==================== pr2_id_ex_reg
pr2_id_ex_reg/density.png
The bar under the picture is 20 um long. 9 x 16 tiles, from dark purple (low) to yellow (high), 0 to 100% covered.
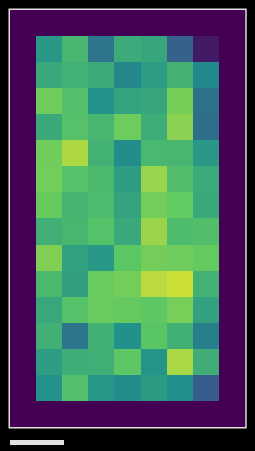

**config.mk**
```make
export PLATFORM = sky130hd
export DESIGN_NAME = pr2_id_ex_reg
export DESIGN_NICKNAME = d
export VERILOG_FILES = /design/src/rtl/pr2_id_ex_reg.sv
export SDC_FILE = /design/constraint.sdc
export NUM_CORES = 1
export LEC_CHECK = 0
export ABC_AREA = 1
export CAP_MARGIN = 20
export CORE_ASPECT_RATIO = 2
export CORE_MARGIN = 10
export CORE_UTILIZATION = 38
export DETAILED_ROUTE_END_ITERATION = 10
export PLACE_DENSITY_LB_ADDON = 0.05
export SYNTH_ARGS = -nofsm -noshare
export SYNTH_HDL_FRONTEND = slang
export SYNTH_SLANG_ARGS = --single-unit
```
**constraint.sdc**
```tcl
create_clock -name clk -period 1.6 [get_ports clk]
set_clock_uncertainty 0.15 [all_clocks]
set_input_delay 0.24 -clock clk [delete_from_list [all_inputs] [get_ports clk]]
set_output_delay 0.24 -clock clk [all_outputs]
set_load 0.02 [all_outputs]
```
**src/rtl/pr2_id_ex_reg.sv**
```systemverilog
// ID/EX pipeline register (PR2) with load-use hazard detection.
// Captures the decoded instruction from ID every cycle. A bubble is inserted
// when the load sitting in PR2 produces a register that the instruction in ID
// reads, because a load result in PR3 is not yet available for forwarding.
// The stall output tells the front end (PC, IF/ID) to hold for that cycle.
module pr2_id_ex_reg #(
  parameter int DATA_W   = 16,
  parameter int ALU_OP_W = 3,
  parameter int CNT_W    = 16
) (
  input  logic                clk,
  input  logic                rst,
  input  logic                hold,
  input  logic                flush,
  input  logic                ID_valid,
  input  logic [2:0]          ID_rs,
  input  logic [2:0]          ID_rt,
  input  logic [2:0]          ID_rd,
  input  logic                ID_uses_rs,
  input  logic                ID_uses_rt,
  input  logic                ID_RF_write_en,
  input  logic                ID_MEM_read,
  input  logic                ID_MEM_write,
  input  logic                ID_alu_src,
  input  logic [ALU_OP_W-1:0] ID_alu_op,
  input  logic [DATA_W-1:0]   ID_imm,
  input  logic [DATA_W-1:0]   ID_rs_data,
  input  logic [DATA_W-1:0]   ID_rt_data,
  output logic                stall,
  output logic                PR2_valid,
  output logic                PR2_RF_write_en,
  output logic                PR2_MEM_read,
  output logic                PR2_MEM_write,
  output logic                PR2_alu_src,
  output logic [2:0]          PR2_rs,
  output logic [2:0]          PR2_rt,
  output logic [2:0]          PR2_rd,
  output logic [ALU_OP_W-1:0] PR2_alu_op,
  output logic [DATA_W-1:0]   PR2_imm,
  output logic [DATA_W-1:0]   PR2_rs_data,
  output logic [DATA_W-1:0]   PR2_rt_data,
  output logic [CNT_W-1:0]    stall_count
);

  // All PR2 fields in one record; the all-zero value is the bubble.
  typedef struct packed {
    logic                valid;
    logic                rf_write_en;
    logic                mem_read;
    logic                mem_write;
    logic                alu_src;
    logic [2:0]          rs;
    logic [2:0]          rt;
    logic [2:0]          rd;
    logic [ALU_OP_W-1:0] alu_op;
    logic [DATA_W-1:0]   imm;
    logic [DATA_W-1:0]   rs_data;
    logic [DATA_W-1:0]   rt_data;
  } pr2_t;

  localparam logic [CNT_W-1:0] CNT_MAX = {CNT_W{1'b1}};

  pr2_t             pr2_q;
  pr2_t             id_in;
  logic [CNT_W-1:0] cnt_q;
  logic             rs_hit;
  logic             rt_hit;
  logic             load_use;

  assign id_in = '{
    valid:       ID_valid,
    rf_write_en: ID_RF_write_en,
    mem_read:    ID_MEM_read,
    mem_write:   ID_MEM_write,
    alu_src:     ID_alu_src,
    rs:          ID_rs,
    rt:          ID_rt,
    rd:          ID_rd,
    alu_op:      ID_alu_op,
    imm:         ID_imm,
    rs_data:     ID_rs_data,
    rt_data:     ID_rt_data
  };

  // Hazard detection: a real load in PR2 whose destination is read by ID.
  // Matches only count on operands the ID instruction actually reads.
  always_comb begin
    rs_hit   = ID_uses_rs & (pr2_q.rd == ID_rs);
    rt_hit   = ID_uses_rt & (pr2_q.rd == ID_rt);
    load_use = pr2_q.valid & pr2_q.mem_read & pr2_q.rf_write_en & ID_valid
             & (rs_hit | rt_hit);
  end

  // A flush kills the consumer anyway, so no stall is needed then; reset
  // also suppresses it so the front end is never held during reset.
  assign stall = load_use & ~flush & ~rst;

  // PR2 update in priority order: reset, flush, hold, load-use bubble, load.
  // Hold freezes PR2 even when load_use is true; the bubble goes in on the
  // first edge without hold if the hazard still exists then.
  always_ff @(posedge clk) begin
    if (rst) begin
      pr2_q <= '0;
      cnt_q <= '0;
    end else if (flush) begin
      pr2_q <= '0;
    end else if (hold) begin
      pr2_q <= pr2_q;
    end else if (load_use) begin
      pr2_q <= '0;
      if (cnt_q != CNT_MAX) cnt_q <= cnt_q + CNT_W'(1);
    end else begin
      pr2_q <= id_in;
    end
  end

  assign PR2_valid       = pr2_q.valid;
  assign PR2_RF_write_en = pr2_q.rf_write_en;
  assign PR2_MEM_read    = pr2_q.mem_read;
  assign PR2_MEM_write   = pr2_q.mem_write;
  assign PR2_alu_src     = pr2_q.alu_src;
  assign PR2_rs          = pr2_q.rs;
  assign PR2_rt          = pr2_q.rt;
  assign PR2_rd          = pr2_q.rd;
  assign PR2_alu_op      = pr2_q.alu_op;
  assign PR2_imm         = pr2_q.imm;
  assign PR2_rs_data     = pr2_q.rs_data;
  assign PR2_rt_data     = pr2_q.rt_data;
  assign stall_count     = cnt_q;

endmodule

```
==================== instruction_fetch_unit
$ cat src/rtl/instruction_fetch_unit_pkg.sv
// Shared definitions for the KGP-RISC fetch stage: IR field positions,
// instruction width, HALT opcode and FSM state encodings.
package instruction_fetch_unit_pkg;

    localparam int INSTR_W    = 32;

    localparam int OPCODE_MSB = 31;
    localparam int OPCODE_LSB = 26;
    localparam int RS_MSB     = 25;
    localparam int RS_LSB     = 21;
    localparam int RT_MSB     = 20;
    localparam int RT_LSB     = 16;
    localparam int SHAMT_MSB  = 15;
    localparam int SHAMT_LSB  = 11;
    localparam int IMM_MSB    = 15;
    localparam int IMM_LSB    = 0;
    localparam int LABEL_MSB  = 25;
    localparam int LABEL_LSB  = 0;
    localparam int FUNC_MSB   = 4;
    localparam int FUNC_LSB   = 0;

    localparam logic [5:0] HALT_OPCODE_DEF = 6'b111111;

    typedef enum logic [2:0] {
        ST_IDLE  = 3'd0,
        ST_REQ   = 3'd1,
        ST_ISSUE = 3'd2,
        ST_HALT  = 3'd3,
        ST_FAULT = 3'd4
    } fetch_state_t;

endpackage

$ cat src/rtl/instruction_fetch_unit_pc.sv
// Program counter for the fetch stage: PC register, +4 incrementer,
// redirect mux and redirect alignment check.
// Ports:
//   i_clk, i_rst            clock, async active-high reset
//   i_pc_en                 load next PC this edge
//   i_redirect_valid/_pc    take i_redirect_pc instead of PC+4
//   o_pc, o_pc_plus4        current PC and PC+4 (wraps mod 2^32)
//   o_redirect_misaligned   redirect requested to a non-word address
module program_counter
    import instruction_fetch_unit_pkg::*;
#(
    parameter logic [31:0] RESET_PC = 32'h0000_0000
) (
    input  logic        i_clk,
    input  logic        i_rst,
    input  logic        i_pc_en,
    input  logic        i_redirect_valid,
    input  logic [31:0] i_redirect_pc,
    output logic [31:0] o_pc,
    output logic [31:0] o_pc_plus4,
    output logic        o_redirect_misaligned
);

    logic [31:0] r_pc;
    logic [31:0] w_pc_next;

    assign o_pc                  = r_pc;
    assign o_pc_plus4            = r_pc + 32'd4;
    assign o_redirect_misaligned = i_redirect_valid && (i_redirect_pc[1:0] != 2'b00);
    assign w_pc_next             = i_redirect_valid ? i_redirect_pc : o_pc_plus4;

    always_ff @(posedge i_clk or posedge i_rst) begin
        if (i_rst) begin
            r_pc <= RESET_PC;
        end else if (i_pc_en) begin
            r_pc <= w_pc_next;
        end
    end

endmodule

$ cat src/rtl/instruction_fetch_unit.sv
// Fetch stage of the multi-cycle KGP-RISC core. Owns the IR and the fetch
// FSM; the PC lives in program_counter.
// Ports:
//   i_clk, i_rst                      clock, async active-high reset
//   o_imem_req, o_imem_addr           instruction-memory read request / address
//   i_imem_valid, i_imem_rdata        memory response
//   o_instr_valid, i_instr_ack        IR handshake with downstream
//   i_redirect_valid, i_redirect_pc   branch/jump target, taken with ack
//   o_opcode .. o_label               slices of the registered IR
//   o_pc_out, o_pc_plus4              PC of the IR instruction and PC+4
//   o_halted, o_fault                 terminal states (exit only by reset)
module instruction_fetch_unit
    import instruction_fetch_unit_pkg::*;
#(
    parameter logic [31:0] RESET_PC    = 32'h0000_0000,
    parameter logic [5:0]  HALT_OPCODE = HALT_OPCODE_DEF,
    parameter int          TIMEOUT     = 16
) (
    input  logic        i_clk,
    input  logic        i_rst,
    output logic        o_imem_req,
    output logic [31:0] o_imem_addr,
    input  logic        i_imem_valid,
    input  logic [31:0] i_imem_rdata,
    output logic        o_instr_valid,
    input  logic        i_instr_ack,
    input  logic        i_redirect_valid,
    input  logic [31:0] i_redirect_pc,
    output logic [5:0]  o_opcode,
    output logic [4:0]  o_func,
    output logic [4:0]  o_rs,
    output logic [4:0]  o_rt,
    output logic [4:0]  o_shamt,
    output logic [15:0] o_imm16,
    output logic [25:0] o_label,
    output logic [31:0] o_pc_out,
    output logic [31:0] o_pc_plus4,
    output logic        o_halted,
    output logic        o_fault
);

    localparam logic [7:0] TMO_LAST = 8'(TIMEOUT - 1);

    fetch_state_t         r_state;
    fetch_state_t         w_state_next;
    logic [INSTR_W-1:0]   r_ir;
    logic [31:0]          r_ir_pc;
    logic [31:0]          r_ir_pc4;
    logic [7:0]           r_tmo_cnt;
    logic                 w_pc_en;
    logic                 w_ir_load;
    logic [31:0]          w_pc;
    logic [31:0]          w_pc_plus4;
    logic                 w_misaligned;

    program_counter #(
        .RESET_PC (RESET_PC)
    ) u_pc (
        .i_clk                 (i_clk),
        .i_rst                 (i_rst),
        .i_pc_en               (w_pc_en),
        .i_redirect_valid      (i_redirect_valid),
        .i_redirect_pc         (i_redirect_pc),
        .o_pc                  (w_pc),
        .o_pc_plus4            (w_pc_plus4),
        .o_redirect_misaligned (w_misaligned)
    );

    always_ff @(posedge i_clk or posedge i_rst) begin
        if (i_rst) begin
            r_state <= ST_IDLE;
        end else begin
            r_state <= w_state_next;
        end
    end

    // HALT beats a redirect on the same ack, so a HALT followed by a bad
    // target still halts cleanly rather than faulting.
    always_comb begin
        w_state_next = r_state;
        w_pc_en      = 1'b0;
        w_ir_load    = 1'b0;
        case (r_state)
            ST_IDLE: w_state_next = ST_REQ;
            ST_REQ: begin
                if (i_imem_valid) begin
                    w_ir_load    = 1'b1;
                    w_state_next = ST_ISSUE;
                end else if (r_tmo_cnt == TMO_LAST) begin
                    w_state_next = ST_FAULT;
                end
            end
            ST_ISSUE: begin
                if (i_instr_ack) begin
                    if (r_ir[OPCODE_MSB:OPCODE_LSB] == HALT_OPCODE) begin
                        w_state_next = ST_HALT;
                    end else if (w_misaligned) begin
                        w_state_next = ST_FAULT;
                    end else begin
                        w_pc_en      = 1'b1;
                        w_state_next = ST_REQ;
                    end
                end
            end
            ST_HALT:  w_state_next = ST_HALT;
            ST_FAULT: w_state_next = ST_FAULT;
            default:  w_state_next = ST_IDLE;
        endcase
    end

    // Counts cycles spent in REQ without a response; cleared everywhere else.
    always_ff @(posedge i_clk or posedge i_rst) begin
        if (i_rst) begin
            r_tmo_cnt <= 8'd0;
        end else if (r_state == ST_REQ && !i_imem_valid) begin
            r_tmo_cnt <= r_tmo_cnt + 8'd1;
        end else begin
            r_tmo_cnt <= 8'd0;
        end
    end

    // pc_out/pc_plus4 are captured with the IR so they stay tied to the held
    // instruction while the PC itself moves on to the next fetch.
    always_ff @(posedge i_clk or posedge i_rst) begin
        if (i_rst) begin
            r_ir     <= '0;
            r_ir_pc  <= 32'd0;
            r_ir_pc4 <= 32'd0;
        end else if (w_ir_load) begin
            r_ir     <= i_imem_rdata;
            r_ir_pc  <= w_pc;
            r_ir_pc4 <= w_pc_plus4;
        end
    end

    assign o_imem_req    = (r_state == ST_REQ);
    assign o_imem_addr   = w_pc;
    assign o_instr_valid = (r_state == ST_ISSUE);
    assign o_halted      = (r_state == ST_HALT);
    assign o_fault       = (r_state == ST_FAULT);

    assign o_opcode   = r_ir[OPCODE_MSB:OPCODE_LSB];
    assign o_func     = r_ir[FUNC_MSB:FUNC_LSB];
    assign o_rs       = r_ir[RS_MSB:RS_LSB];
    assign o_rt       = r_ir[RT_MSB:RT_LSB];
    assign o_shamt    = r_ir[SHAMT_MSB:SHAMT_LSB];
    assign o_imm16    = r_ir[IMM_MSB:IMM_LSB];
    assign o_label    = r_ir[LABEL_MSB:LABEL_LSB];
    assign o_pc_out   = r_ir_pc;
    assign o_pc_plus4 = r_ir_pc4;

endmodule

$ cat config.mk
export PLATFORM = sky130hd
export DESIGN_NAME = instruction_fetch_unit
export DESIGN_NICKNAME = d
export VERILOG_FILES = /design/src/rtl/instruction_fetch_unit_pkg.sv /design/src/rtl/instruction_fetch_unit_pc.sv /design/src/rtl/instruction_fetch_unit.sv
export SDC_FILE = /design/constraint.sdc
export NUM_CORES = 1
export LEC_CHECK = 0
export CAP_MARGIN = 25
export CORE_MARGIN = 2
export CORE_UTILIZATION = 25
export DETAILED_ROUTE_END_ITERATION = 10
export SETUP_SLACK_MARGIN = 0.2
export SLEW_MARGIN = 10
export SYNTH_ARGS = -nofsm -noshare
export SYNTH_HDL_FRONTEND = slang
export SYNTH_SLANG_ARGS = --single-unit
$ cat constraint.sdc
create_clock -name i_clk -period 4.3 [get_ports i_clk]
set_input_delay 0.86 -clock i_clk [delete_from_list [all_inputs] [get_ports i_clk]]
set_output_delay 0.86 -clock i_clk [all_outputs]
set_load 0.005 [all_outputs]
instruction_fetch_unit/density.png
The bar under the picture is 50 um long. 17 x 17 tiles, from dark purple (low) to yellow (high), 0 to 100% covered.
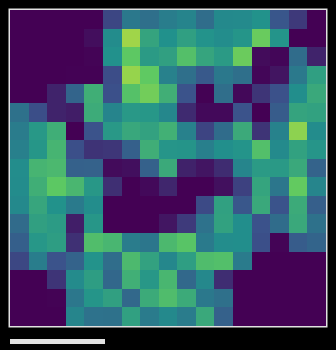
2.8% of the tiles are over 75% full. 24% of the tiles are nearly empty. The fullest tile reaches 85%. The mean over all tiles is 33%. The emptiest ninth of the die: upper left.
Starting Density: 25.53%
core box area: 26060 um2
Finished Core Util: 36.92%

instruction_fetch_unit/wire_density.png
33 x 33 tiles, from dark purple (low) to yellow (high), scaled to the fullest tile. Values are wire area over tile area, all layers added.
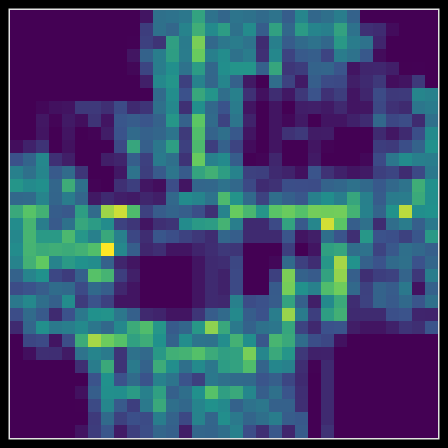
The emptiest ninth of the die: upper left. The fullest tile reaches 0.44. 13% of the tiles are over half the peak.
Vias: 5270
overall global routing resource usage: 13.92%
Total Wirelength: 19170 um

==> summary.txt, instruction_fetch_unit <==
run metrics: crit start category flip-flop, synth cell count leaders dfrtp_1 (137), mux2_2 (65), a21oi_1 (58), final instance area 9622 um2, layout cell share with drive strength beyond 1 between 10% and 20%, Setup CP Type reg -> out, number of nets in the layout 860, simple share 12.98%, CTS Buf Count 17, Yosys cell types roughly 56, Top Layout Cells clkdlybuf4s50_1 (235), dfrtp_1 (137), mux2_2 (65), CTS H-tree lvls 4, Routed WL per cell 16.85 um, XOR Share, Synth 4.345%, syn_area_per_cell roughly 11 um2, Req. time, crit path about 3400 ps, floorplan row count 59, delay-heaviest family, CP buffers and inverters, Compound Share, Synth 11.47%, Min-Delay Path Class reg -> reg, outcome finished, final reports clean
==> instruction_fetch_unit: layout make-up <==
type	count	share of cell area, %
clock inverter	14	1.782
tap	335	4.356
inverter	4	0.1951
antenna	1	0.02601
sequential	137	35.63
timing repair buffer	243	25.31
clock buffer	18	4.564
multi-input combinational	386	28.14
==> instruction_fetch_unit: layer usage <==
metal	GRT usage, %	routed length [um]
met5	0	10
met4	4.235	244
met3	3.734	1103
met2	21.79	9073
met1	18.84	8739
==> instruction_fetch_unit: registers in the layout, summed over array words and instances, names as in the netlist <==
register,count
o_pc_out,32
o_pc_plus4,30
r_ir,32
u_pc.o_pc,32
r_tmo_cnt,8
r_state,3
==> instruction_fetch_unit: power by group <==
group	switching (uW)	internal, uW
Sequential	630	1860
Combinational	955	1880
Clock	612	932
Total	2200	4680
==> instruction_fetch_unit: worst register-to-register path: cells and delay by family, from the launching register on <==
kind          cells  cell delay [ps]
fa+ha+maj         1              360
flops             1              510
mux               1              250
simple gates      4             1290
pr2_id_ex_reg/final_clocks.png
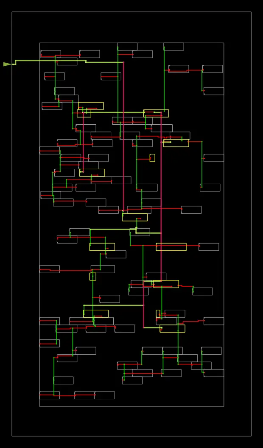
flop count: 81
CTS Buf Count: 9
CTS sink cnt: 81
Power Clock: 2050 uW

pr2_id_ex_reg/wire_density.png
18 x 31 tiles, from dark purple (low) to yellow (high), scaled to the fullest tile. Values are wire area over tile area, all layers added.
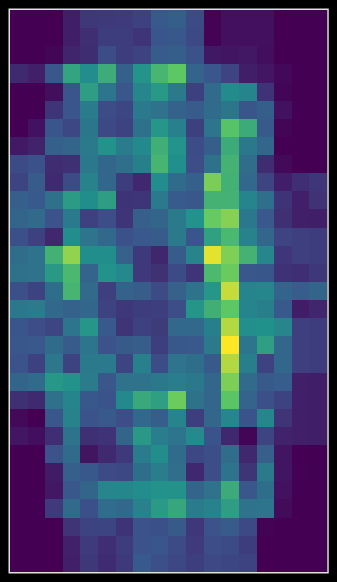
11% of the tiles are over half the peak. The fullest tile reaches 0.63. The mean over all tiles is 0.17.
Routed WL per cell: 17.86 um
Total Wirelength: 14040 um

Notes on pr2_id_ex_reg/density.png above:
The emptiest ninth of the die: upper right. The mean over all tiles is 43%. 17% of the tiles are over 75% full.
Finished Core Util: 67.15%
core box area: 9012 um2
Starting Density: 38.73%

==> summary.txt, pr2_id_ex_reg <==
run metrics: number of nets in the layout 752, layout cell share with drive strength beyond 1 between 20% and 30%, hold-fix buffers at CTS 0, final setup margin -275.1 ps, die area 13650 um2, Reg power frac 44.0%, post-placement cell area about 5400 um2, maximum clock insertion buffer count 2, area share, top type 46.45%, Worst path depth 9, outcome finished with violations, crit start category flip-flop, worst hold margin 59.98 ps, placed cells 757, Setup Viol. Count Final 82, failing checks negative setup slack, post-route ant nets 0, setup TNS -7566 ps, sequential power approximately 2100 uW, Worst path slowest cell dfxtp_4, min-delay src ID_rs[0], XOR Share, Synth 0.7527%, delay-heaviest family, CP simple AND/OR/NAND/NOR gates, final non-filler cell total 786, Psw 1175 uW, Chip Height 155.5 um, OpenROAD warning count 29
==> pr2_id_ex_reg: logic make-up after synthesis <==
family                     after synthesis
buffers and inverters                   55
xor gates and xnor gates                 3
adders and majority gates                1
and+or+nand+nor                        205
AOI/OAI and AO/OA                      143
DFF                                     81
==> pr2_id_ex_reg: cells in the final DEF, fill, tap and decap left out, drive strengths merged, types with 2 or more instances in the layout <==
cell type,count
dlygate4sd2,81
o21ai,67
clkdlybuf4s50,64
buf,54
xor2,2
nand3,10
nand2,139
clkinv,3
nor2,47
a21oi,74
clkbuf,17
nand4,8
dfxtp,81
o21bai,2
clkdlybuf4s15,5
inv,24
==> pr2_id_ex_reg: final cells by class <==
cell class                      instances  area [um2]  area share [%]
Timing Repair Buffer                  211        2113           34.92
Clock buffer                           11       242.7           4.011
Multi-Input combinational cell        352        1792           29.61
Clock inverter                          3       41.29          0.6822
Antenna cell                            1       2.502         0.04135
Tap cell                              102       127.6           2.109
Sequential cell                        81        1637           27.04
Inverter                               25       96.34           1.592

==================== acdma_crossbar_top
acdma_crossbar_top/wire_density.png
40 x 40 tiles, from dark purple (low) to yellow (high), scaled to the fullest tile. Values are wire area over tile area, all layers added.
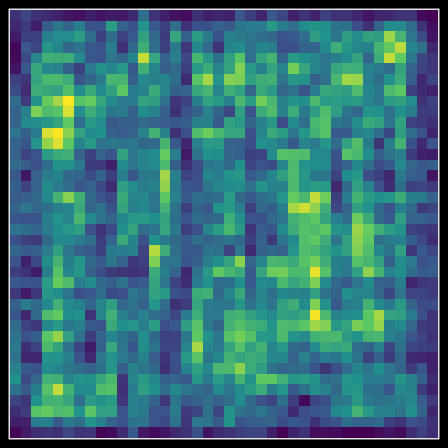

### src/rtl/acdma_crossbar_top_pkg.sv
// Shared constants and the Walsh code helper for the aggregated-CDMA crossbar.
package AggrCDMAPkg;

    localparam int NUM_PORTS     = 4;
    localparam int DATA_WIDTH    = 32;
    localparam int COUNTER_WIDTH = $clog2(NUM_PORTS);
    localparam int CHIP_WIDTH    = DATA_WIDTH + COUNTER_WIDTH + 1;
    localparam int ACC_WIDTH     = DATA_WIDTH + 2 * COUNTER_WIDTH + 1;

    // Returns 1 when W_i[c] is -1 (odd parity of i & c), 0 when it is +1.
    function automatic logic walsh_sign(input int unsigned i, input int unsigned c);
        return ^(i & c);
    endfunction

endpackage

### src/rtl/acdma_despreader.sv
// Single-port Walsh despreader: accumulates one code period of chips and
// registers the recovered word. Define ACDMA_ASSERT_EN for simulation checks.
module acdma_despreader
    import AggrCDMAPkg::*;
#(
    parameter int unsigned PORT_IDX = 0
) (
    input  logic                         clk,
    input  logic                         rst,
    input  logic signed [CHIP_WIDTH-1:0] i_chip,
    input  logic [COUNTER_WIDTH-1:0]     i_chip_idx,
    output logic [DATA_WIDTH-1:0]        o_decoded
);

    localparam logic [COUNTER_WIDTH-1:0] LAST_CHIP = COUNTER_WIDTH'(NUM_PORTS - 1);

    logic signed [ACC_WIDTH-1:0] r_acc;
    logic        [DATA_WIDTH-1:0] r_decoded;
    logic signed [ACC_WIDTH-1:0] w_chip_ext;
    logic signed [ACC_WIDTH-1:0] w_term;
    logic signed [ACC_WIDTH-1:0] w_sum;

    assign w_chip_ext = ACC_WIDTH'(i_chip);
    assign w_term     = walsh_sign(PORT_IDX, 32'(i_chip_idx)) ? -w_chip_ext : w_chip_ext;
    assign w_sum      = r_acc + w_term;

    // NOTE: the accumulator must be reset, otherwise a mid-period reset would
    // leak partial sums into the first period afterwards.
    always_ff @(posedge clk) begin
        if (rst) begin
            r_acc     <= '0;
            r_decoded <= '0;
        end else if (i_chip_idx == LAST_CHIP) begin
            // Divide by the code length: an arithmetic shift, then keep the data bits.
            r_decoded <= w_sum[COUNTER_WIDTH +: DATA_WIDTH];
            r_acc     <= '0;
        end else begin
            r_acc <= w_sum;
        end
    end

    assign o_decoded = r_decoded;

`ifdef ACDMA_ASSERT_EN
    a_exact_division: assert property (@(posedge clk) disable iff (rst)
        (i_chip_idx == LAST_CHIP) |-> (w_sum[COUNTER_WIDTH-1:0] == '0));
`else
`endif

endmodule

### src/rtl/acdma_crossbar_top.sv
// Aggregated-CDMA crossbar: Walsh-spreads all ports into one chip stream and
// despreads it per port. Define ACDMA_ASSERT_EN for simulation-only checks.
module acdma_crossbar_top
    import AggrCDMAPkg::*;
(
    input  logic                                  clk,
    input  logic                                  rst,
    input  logic [NUM_PORTS-1:0][DATA_WIDTH-1:0]  data,
    output logic [NUM_PORTS-1:0][DATA_WIDTH-1:0]  decoded
);

    localparam logic [COUNTER_WIDTH-1:0] LAST_CHIP = COUNTER_WIDTH'(NUM_PORTS - 1);

    logic        [COUNTER_WIDTH-1:0] counter;
    logic        [COUNTER_WIDTH-1:0] decoder_counter;
    logic signed [CHIP_WIDTH-1:0]    r_chip_reg;
    logic signed [CHIP_WIDTH-1:0]    w_chip_sum;

    // NOTE: every variable written in always_comb gets a default first, so no
    // latch can be inferred.
    always_comb begin
        w_chip_sum = '0;
        for (int i = 0; i < NUM_PORTS; i++) begin
            if (walsh_sign(unsigned'(i), 32'(counter)))
                w_chip_sum = w_chip_sum - CHIP_WIDTH'(data[i]);
            else
                w_chip_sum = w_chip_sum + CHIP_WIDTH'(data[i]);
        end
    end

    // NOTE: sequential state uses non-blocking assignments so every register
    // samples pre-edge values, keeping decoder_counter exactly one cycle behind.
    always_ff @(posedge clk) begin
        if (rst) begin
            counter         <= '0;
            decoder_counter <= LAST_CHIP;
            r_chip_reg      <= '0;
        end else begin
            counter         <= (counter == LAST_CHIP) ? '0 : counter + COUNTER_WIDTH'(1);
            decoder_counter <= counter;
            r_chip_reg      <= w_chip_sum;
        end
    end

    for (genvar g = 0; g < NUM_PORTS; g++) begin : g_port
        acdma_despreader #(
            .PORT_IDX (g)
        ) u_despreader (
            .clk        (clk),
            .rst        (rst),
            .i_chip     (r_chip_reg),
            .i_chip_idx (decoder_counter),
            .o_decoded  (decoded[g])
        );
    end

`ifdef ACDMA_ASSERT_EN
    a_counter_lag: assert property (@(posedge clk) disable iff (rst)
        decoder_counter == counter - COUNTER_WIDTH'(1));
    a_pow2_ports: assert property (@(posedge clk)
        (NUM_PORTS & (NUM_PORTS - 1)) == 0);
`else
`endif

endmodule

### config.mk
export PLATFORM = sky130hd
export DESIGN_NAME = acdma_crossbar_top
export DESIGN_NICKNAME = d
export VERILOG_FILES = /design/src/rtl/acdma_crossbar_top_pkg.sv /design/src/rtl/acdma_despreader.sv /design/src/rtl/acdma_crossbar_top.sv
export SDC_FILE = /design/constraint.sdc
export NUM_CORES = 1
export LEC_CHECK = 0
export CORE_UTILIZATION = 65
export CTS_BUF_LIST = sky130_fd_sc_hd__clkbuf_8
export DETAILED_ROUTE_END_ITERATION = 16
export HOLD_SLACK_MARGIN = 0.06
export PLACE_DENSITY = 0.9
export SLEW_MARGIN = 20
export SYNTH_ARGS = -nofsm -noshare
export SYNTH_HDL_FRONTEND = slang
export SYNTH_SLANG_ARGS = --single-unit
### constraint.sdc
create_clock -name clk -period 16 [get_ports clk]
set_input_delay 4.8 -clock clk [delete_from_list [all_inputs] [get_ports clk]]
set_output_delay 4.8 -clock clk [all_outputs]
set_load 0.02 [all_outputs]
==================== cic_dec_ctrl
===== config.mk =====
export PLATFORM = sky130hd
export DESIGN_NAME = cic_dec_ctrl
export DESIGN_NICKNAME = d
export VERILOG_FILES = /design/src/rtl/cic_dec_ctrl.sv
export SDC_FILE = /design/constraint.sdc
export NUM_CORES = 1
export LEC_CHECK = 0
export CAP_MARGIN = 20
export CORE_ASPECT_RATIO = 0.9
export CORE_MARGIN = 3
export CORE_UTILIZATION = 49
export CTS_CLUSTER_DIAMETER = 80
export DETAILED_ROUTE_END_ITERATION = 16
export PLACE_DENSITY = 0.79
export SYNTH_ARGS = -nofsm -noshare
export SYNTH_HDL_FRONTEND = slang
export SYNTH_SLANG_ARGS = --single-unit

===== constraint.sdc =====
create_clock -name clk -period 4.5 [get_ports clk]
set_input_delay 0.45 -clock clk [delete_from_list [all_inputs] [get_ports clk]]
set_output_delay 0.45 -clock clk [all_outputs]
set_load 0.005 [all_outputs]

===== src/rtl/cic_dec_ctrl.sv =====
// rtl/cic_dec_ctrl.sv - CIC decimator control: output strobe, reconfiguration flush and overflow statistics
module cic_dec_ctrl #(
  parameter int FLUSH_CYC = 4,
  parameter int CW        = 8
) (
  input  logic          clk,
  input  logic          reset,
  input  logic          en,
  input  logic          in_vld,
  input  logic          cfg_load,
  input  logic [2:0]    cfg_os,
  input  logic [1:0]    flag_t,
  input  logic          ovf_clr,
  output logic [2:0]    os_sel,
  output logic          dec_stb,
  output logic          integ_clr,
  output logic          busy,
  output logic          cfg_err,
  output logic [CW-1:0] ovf_cnt,
  output logic          ovf_pos,
  output logic          ovf_neg
);

  localparam int FW = (FLUSH_CYC > 1) ? $clog2(FLUSH_CYC) : 1;
  localparam logic [FW-1:0] FLUSH_LAST = FW'(FLUSH_CYC - 1);

  typedef enum logic [1:0] {IDLE, RUN, DRAIN, CLEAR} state_t;

  state_t        state, state_nxt;
  logic [2:0]    pending, pending_nxt, os_sel_nxt;
  logic [5:0]    cnt, cnt_nxt, lim;
  logic [FW-1:0] flush_cnt, flush_cnt_nxt;
  logic          dec_stb_nxt, integ_clr_nxt, busy_nxt, cfg_err_nxt;
  logic [CW-1:0] ovf_cnt_nxt;
  logic          ovf_pos_nxt, ovf_neg_nxt;
  logic          flag_q, trunc_evt, cfg_ok, wrap;

  // R-1 as a low-bit mask: os_sel=0 -> 0, os_sel=6 -> 63
  assign lim       = ~(6'h3F << os_sel);
  assign wrap      = in_vld && (cnt == lim);
  assign cfg_ok    = cfg_load && (cfg_os != 3'b111);
  assign trunc_evt = flag_t[0] ^ flag_q;

  always_comb begin
    state_nxt     = state;
    pending_nxt   = pending;
    os_sel_nxt    = os_sel;
    cnt_nxt       = cnt;
    flush_cnt_nxt = flush_cnt;
    dec_stb_nxt   = 1'b0;
    integ_clr_nxt = integ_clr;
    busy_nxt      = busy;
    cfg_err_nxt   = cfg_load && (cfg_os == 3'b111);

    if (!en) begin
      state_nxt     = IDLE;
      cnt_nxt       = 6'd0;
      integ_clr_nxt = 1'b0;
      busy_nxt      = 1'b0;
      flush_cnt_nxt = '0;
      if (cfg_ok)
        os_sel_nxt = cfg_os;
      else if (state == DRAIN || state == CLEAR)
        os_sel_nxt = pending;
    end else begin
      case (state)
        IDLE: begin
          state_nxt = RUN;
          cnt_nxt   = 6'd0;
          if (cfg_ok) os_sel_nxt = cfg_os;
        end
        RUN: begin
          if (wrap) begin
            cnt_nxt     = 6'd0;
            dec_stb_nxt = 1'b1;
          end else if (in_vld) begin
            cnt_nxt = cnt + 6'd1;
          end
          if (cfg_ok) begin
            pending_nxt = cfg_os;
            state_nxt   = DRAIN;
            busy_nxt    = 1'b1;
          end
        end
        DRAIN: begin
          if (cfg_ok) pending_nxt = cfg_os;
          // a partially filled decimation frame completes before the flush
          if (cnt != 6'd0) begin
            if (wrap) begin
              cnt_nxt     = 6'd0;
              dec_stb_nxt = 1'b1;
            end else if (in_vld) begin
              cnt_nxt = cnt + 6'd1;
            end
          end else begin
            state_nxt     = CLEAR;
            integ_clr_nxt = 1'b1;
            flush_cnt_nxt = '0;
          end
        end
        CLEAR: begin
          cnt_nxt = 6'd0;
          if (cfg_ok) pending_nxt = cfg_os;
          if (flush_cnt == FLUSH_LAST) begin
            state_nxt     = RUN;
            integ_clr_nxt = 1'b0;
            busy_nxt      = 1'b0;
            os_sel_nxt    = pending_nxt;
          end else begin
            flush_cnt_nxt = FW'(flush_cnt + 1'b1);
          end
        end
        default: state_nxt = IDLE;
      endcase
    end
  end

  always_comb begin
    ovf_cnt_nxt = ovf_cnt;
    ovf_pos_nxt = ovf_pos;
    ovf_neg_nxt = ovf_neg;
    if (ovf_clr) begin
      ovf_cnt_nxt = '0;
      ovf_pos_nxt = 1'b0;
      ovf_neg_nxt = 1'b0;
    end
    // flush-time truncations come from the clear itself, not real overflow
    if (trunc_evt && state != CLEAR) begin
      if (ovf_clr)
        ovf_cnt_nxt = CW'(1);
      else if (ovf_cnt != {CW{1'b1}})
        ovf_cnt_nxt = ovf_cnt + CW'(1);
      if (flag_t[1]) ovf_neg_nxt = 1'b1;
      else           ovf_pos_nxt = 1'b1;
    end
  end

  always_ff @(posedge clk) begin
    flag_q <= flag_t[0];
    if (reset) begin
      state     <= IDLE;
      pending   <= 3'd0;
      os_sel    <= 3'd0;
      cnt       <= 6'd0;
      flush_cnt <= '0;
      dec_stb   <= 1'b0;
      integ_clr <= 1'b0;
      busy      <= 1'b0;
      cfg_err   <= 1'b0;
      ovf_cnt   <= '0;
      ovf_pos   <= 1'b0;
      ovf_neg   <= 1'b0;
    end else begin
      state     <= state_nxt;
      pending   <= pending_nxt;
      os_sel    <= os_sel_nxt;
      cnt       <= cnt_nxt;
      flush_cnt <= flush_cnt_nxt;
      dec_stb   <= dec_stb_nxt;
      integ_clr <= integ_clr_nxt;
      busy      <= busy_nxt;
      cfg_err   <= cfg_err_nxt;
      ovf_cnt   <= ovf_cnt_nxt;
      ovf_pos   <= ovf_pos_nxt;
      ovf_neg   <= ovf_neg_nxt;
    end
  end

endmodule


cic_dec_ctrl/density.png
The bar under the picture is 20 um long. 7 x 6 tiles, from dark purple (low) to yellow (high), 0 to 100% covered.
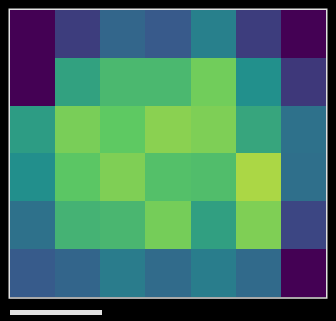
The emptiest ninth of the die: upper left. The fullest tile reaches 87%. 19% of the tiles are over 75% full. The mean over all tiles is 48%. 9.5% of the tiles are nearly empty. The densest ninth of the die: centre.
Finished Core Util: 66.18%
core box area: 3233 um2
Starting Density: 53.99%

==> summary.txt, cic_dec_ctrl <==
run metrics: outcome finished, final reports clean, # DRC 0, Comb gates 157, Clock Latency Late Sink 290 ps, CP peak stage delay between 400 and 500 ps, post-CTS setup repair buffer count 0, antenna fix cells 0, clk slew on worst S/H paths 60 ps, CTS sink cnt 31, Tcrit/Tclk final 45.88%, met3 GRT Util 5.755%, Tap Cells around 42, skew final roughly 4.4 ps, Commonest Layout Cell dfxtp_1, filler instances 298, delay-heaviest family, CP simple AND/OR/NAND/NOR gates, Sw Share roughly a quarter, Top power group registers, drt initial violations about 100, Synth logic family simple AND/OR/NAND/NOR gates, critical path arrival around 2200 ps, Routed WL per cell 13.67 um, layout cell share with drive strength beyond 1 6.061%, Hold Crit Depth 2
## cic_dec_ctrl: cell usage after synthesis, types with 2 or more instances
library cell  number  share of area [%]
o41ai_1            2                1.0
o211ai_1           4                1.7
nand4_1            5                1.8
nand2_1           12                2.6
nor2_1            19                4.1
o22a_1             2                1.0
a21oi_1           12                3.4
or4_1              2               0.86
and3_1             4                1.4
dfxtp_1           31                 36
clkbuf_1           5                1.1
nand2b_1           4                1.4
xor2_1             5                2.5
mux2i_1            7                4.0
a21boi_0           2               0.86
o31ai_1            3                1.3
ha_1               8                5.7
a211oi_1           4                1.7
o21ai_0            7                2.0
a22oi_1            3                1.3
inv_1              8                1.7
nor4_1             2               0.72
nor3_1             9                2.6
nor2b_1            6                2.2
xnor2_1            5                2.5
nand3_1            7                2.0
buf_2              2               0.57
o21bai_1           2               0.86
## cic_dec_ctrl: metrics by stage
stage,hold WS (ps),cell area (um2),setup WS [ps]
floorplan,455.2,1745,2671
global placement,470.5,2039,2407
detailed placement,474.2,2039,2373
CTS,482.8,2140,2434
global route,525.2,2140,2313
finish,480.5,2140,2436
acdma_crossbar_top/metal_stack.png
Only two layers are drawn.
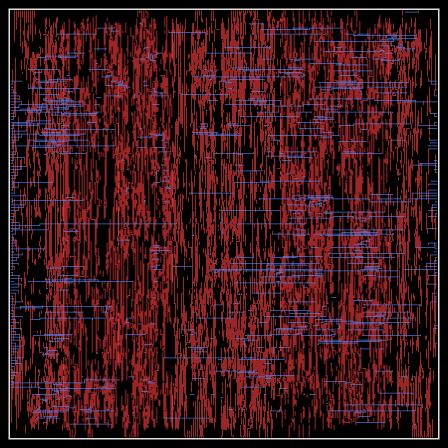
Red marks met2, wire length 35.3 mm. Blue marks met3, wire length 5200 um.
overall global routing resource usage: 36.08%
Vias: 24170
Routed WL per cell: 18.62 um
Total Wirelength: 72760 um

## Picture notes: acdma_crossbar_top/wire_density.png
The mean over all tiles is 0.31. The fullest tile reaches 0.76. 30% of the tiles are over half the peak. 0.40% of the tiles are nearly empty.

==> summary.txt, acdma_crossbar_top <==
run metrics: outcome finished, final reports clean, die width 197.8 um, Adder Share, Synth between 10% and 20%, final HPWL from detailed placement 55550 um, Slew @ Worst Pin 1104 ps, Min-Delay Path Class reg -> reg, clk slew on worst S/H paths 60 ps, # Cells Yosys 3178, routability cong. around 1, post-synthesis sequential area ratio 24.26%, final hold vios 0, largest net degree at the start of global routing 112, Commonest Layout Cell nor2_1, setup TNS 0 ps, min-delay src g_port[3].u_despreader.o_decoded[27]$_SDFFE_PP0P_, CTS H-tree lvls 2, Top Metal Used met5, hold-fix buffers at CTS 0, Starting Density 66.15%, worst hold margin ~480 ps, Clock Latency Late Sink 600 ps, layout cell share with drive strength beyond 1 3.711%, post-placement cell area 27750 um2, EDFF count, synth 0
## acdma_crossbar_top: worst max path at each step
stage | startpoint | endpoint | slack, ps | cells past startpoint
global placement | data[33] | r_chip_reg[33]$_SDFF_PP0_ | 3880 | 31
global route | data[33] | r_chip_reg[33]$_SDFF_PP0_ | 3130 | 29
detailed placement | data[33] | r_chip_reg[33]$_SDFF_PP0_ | 3510 | 31
finish | data[33] | r_chip_reg[33]$_SDFF_PP0_ | 3790 | 31
floorplan | data[33] | r_chip_reg[32]$_SDFF_PP0_ | 5210 | 31
CTS | data[33] | r_chip_reg[33]$_SDFF_PP0_ | 4100 | 31
## acdma_crossbar_top: area by class of cell
type / count / area (um2) / area share, %
antenna: 1 / 2.502 / 0.008712
multi-input combinational: 2612 / 17890 / 62.30
inverter: 131 / 491.7 / 1.712
timing repair buffer: 271 / 2675 / 9.313
tap: 511 / 639.4 / 2.226
sequential: 302 / 6046 / 21.05
clock buffer: 61 / 839.6 / 2.923
clock inverter: 18 / 136.4 / 0.4748
## acdma_crossbar_top: report_power, final
part           leakage (uW)  internal (uW)  switching [uW]  total, uW
sequential          0.00249           1050             217       1260
clock              0.000537            372             307        679
combinational       0.00974           1870            2610       4480

==================== call_stack_unit_flat
call_stack_unit_flat/metal_stack.png
Only two layers are drawn.
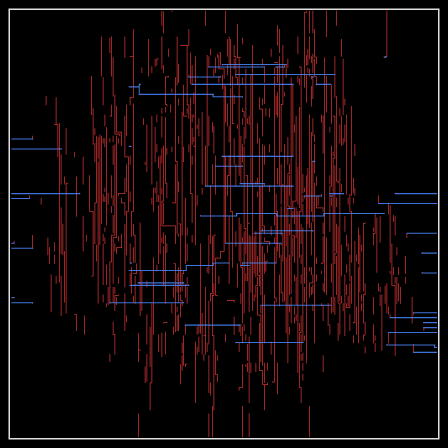

## src/rtl/call_stack_unit_if.sv

```systemverilog
`default_nettype none
// ============================================================================
//  Module   : call_stack_unit_if
//  Brief    : Controller <-> return-address stack request/response bundle.
//             Optional stack_underflow present with CALL_STACK_UNDERFLOW_EN.
//  Revision : 1.0  initial release
// ============================================================================
interface call_stack_unit_if #(
    parameter int DEPTH = 8,
    parameter int WIDTH = 12
);
    localparam int CW = $clog2(DEPTH + 1);

    logic             flush;
    logic             stack_push;
    logic             stack_pop;
    logic [WIDTH-1:0] push_data;
    logic [WIDTH-1:0] top_data;
    logic             empty;
    logic             full;
    logic [CW-1:0]    count;
    logic             stack_overflow;
`ifdef CALL_STACK_UNDERFLOW_EN
    logic             stack_underflow;
`endif

    modport master (
        output flush, stack_push, stack_pop, push_data,
        input  top_data, empty, full, count, stack_overflow
`ifdef CALL_STACK_UNDERFLOW_EN
        , input stack_underflow
`endif
    );

    modport slave (
        input  flush, stack_push, stack_pop, push_data,
        output top_data, empty, full, count, stack_overflow
`ifdef CALL_STACK_UNDERFLOW_EN
        , output stack_underflow
`endif
    );
endinterface
`default_nettype wire

```

## src/rtl/call_stack_unit.sv

```systemverilog
`default_nettype none
// ============================================================================
//  Module   : call_stack_unit
//  Brief    : LIFO return-address stack with sticky overflow flag.
//             Macro CALL_STACK_UNDERFLOW_EN adds a sticky stack_underflow flag.
//  Revision : 1.0  initial release
// ============================================================================
module call_stack_unit #(
    parameter int DEPTH = 8,
    parameter int WIDTH = 12
) (
    input  wire logic         clk,
    input  wire logic         rst,
    call_stack_unit_if.slave  bus
);
    localparam int            CW      = $clog2(DEPTH + 1);
    localparam int            AW      = (DEPTH > 1) ? $clog2(DEPTH) : 1;
    localparam logic [CW-1:0] C_DEPTH = CW'(DEPTH);

    logic [WIDTH-1:0] r_mem [DEPTH];
    logic [CW-1:0]    r_count;
    logic [CW-1:0]    w_count_nxt;
    logic             r_overflow;
    logic             w_overflow_nxt;
    logic             w_wr_en;
    logic [AW-1:0]    w_wr_idx;
    logic [AW-1:0]    w_top_idx;
    logic             w_empty;
    logic             w_full;
`ifdef CALL_STACK_UNDERFLOW_EN
    logic             r_underflow;
    logic             w_underflow_nxt;
`endif

    assign w_empty   = (r_count == '0);
    assign w_full    = (r_count == C_DEPTH);
    assign w_top_idx = AW'(r_count - 1'b1);

    always_comb begin
        w_count_nxt    = r_count;
        w_overflow_nxt = r_overflow;
        w_wr_en        = 1'b0;
        w_wr_idx       = AW'(r_count);
`ifdef CALL_STACK_UNDERFLOW_EN
        w_underflow_nxt = r_underflow;
`endif
        if (bus.flush) begin
            w_count_nxt = '0;
        end else if (bus.stack_push && bus.stack_pop && !w_empty) begin
            // Replace the top in place; legal even when full, never flags.
            w_wr_en  = 1'b1;
            w_wr_idx = w_top_idx;
        end else if (bus.stack_push) begin
            if (w_full) begin
                w_overflow_nxt = 1'b1;
            end else begin
                w_wr_en     = 1'b1;
                w_count_nxt = r_count + 1'b1;
            end
        end else if (bus.stack_pop) begin
            if (!w_empty) begin
                w_count_nxt = r_count - 1'b1;
            end
`ifdef CALL_STACK_UNDERFLOW_EN
            else begin
                w_underflow_nxt = 1'b1;
            end
`endif
        end
    end

    always_ff @(posedge clk or negedge rst) begin
        if (!rst) begin
            r_count    <= '0;
            r_overflow <= 1'b0;
        end else begin
            r_count    <= w_count_nxt;
            r_overflow <= w_overflow_nxt;
        end
    end

`ifdef CALL_STACK_UNDERFLOW_EN
    always_ff @(posedge clk or negedge rst) begin
        if (!rst) begin
            r_underflow <= 1'b0;
        end else begin
            r_underflow <= w_underflow_nxt;
        end
    end

    assign bus.stack_underflow = r_underflow;
`endif

    // Storage is never reset: the empty gate below hides stale contents.
    always_ff @(posedge clk) begin
        if (w_wr_en) begin
            r_mem[w_wr_idx] <= bus.push_data;
        end
    end

    assign bus.top_data       = w_empty ? '0 : r_mem[w_top_idx];
    assign bus.empty          = w_empty;
    assign bus.full           = w_full;
    assign bus.count          = r_count;
    assign bus.stack_overflow = r_overflow;

endmodule
`default_nettype wire

```

## src/flat_wrapper.sv

```systemverilog
// flat-port wrapper written by rule: the top's interface ports become plain ports
module call_stack_unit_flat 
#(
    parameter int DEPTH = 8,
    parameter int WIDTH = 12
)
  (clk, rst, bus_flush, bus_stack_push, bus_stack_pop, bus_push_data, bus_top_data, bus_empty, bus_full, bus_count, bus_stack_overflow);
  call_stack_unit_if #(.DEPTH(DEPTH), .WIDTH(WIDTH)) bus_i ();
  input  wire logic clk;
  input  wire logic rst;
  input wire logic [$bits(bus_i.flush)-1:0] bus_flush;
  input wire logic [$bits(bus_i.stack_push)-1:0] bus_stack_push;
  input wire logic [$bits(bus_i.stack_pop)-1:0] bus_stack_pop;
  input wire logic [$bits(bus_i.push_data)-1:0] bus_push_data;
  output wire logic [$bits(bus_i.top_data)-1:0] bus_top_data;
  output wire logic [$bits(bus_i.empty)-1:0] bus_empty;
  output wire logic [$bits(bus_i.full)-1:0] bus_full;
  output wire logic [$bits(bus_i.count)-1:0] bus_count;
  output wire logic [$bits(bus_i.stack_overflow)-1:0] bus_stack_overflow;
  assign bus_i.flush = bus_flush;
  assign bus_i.stack_push = bus_stack_push;
  assign bus_i.stack_pop = bus_stack_pop;
  assign bus_i.push_data = bus_push_data;
  assign bus_top_data = bus_i.top_data;
  assign bus_empty = bus_i.empty;
  assign bus_full = bus_i.full;
  assign bus_count = bus_i.count;
  assign bus_stack_overflow = bus_i.stack_overflow;
  call_stack_unit #(.DEPTH(DEPTH), .WIDTH(WIDTH)) u_core (.clk(clk), .rst(rst), .bus(bus_i));
endmodule
```

## config.mk

```make
export PLATFORM = sky130hd
export DESIGN_NAME = call_stack_unit_flat
export DESIGN_NICKNAME = d
export VERILOG_FILES = /design/src/rtl/call_stack_unit_if.sv /design/src/rtl/call_stack_unit.sv /design/src/flat_wrapper.sv
export SDC_FILE = /design/constraint.sdc
export NUM_CORES = 1
export LEC_CHECK = 0
export ABC_AREA = 1
export CORE_MARGIN = 3
export CORE_UTILIZATION = 35
export DETAILED_ROUTE_END_ITERATION = 12
export GPL_TIMING_DRIVEN = 0
export HOLD_SLACK_MARGIN = 0.05
export PLACE_DENSITY_LB_ADDON = 0.25
export SYNTH_ARGS = -nofsm -noshare
export SYNTH_HDL_FRONTEND = slang
export SYNTH_SLANG_ARGS = --single-unit
```

## constraint.sdc

```tcl
create_clock -name clk -period 2.5 [get_ports clk]
set_clock_uncertainty 0.1 [all_clocks]
set_input_delay 0.25 -clock clk [delete_from_list [all_inputs] [get_ports clk]]
set_output_delay 0.25 -clock clk [all_outputs]
set_load 0.01 [all_outputs]
```

==================== conv_sched
$ cat src/rtl/conv_sched.sv
// Sequencer driving one ConvAccum pass per input-channel group: weight fetch, gap,
// pixel stream, then wait for the accumulator's write-backs before the next group.
module conv_sched #(
  parameter int DataWidth  = 32,
  parameter int AddrWidth  = 16,
  parameter int KernelSize = 9,
  parameter int GapCycles  = 4
) (
  input  logic                   Clk,
  input  logic                   Rst,
  input  logic                   start,
  input  logic [8:0]             row_in,
  input  logic [8:0]             col_in,
  input  logic [7:0]             num_groups,
  input  logic [AddrWidth-1:0]   weight_base,
  input  logic [AddrWidth-1:0]   data_base,
  output logic                   w_rd_en,
  output logic [AddrWidth-1:0]   w_rd_addr,
  input  logic [4*DataWidth-1:0] w_rd_data,
  output logic                   d_rd_en,
  output logic [AddrWidth-1:0]   d_rd_addr,
  input  logic [4*DataWidth-1:0] d_rd_data,
  output logic [4*DataWidth-1:0] weight_out,
  output logic                   weight_valid,
  output logic [4*DataWidth-1:0] data_out,
  output logic                   data_valid,
  output logic                   conv_first,
  output logic [8:0]             conv_row,
  output logic [8:0]             conv_col,
  input  logic                   wr_en_conv,
  output logic                   busy,
  output logic                   done,
  output logic [7:0]             group_idx
);

  typedef enum logic [2:0] {S_IDLE, S_LOAD_W, S_GAP, S_STREAM, S_DRAIN, S_DONE} state_t;

  localparam logic [17:0] KLast = 18'(KernelSize - 1);
  localparam logic [17:0] GLast = 18'(GapCycles - 1);

  state_t               state_q, state_d;
  logic [8:0]           row_q, row_d, col_q, col_d;
  logic [7:0]           ng_q, ng_d, g_q, g_d;
  logic [17:0]          n_q, n_d, step_q, step_d, wcnt_q, wcnt_d, wcnt_sum;
  logic [AddrWidth-1:0] wptr_q, wptr_d, dptr_q, dptr_d;
  logic                 empty_q, empty_d, wv_q, wv_d, dv_q, dv_d, active;

  always_ff @(posedge Clk or posedge Rst) begin
    if (Rst) begin
      state_q <= S_IDLE;
      row_q   <= '0;
      col_q   <= '0;
      ng_q    <= '0;
      g_q     <= '0;
      n_q     <= '0;
      step_q  <= '0;
      wcnt_q  <= '0;
      wptr_q  <= '0;
      dptr_q  <= '0;
      empty_q <= 1'b0;
      wv_q    <= 1'b0;
      dv_q    <= 1'b0;
    end else begin
      state_q <= state_d;
      row_q   <= row_d;
      col_q   <= col_d;
      ng_q    <= ng_d;
      g_q     <= g_d;
      n_q     <= n_d;
      step_q  <= step_d;
      wcnt_q  <= wcnt_d;
      wptr_q  <= wptr_d;
      dptr_q  <= dptr_d;
      empty_q <= empty_d;
      wv_q    <= wv_d;
      dv_q    <= dv_d;
    end
  end

  // Accumulator write-backs only count while this group's pixels are in flight.
  assign wcnt_sum = wcnt_q + {17'd0, wr_en_conv && (state_q == S_STREAM || state_q == S_DRAIN)};

  always_comb begin
    state_d = state_q;
    row_d   = row_q;
    col_d   = col_q;
    ng_d    = ng_q;
    g_d     = g_q;
    n_d     = n_q;
    step_d  = step_q;
    wcnt_d  = wcnt_sum;
    wptr_d  = wptr_q;
    dptr_d  = dptr_q;
    empty_d = empty_q;
    wv_d    = (state_q == S_LOAD_W);
    dv_d    = (state_q == S_STREAM);
    case (state_q)
      S_IDLE: begin
        if (start) begin
          row_d   = row_in;
          col_d   = col_in;
          ng_d    = num_groups;
          n_d     = 18'(row_in) * 18'(col_in);
          wptr_d  = weight_base;
          dptr_d  = data_base;
          g_d     = '0;
          step_d  = '0;
          wcnt_d  = '0;
          empty_d = (row_in == 9'd0) || (col_in == 9'd0) || (num_groups == 8'd0);
          // An empty job still spends one busy cycle so done lands two cycles after start.
          state_d = empty_d ? S_DRAIN : S_LOAD_W;
        end
      end
      S_LOAD_W: begin
        if (step_q == KLast) begin
          step_d  = '0;
          state_d = S_GAP;
        end else begin
          step_d = step_q + 18'd1;
        end
      end
      S_GAP: begin
        if (step_q == GLast) begin
          step_d  = '0;
          state_d = S_STREAM;
        end else begin
          step_d = step_q + 18'd1;
        end
      end
      S_STREAM: begin
        if (step_q == n_q - 18'd1) begin
          step_d  = '0;
          state_d = S_DRAIN;
        end else begin
          step_d = step_q + 18'd1;
        end
      end
      S_DRAIN: begin
        if (empty_q) begin
          state_d = S_DONE;
        end else if (wcnt_sum == n_q) begin
          if (({1'b0, g_q} + 9'd1) < {1'b0, ng_q}) begin
            g_d     = g_q + 8'd1;
            wcnt_d  = '0;
            wptr_d  = wptr_q + AddrWidth'(KernelSize);
            dptr_d  = dptr_q + AddrWidth'(n_q);
            state_d = S_LOAD_W;
          end else begin
            state_d = S_DONE;
          end
        end
      end
      S_DONE:  state_d = S_IDLE;
      default: state_d = S_IDLE;
    endcase
  end

  always_comb begin
    active       = (state_q == S_LOAD_W) || (state_q == S_GAP) ||
                   (state_q == S_STREAM) || (state_q == S_DRAIN);
    w_rd_en      = (state_q == S_LOAD_W);
    d_rd_en      = (state_q == S_STREAM);
    w_rd_addr    = w_rd_en ? wptr_q + AddrWidth'(step_q) : '0;
    d_rd_addr    = d_rd_en ? dptr_q + AddrWidth'(step_q) : '0;
    weight_valid = wv_q;
    data_valid   = dv_q;
    weight_out   = wv_q ? w_rd_data : '0;
    data_out     = dv_q ? d_rd_data : '0;
    conv_first   = active && !empty_q && (g_q == 8'd0);
    conv_row     = row_q;
    conv_col     = col_q;
    busy         = active;
    done         = (state_q == S_DONE);
    group_idx    = g_q;
  end

endmodule

$ cat config.mk
export PLATFORM = sky130hd
export DESIGN_NAME = conv_sched
export DESIGN_NICKNAME = d
export VERILOG_FILES = /design/src/rtl/conv_sched.sv
export SDC_FILE = /design/constraint.sdc
export NUM_CORES = 1
export LEC_CHECK = 0
export CAP_MARGIN = 20
export CORE_AREA = 3 3 249 251
export CTS_CLUSTER_SIZE = 12
export DETAILED_ROUTE_END_ITERATION = 12
export DIE_AREA = 0 0 252 254
export GPL_TIMING_DRIVEN = 0
export HOLD_SLACK_MARGIN = 0.12
export PLACE_DENSITY = 0.49
export RECOVER_POWER = 50
export SYNTH_ARGS = -nofsm -noshare
export SYNTH_HDL_FRONTEND = slang
export SYNTH_SLANG_ARGS = --single-unit
$ cat constraint.sdc
create_clock -name Clk -period 5.6 [get_ports Clk]
set_input_delay 1.12 -clock Clk [delete_from_list [all_inputs] [get_ports Clk]]
set_output_delay 1.12 -clock Clk [all_outputs]
set_load 0.03 [all_outputs]
==================== sen_sched
<file path="src/rtl/sen_sched.sv">
// Sensor-command scheduler: queues bus write commands, raises periodic round-robin read
// polls and serialises both onto one req/ack/done port, guarded by a transaction watchdog.
//
// state     | meaning
// IDLE      | no transaction; picks the FIFO head, else a pending poll
// REQ       | tx_req high, waiting for tx_ack
// WAIT_DONE | accepted by the transmitter, waiting for tx_done
module sen_sched #(
    parameter int unsigned FIFO_DEPTH = 4,
    parameter logic [15:0] POLL_DIV   = 16'd50000,
    parameter int unsigned N_SENSOR   = 4,
    parameter logic [15:0] TIMEOUT    = 16'd1000
) (
    input  logic                        sys_clk,
    input  logic                        sys_rst,
    input  logic [39:0]                 sen_cmd,
    input  logic                        sen_cmd_flag,
    input  logic                        poll_en,
    output logic [39:0]                 tx_cmd,
    output logic                        tx_rd,
    output logic                        tx_req,
    input  logic                        tx_ack,
    input  logic                        tx_done,
    output logic                        busy,
    output logic [$clog2(FIFO_DEPTH):0] fifo_cnt,
    output logic                        drop_flag,
    output logic                        timeout_flag
);

    localparam int unsigned AW = $clog2(FIFO_DEPTH);
    localparam logic [AW:0] FULL_CNT = (AW+1)'(FIFO_DEPTH);
    localparam logic [7:0]  LAST_ID  = 8'(N_SENSOR);

    typedef enum logic [1:0] {IDLE, REQ, WAIT_DONE} state_t;

    state_t        state, state_nxt;
    logic [39:0]   fifo_mem [FIFO_DEPTH];
    logic [AW-1:0] wr_ptr, rd_ptr;
    logic          fifo_empty, fifo_full, push, pop;
    logic [15:0]   poll_cnt, wd_cnt;
    logic          poll_pend, poll_wrap;
    logic [7:0]    poll_id;
    logic          issue_wr, issue_poll, wd_expired, timeout_evt;

    assign fifo_empty = (fifo_cnt == '0);
    assign fifo_full  = (fifo_cnt == FULL_CNT);
    assign issue_wr   = (state == IDLE) && !fifo_empty;
    assign issue_poll = (state == IDLE) && fifo_empty && poll_pend;
    assign pop        = issue_wr;
    // A full FIFO still takes a push when the head leaves in the same cycle.
    assign push       = sen_cmd_flag && (!fifo_full || pop);
    assign poll_wrap  = poll_en && (poll_cnt == POLL_DIV - 16'd1);
    // Compare with >= so an ack landing on the expiry cycle still bounds WAIT_DONE.
    assign wd_expired = (wd_cnt >= TIMEOUT - 16'd1);

    assign tx_req = (state == REQ);
    assign busy   = (state != IDLE);

    always_comb begin
        state_nxt   = state;
        timeout_evt = 1'b0;
        case (state)
            IDLE: begin
                if (issue_wr || issue_poll) state_nxt = REQ;
            end
            REQ: begin
                if (tx_ack) begin
                    state_nxt = tx_done ? IDLE : WAIT_DONE;
                end else if (wd_expired) begin
                    state_nxt   = IDLE;
                    timeout_evt = 1'b1;
                end
            end
            WAIT_DONE: begin
                if (tx_done) begin
                    state_nxt = IDLE;
                end else if (wd_expired) begin
                    state_nxt   = IDLE;
                    timeout_evt = 1'b1;
                end
            end
            default: state_nxt = IDLE;
        endcase
    end

    always_ff @(posedge sys_clk or negedge sys_rst) begin
        if (!sys_rst) begin
            state        <= IDLE;
            wd_cnt       <= '0;
            tx_cmd       <= '0;
            tx_rd        <= 1'b0;
            timeout_flag <= 1'b0;
        end else begin
            state        <= state_nxt;
            wd_cnt       <= (state == IDLE) ? '0 : wd_cnt + 16'd1;
            timeout_flag <= timeout_evt;
            if (issue_wr) begin
                tx_cmd <= fifo_mem[rd_ptr];
                tx_rd  <= 1'b0;
            end else if (issue_poll) begin
                tx_cmd <= {poll_id, 32'h0};
                tx_rd  <= 1'b1;
            end
        end
    end

    always_ff @(posedge sys_clk or negedge sys_rst) begin
        if (!sys_rst) begin
            poll_cnt  <= '0;
            poll_pend <= 1'b0;
            poll_id   <= 8'h01;
        end else begin
            if (!poll_en) begin
                poll_cnt  <= '0;
                poll_pend <= 1'b0;
            end else begin
                poll_cnt <= poll_wrap ? '0 : poll_cnt + 16'd1;
                if (issue_poll)     poll_pend <= 1'b0;
                else if (poll_wrap) poll_pend <= 1'b1;
            end
            if (issue_poll) poll_id <= (poll_id == LAST_ID) ? 8'h01 : poll_id + 8'h01;
        end
    end

    always_ff @(posedge sys_clk) begin
        if (push) fifo_mem[wr_ptr] <= sen_cmd;
    end

    always_ff @(posedge sys_clk or negedge sys_rst) begin
        if (!sys_rst) begin
            wr_ptr    <= '0;
            rd_ptr    <= '0;
            fifo_cnt  <= '0;
            drop_flag <= 1'b0;
        end else begin
            drop_flag <= sen_cmd_flag && !push;
            if (push) wr_ptr <= wr_ptr + 1'b1;
            if (pop)  rd_ptr <= rd_ptr + 1'b1;
            case ({push, pop})
                2'b10:   fifo_cnt <= fifo_cnt + 1'b1;
                2'b01:   fifo_cnt <= fifo_cnt - 1'b1;
                default: fifo_cnt <= fifo_cnt;
            endcase
        end
    end

endmodule

</file>
<file path="config.mk">
export PLATFORM = sky130hd
export DESIGN_NAME = sen_sched
export DESIGN_NICKNAME = d
export VERILOG_FILES = /design/src/rtl/sen_sched.sv
export SDC_FILE = /design/constraint.sdc
export NUM_CORES = 1
export LEC_CHECK = 0
export CORE_MARGIN = 5
export CORE_UTILIZATION = 40
export DETAILED_ROUTE_END_ITERATION = 10
export SYNTH_ARGS = -nofsm -noshare
export SYNTH_HDL_FRONTEND = slang
export SYNTH_SLANG_ARGS = --single-unit
</file>
<file path="constraint.sdc">
create_clock -name sys_clk -period 8.3 [get_ports sys_clk]
set_clock_uncertainty 0.15 [all_clocks]
set_input_delay 0.83 -clock sys_clk [delete_from_list [all_inputs] [get_ports sys_clk]]
set_output_delay 0.83 -clock sys_clk [all_outputs]
set_load 0.02 [all_outputs]
</file>
==================== led_band_fc_sequencer_flat
<file path="config.mk">
export PLATFORM = sky130hd
export DESIGN_NAME = led_band_fc_sequencer_flat
export DESIGN_NICKNAME = d
export VERILOG_FILES = /design/src/rtl/led_band_pkg.sv /design/src/rtl/led_band_fc_sequencer_if.sv /design/src/rtl/sclk_tick_gen.sv /design/src/rtl/led_band_fc_sequencer.sv /design/src/flat_wrapper.sv
export SDC_FILE = /design/constraint.sdc
export NUM_CORES = 1
export LEC_CHECK = 0
export CORE_MARGIN = 5
export CORE_UTILIZATION = 40
export DETAILED_ROUTE_END_ITERATION = 7
export GPL_ROUTABILITY_DRIVEN = 0
export PLACE_DENSITY = 0.69
export RECOVER_POWER = 25
export SLEW_MARGIN = 20
export SYNTH_ARGS = -nofsm -noshare
export SYNTH_HDL_FRONTEND = slang
export SYNTH_SLANG_ARGS = --single-unit
</file>
<file path="constraint.sdc">
create_clock -name clk -period 4.3 [get_ports clk]
set_clock_uncertainty 0.15 [all_clocks]
set_input_delay 0.645 -clock clk [delete_from_list [all_inputs] [get_ports clk]]
set_output_delay 0.645 -clock clk [all_outputs]
set_load 0.01 [all_outputs]
</file>
<file path="src/rtl/led_band_pkg.sv">
// led_band_pkg: shared state encoding and default FC command lengths
package led_band_pkg;
  typedef enum logic [2:0] {IDLE, LAT_EN, SHIFT, LAT_WR, DONE} state_t;
  localparam int FCWRTEN_SCLKS = 15;
  localparam int WRTFC_SCLKS = 5;
  localparam int FC_WIDTH = 48;
endpackage

</file>
<file path="src/rtl/led_band_fc_sequencer_if.sv">
// led_band_fc_sequencer_if: start/busy/done handshake plus SCLK/LAT driver lines
interface led_band_fc_sequencer_if;
  logic start;
  logic SCLK;
  logic LAT;
  logic busy;
  logic done;
  modport master (output start, input SCLK, LAT, busy, done);
  modport slave (input start, output SCLK, LAT, busy, done);
endinterface

</file>
<file path="src/rtl/sclk_tick_gen.sv">
// sclk_tick_gen: one-clk tick every SCLK_HALF clks, restartable by clear
module sclk_tick_gen #(
  parameter int SCLK_HALF = 2
) (
  input  logic clk,
  input  logic rst_n,
  input  logic clear,
  output logic tick
);
  localparam int W = $clog2(SCLK_HALF);
  logic [W-1:0] r_cnt;
  assign tick = r_cnt == W'(SCLK_HALF - 1);
  always_ff @(posedge clk)
    if (!rst_n || clear || tick) r_cnt <= '0;
    else r_cnt <= r_cnt + 1'b1;
endmodule

</file>
<file path="src/rtl/led_band_fc_sequencer.sv">
// led_band_fc_sequencer: FCWRTEN latch, FC shift and WRTFC latch SCLK/LAT sequence
module led_band_fc_sequencer
  import led_band_pkg::*;
#(
  parameter int SCLK_HALF = 2,
  parameter int FCWRTEN_PULSES = FCWRTEN_SCLKS,
  parameter int FC_BITS = FC_WIDTH,
  parameter int WRTFC_PULSES = WRTFC_SCLKS,
  parameter bit START_ON_RESET = 1'b1
) (
  input logic clk,
  input logic rst_n,
  led_band_fc_sequencer_if.slave bus
);
  state_t r_state, w_state_nxt;
  logic r_pend, r_sclk, r_lat, r_busy, r_done;
  logic [5:0] r_pcnt, w_pcnt_nxt, w_n;
  logic w_tick, w_accept, w_phase, w_end;
  logic w_sclk_nxt, w_lat_nxt, w_busy_nxt, w_done_nxt;

  sclk_tick_gen #(.SCLK_HALF(SCLK_HALF)) u_tick (
    .clk(clk), .rst_n(rst_n), .clear(w_accept), .tick(w_tick)
  );

  assign w_accept = r_state == IDLE && (bus.start || r_pend);
  assign w_phase = r_state == LAT_EN || r_state == SHIFT || r_state == LAT_WR;
  assign w_n = r_state == LAT_EN ? 6'(FCWRTEN_PULSES) : r_state == SHIFT ? 6'(FC_BITS) : 6'(WRTFC_PULSES);
  // a phase ends on the tick after its last falling edge
  assign w_end = w_phase && w_tick && !r_sclk && r_pcnt == w_n;

  always_ff @(posedge clk)
    if (!rst_n) begin
      r_state <= IDLE;
      r_pend <= START_ON_RESET;
      r_sclk <= 1'b0;
      r_lat <= 1'b0;
      r_busy <= 1'b0;
      r_done <= 1'b0;
      r_pcnt <= '0;
    end else begin
      r_state <= w_state_nxt;
      r_pend <= r_pend && !w_accept;
      r_sclk <= w_sclk_nxt;
      r_lat <= w_lat_nxt;
      r_busy <= w_busy_nxt;
      r_done <= w_done_nxt;
      r_pcnt <= w_pcnt_nxt;
    end

  always_comb begin
    w_state_nxt = r_state;
    case (r_state)
      IDLE:    w_state_nxt = w_accept ? LAT_EN : IDLE;
      LAT_EN:  w_state_nxt = w_end ? SHIFT : LAT_EN;
      SHIFT:   w_state_nxt = w_end ? LAT_WR : SHIFT;
      LAT_WR:  w_state_nxt = w_end ? DONE : LAT_WR;
      default: w_state_nxt = IDLE;
    endcase
  end

  always_comb begin
    w_sclk_nxt = w_phase && (r_sclk ^ (w_tick && !w_end));
    w_pcnt_nxt = (!w_phase || w_end) ? 6'd0 : r_pcnt + 6'(w_tick && !r_sclk);
    w_lat_nxt = r_state == IDLE ? w_accept : w_end ? r_state == SHIFT : r_lat;
    w_done_nxt = w_end && r_state == LAT_WR;
    w_busy_nxt = r_state == IDLE ? w_accept : w_done_nxt ? 1'b0 : r_busy;
  end

  assign bus.SCLK = r_sclk;
  assign bus.LAT = r_lat;
  assign bus.busy = r_busy;
  assign bus.done = r_done;
endmodule

</file>
<file path="src/flat_wrapper.sv">
// flat-port wrapper written by rule: the top's interface ports become plain ports
module led_band_fc_sequencer_flat import led_band_pkg::*;
#(
  parameter int SCLK_HALF = 2,
  parameter int FCWRTEN_PULSES = FCWRTEN_SCLKS,
  parameter int FC_BITS = FC_WIDTH,
  parameter int WRTFC_PULSES = WRTFC_SCLKS,
  parameter bit START_ON_RESET = 1'b1
)
  (clk, rst_n, bus_start, bus_SCLK, bus_LAT, bus_busy, bus_done);
  led_band_fc_sequencer_if bus_i ();
  input logic clk;
  input logic rst_n;
  input wire logic [$bits(bus_i.start)-1:0] bus_start;
  output wire logic [$bits(bus_i.SCLK)-1:0] bus_SCLK;
  output wire logic [$bits(bus_i.LAT)-1:0] bus_LAT;
  output wire logic [$bits(bus_i.busy)-1:0] bus_busy;
  output wire logic [$bits(bus_i.done)-1:0] bus_done;
  assign bus_i.start = bus_start;
  assign bus_SCLK = bus_i.SCLK;
  assign bus_LAT = bus_i.LAT;
  assign bus_busy = bus_i.busy;
  assign bus_done = bus_i.done;
  led_band_fc_sequencer #(.SCLK_HALF(SCLK_HALF), .FCWRTEN_PULSES(FCWRTEN_PULSES), .FC_BITS(FC_BITS), .WRTFC_PULSES(WRTFC_PULSES), .START_ON_RESET(START_ON_RESET)) u_core (.clk(clk), .rst_n(rst_n), .bus(bus_i));
endmodule
</file>
led_band_fc_sequencer_flat/density.png
The bar under the picture is 20 um long. 10 x 10 tiles, from dark purple (low) to yellow (high), 0 to 100% covered.
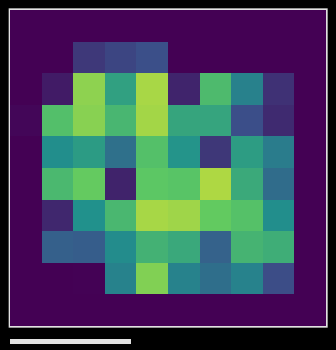
The emptiest ninth of the die: upper right. 43% of the tiles are nearly empty. The mean over all tiles is 29%.
Finished Core Util: 48.50%
Starting Density: 41.90%
core box area: 1708 um2

led_band_fc_sequencer_flat/wire_density.png
10 x 10 tiles, from dark purple (low) to yellow (high), scaled to the fullest tile. Values are wire area over tile area, all layers added.
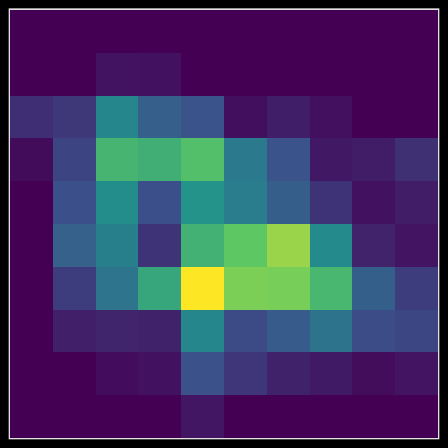
The fullest tile reaches 0.39. The densest ninth of the die: centre. The emptiest ninth of the die: upper right. 35% of the tiles are nearly empty. The mean over all tiles is 0.073. 12% of the tiles are over half the peak.
Routed WL per cell: 11.09 um
Total Wirelength: 1242 um
Vias: 578

==> summary.txt, led_band_fc_sequencer_flat <==
run metrics: outcome finished, final reports clean, syn_area_per_cell ~9.2 um2, critical path arrival 1200 ps, VDD IR max slightly above 0.2 mV, CTS sink cnt 15, post-route ant nets 0, initial antenna violation count 0, CP Capture Type output pin, worst path bufs/invs 1, Most Crowded Layer GR met2, Sw Share 23.63%, drt pass-1 iters 4, # Cells Yosys 78, Top Metal Used met4, I/O Buffers 6, layout cell share with drive strength beyond 1 10.34%, final non-filler cell total ~110, Lkg Pwr 0.0003028 uW, CP peak stage delay 550 ps, GRT met2 Usage between 10% and 20%
-- led_band_fc_sequencer_flat: area by class of cell --
| type | count | area share, % |
|---|---|---|
| clock buffer | 4 | 3.172 |
| inverter | 3 | 1.360 |
| multi-input combinational | 59 | 48.19 |
| sequential | 15 | 36.25 |
| tap | 25 | 3.776 |
| timing repair buffer | 6 | 7.251 |
-- led_band_fc_sequencer_flat: final timing paths --
path / from / endpoint / cells after the start
hold reg to reg: u_core.u_tick.tick$_SDFF_PP0_ / u_core.u_tick.tick$_SDFF_PP0_ / 1
hold / removal: u_core.u_tick.tick$_SDFF_PP0_ / u_core.u_tick.tick$_SDFF_PP0_ / 1
setup / recovery: u_core.bus.SCLK$_SDFF_PN0_ / bus_SCLK / 1
setup reg to reg: u_core.r_state[1]$_SDFF_PN0_ / u_core.bus.LAT$_SDFFE_PN0P_ / 4
-- led_band_fc_sequencer_flat: state kept, by name, indices dropped and copies added, names as in the netlist --
| register | flops |
|---|---|
| u_core.r_state | 3 |
| u_core.bus.done | 1 |
| u_core.bus.SCLK | 1 |
| u_core.r_pcnt | 6 |
| u_core.r_pend | 1 |
| u_core.bus.LAT | 1 |
| u_core.bus.busy | 1 |
| u_core.u_tick.tick | 1 |
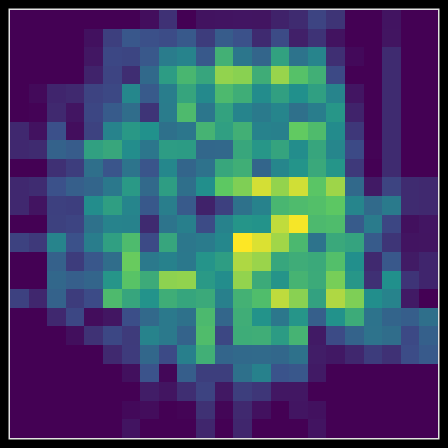
call_stack_unit_flat/wire_density.png
23 x 23 tiles, from dark purple (low) to yellow (high), scaled to the fullest tile. Values are wire area over tile area, all layers added.
22% of the tiles are over half the peak. 25% of the tiles are nearly empty. The fullest tile reaches 0.46. The densest ninth of the die: centre. The mean over all tiles is 0.13.
overall global routing resource usage: 16.63%
Total Wirelength: 10900 um
Vias: 2962
Routed WL per cell: 18.17 um

## Picture notes: call_stack_unit_flat/metal_stack.png
Red marks met2, wire length 5290 um. Blue marks met3, wire length 596 um.

==> summary.txt, call_stack_unit_flat <==
run metrics: post-route ant nets 0, max reg flops 96, Starting Density 35.94%, PwrDens 1398 nW/um2, FF+latch count, synth between 100 and 150, area growth from synthesis to layout 25.11%, Int Pwr 4515 uW, worst path bufs/invs 5, Slew HR 66.75%, CTS H-tree lvls 3, fmax 0.4180 GHz, outcome finished, final reports clean, Chip Height 117.3 um, Syn Nets 390, Clock Latency Late Sink 340 ps, Yosys chip area 4335 um2
call_stack_unit_flat: cells by family after synthesis:
family                     Yosys count  synth area share [%]
AOI/OAI and AO/OA                   85                 12.01
xor gates and xnor gates             2                0.5773
adders and majority gates            2                0.5771
buffers and inverters               35                 3.867
DFF                                101                 69.38
and+or+nand+nor                    146                 13.59
call_stack_unit_flat: worst paths after layout:
kind	startpoint	end	slack [ps]	cells past startpoint
min reg2reg	u_core.bus.stack_overflow$_DFFE_PN0P_	u_core.bus.stack_overflow$_DFFE_PN0P_	350	1
max reg2reg	u_core.bus.count[0]$_DFFE_PN0P_	u_core.r_mem[1][9]$_DFFE_PP_	120	9
min	u_core.bus.stack_overflow$_DFFE_PN0P_	u_core.bus.stack_overflow$_DFFE_PN0P_	350	1
max	u_core.bus.count[0]$_DFFE_PN0P_	bus_empty	110	7
min in group asynchronous	rst	u_core.bus.stack_overflow$_DFFE_PN0P_	580	2
max in group asynchronous	rst	u_core.bus.count[1]$_DFFE_PN0P_	1490	2
call_stack_unit_flat: timing repair:
action                     CTS  global route
setup buffers                7             2
cloned                       2             0
pin swaps                   10             6
hold buffers                 1             0
hold endpoints to repair     2             0
setup endpoints to repair  110           109
gates resized               91            11
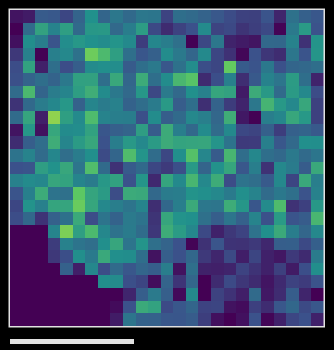
conv_sched/density.png
The bar under the picture is 100 um long. 25 x 25 tiles, from dark purple (low) to yellow (high), 0 to 100% covered.
The mean over all tiles is 33%. The fullest tile reaches 83%. 9.1% of the tiles are nearly empty. The emptiest ninth of the die: lower left.
core box area: 60130 um2
Finished Core Util: 36.61%
Starting Density: 23.30%

==> summary.txt, conv_sched <==
run metrics: drt initial violations 1535, clock root buffer clkbuf_16, Worst path depth 11, max-cap violations 3, final HPWL from detailed placement 88770 um, DR vias/cell roughly 5.1, Chip Height between 200 and 300 um, largest net degree at the start of global routing between 80 and 90, skew final 11.12 ps, # DRC 0, OpenROAD warning count 28, I/O Buffers 638, outcome finished with violations, clock period minus worst slack 5442 ps, Min-Delay Path Class reg -> reg, post-CTS setup repair buffer count 0, GR Overflow Total 0, most common cell in the netlist and2_1, pre-CTS setup slack -728.0 ps, EDFF count, synth 0, post-synthesis mux area share 1.616%, area growth from synthesis to layout 57.09%, Slew Limit Fails roughly 40, Yosys chip area between 10000 and 15000 um2, worst-path maximum fanout 7, placed cells 3207, worst path bufs/invs 1, vias in the first global route 15880, failing checks max-capacitance violations, max-slew violations, Top Layout Cells clkdlybuf4s50_1 (495), and2_1 (310), nand2_1 (216)
[conv_sched: worst reg2reg max path: stages, from the launching register on]
cell and delay (ps):
dfrtp_1 550, inv_1 220, or2_2 330, clkbuf_1 330
a21boi_0 310, ha_1 220, nand3_1 180, buf_2 240
xor2_1 180, a2111o_1 460, a2111oi_2 310, nand4_1 270
or4_1 520, buf_2 190, nand2_2 180, buf_6 220
mux2_2 360
[conv_sched: state kept, by name (all words and copies together) (netlist names)]
signal and cells:
group_idx 8, weight_valid 1, empty_q 1, dptr_q 16, data_valid 1, wcnt_q 18, step_q 18, state_q 3
wptr_q 16, n_q 18, ng_q 8, conv_row 9, conv_col 9
[conv_sched: final cells by class]
class | count | area share [%]
diodes | 29 | 0.3297
plain buffers | 98 | 1.978
clock buffers | 18 | 1.950
clock inverters | 14 | 0.6195
inverters | 107 | 1.830
multi-input cells | 1433 | 45.28
flip-flops and latches | 126 | 14.33
well taps | 782 | 4.445
repair buffers | 643 | 29.24
[conv_sched: power breakdown]
part | switching, uW | internal, uW | leakage, uW
Sequential | 44.3 | 958 | 0.00162
Clock | 506 | 618 | 0.000262
Combinational | 816 | 713 | 0.00789
sen_sched/wire_density.png
34 x 34 tiles, from dark purple (low) to yellow (high), scaled to the fullest tile. Values are wire area over tile area, all layers added.
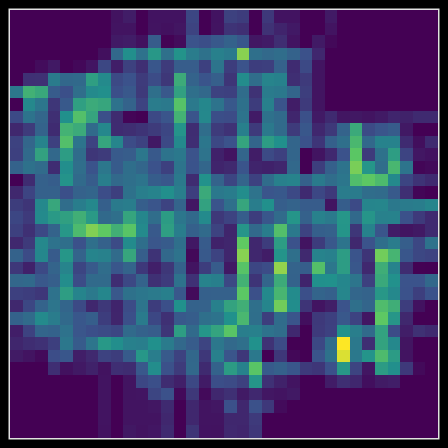
The mean over all tiles is 0.11. The densest ninth of the die: middle left. 21% of the tiles are nearly empty. 9.3% of the tiles are over half the peak. The emptiest ninth of the die: upper right.
Routed WL per cell: 18.27 um
Total Wirelength: 20000 um
overall global routing resource usage: 14.29%
Vias: 5615

sen_sched/final_clocks.png
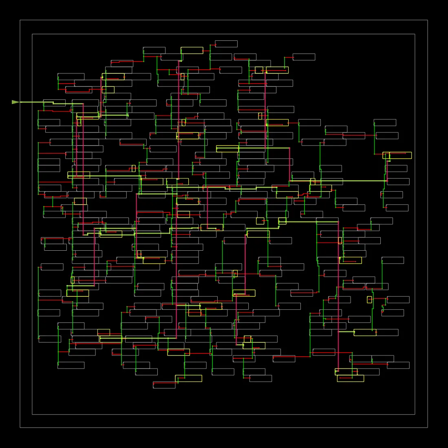
CTS Buf Count: 27
CTS sink cnt: 253

==> summary.txt, sen_sched <==
run metrics: Top Metal Used met4, CP Capture Type output pin, maximum clock insertion buffer count 3, top cells, area edfxtp_1 (47%), dfrtp_1 (23%), mux4_2 (8.9%), vias in the first global route a little over 6000, I/O Buffers 93, area growth from synthesis to layout 20.62%, outcome finished, final reports clean, XOR Share, Synth slightly below 3%, Int Pwr approximately 2900 uW, clk slew on worst S/H paths 60 ps, clock period minus worst slack 3502 ps, final hold vios 0, DR vias/cell ~5, worst-path maximum fanout 25, Reg power frac a little over two fifths, setup TNS 0 ps, Cell Chain, Critical Path inv_1, ha_1, inv_1, clkdlybuf4s50_1, Commonest Layout Cell edfxtp_1
## sen_sched: how the worst max path moves through the flow
stage | start | to | slack (ps) | depth (start not counted)
4_1_cts | state[0]$_DFFE_PN0P_ | busy | 4770 | 4
3_3_place_gp | sen_cmd_flag | fifo_mem[2][14]$_DFFE_PP_ | 4920 | 4
6_report | state[0]$_DFFE_PN0P_ | busy | 4800 | 4
3_5_place_dp | sen_cmd_flag | fifo_mem[1][14]$_DFFE_PP_ | 4880 | 4
5_1_grt | state[1]$_DFFE_PN0P_ | busy | 4620 | 4
2_1_floorplan | sen_cmd_flag | fifo_mem[0][0]$_DFFE_PP_ | 5530 | 3
## sen_sched: layout make-up
type | count | area, um2
inverters | 16 | 60.06
flip-flops and latches | 253 | 7138
clock inverters | 13 | 127.6
multi-input cells | 351 | 2756
fillers | 2159 | 12830
clock buffers | 37 | 763.2
well taps | 330 | 412.9
repair buffers | 95 | 943.4
## sen_sched: sequential cells by signal (all words and copies together) (netlist names)
name	flops
drop_flag	1
fifo_cnt	3
fifo_mem	160
poll_cnt	16
poll_id	8
poll_pend	1
rd_ptr	2
state	2
timeout_flag	1
tx_cmd	40
tx_rd	1
wd_cnt	16
wr_ptr	2


==> screenshots <==
Clock nets.
(a)
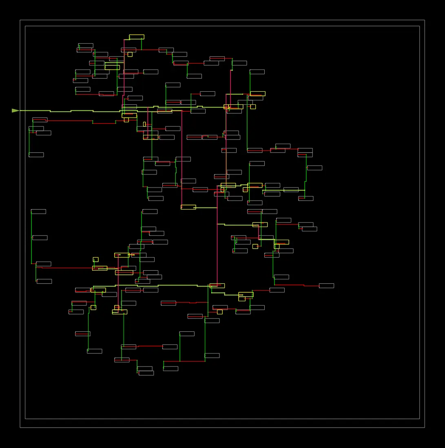
(b)
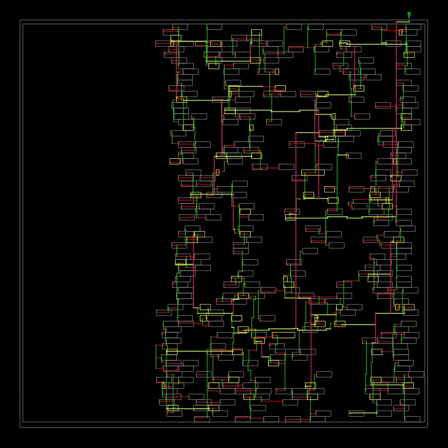
(c)
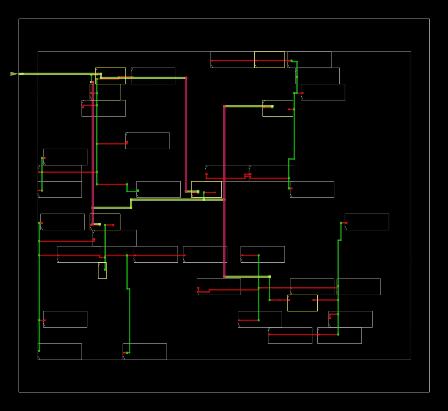
(d)
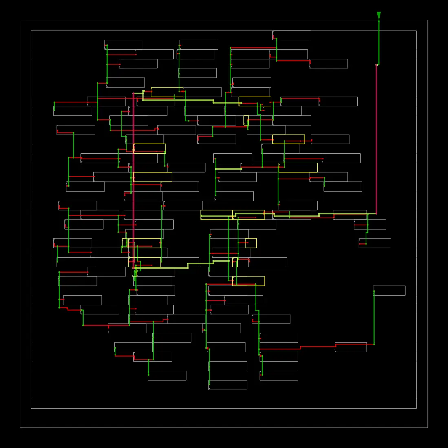
(e)
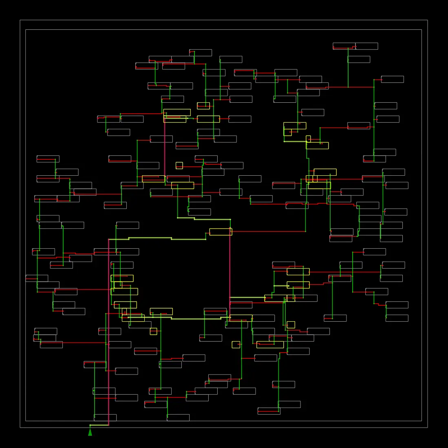
| picture | from |
|---|---|
| (b) | acdma_crossbar_top |
| (e) | instruction_fetch_unit |
| (a) | conv_sched |
| (c) | cic_dec_ctrl |
| (d) | call_stack_unit_flat |


==> layout pictures side by side <==
Cell area per tile.
picture 1
The bar under the picture is 50 um long. 17 x 17 tiles, from dark purple (low) to yellow (high), 0 to 100% covered.
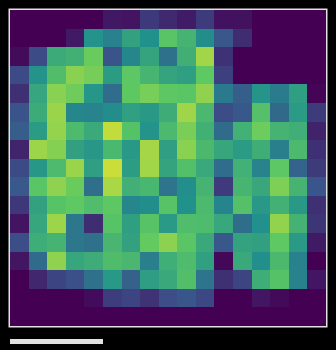
picture 2
The bar under the picture is 50 um long. 20 x 20 tiles, from dark purple (low) to yellow (high), 0 to 100% covered.
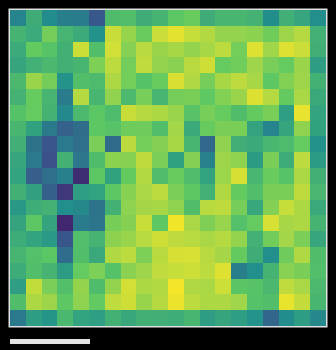
picture 3
The bar under the picture is 20 um long. 12 x 12 tiles, from dark purple (low) to yellow (high), 0 to 100% covered.
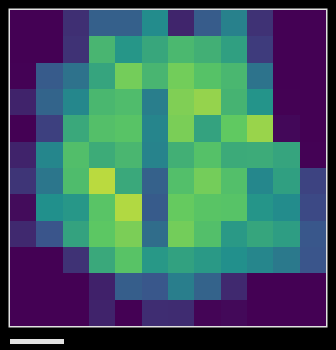
| from | picture |
|---|---|
| sen_sched | picture 1 |
| acdma_crossbar_top | picture 2 |
| call_stack_unit_flat | picture 3 |

Power and IR drop assume default switching activity.
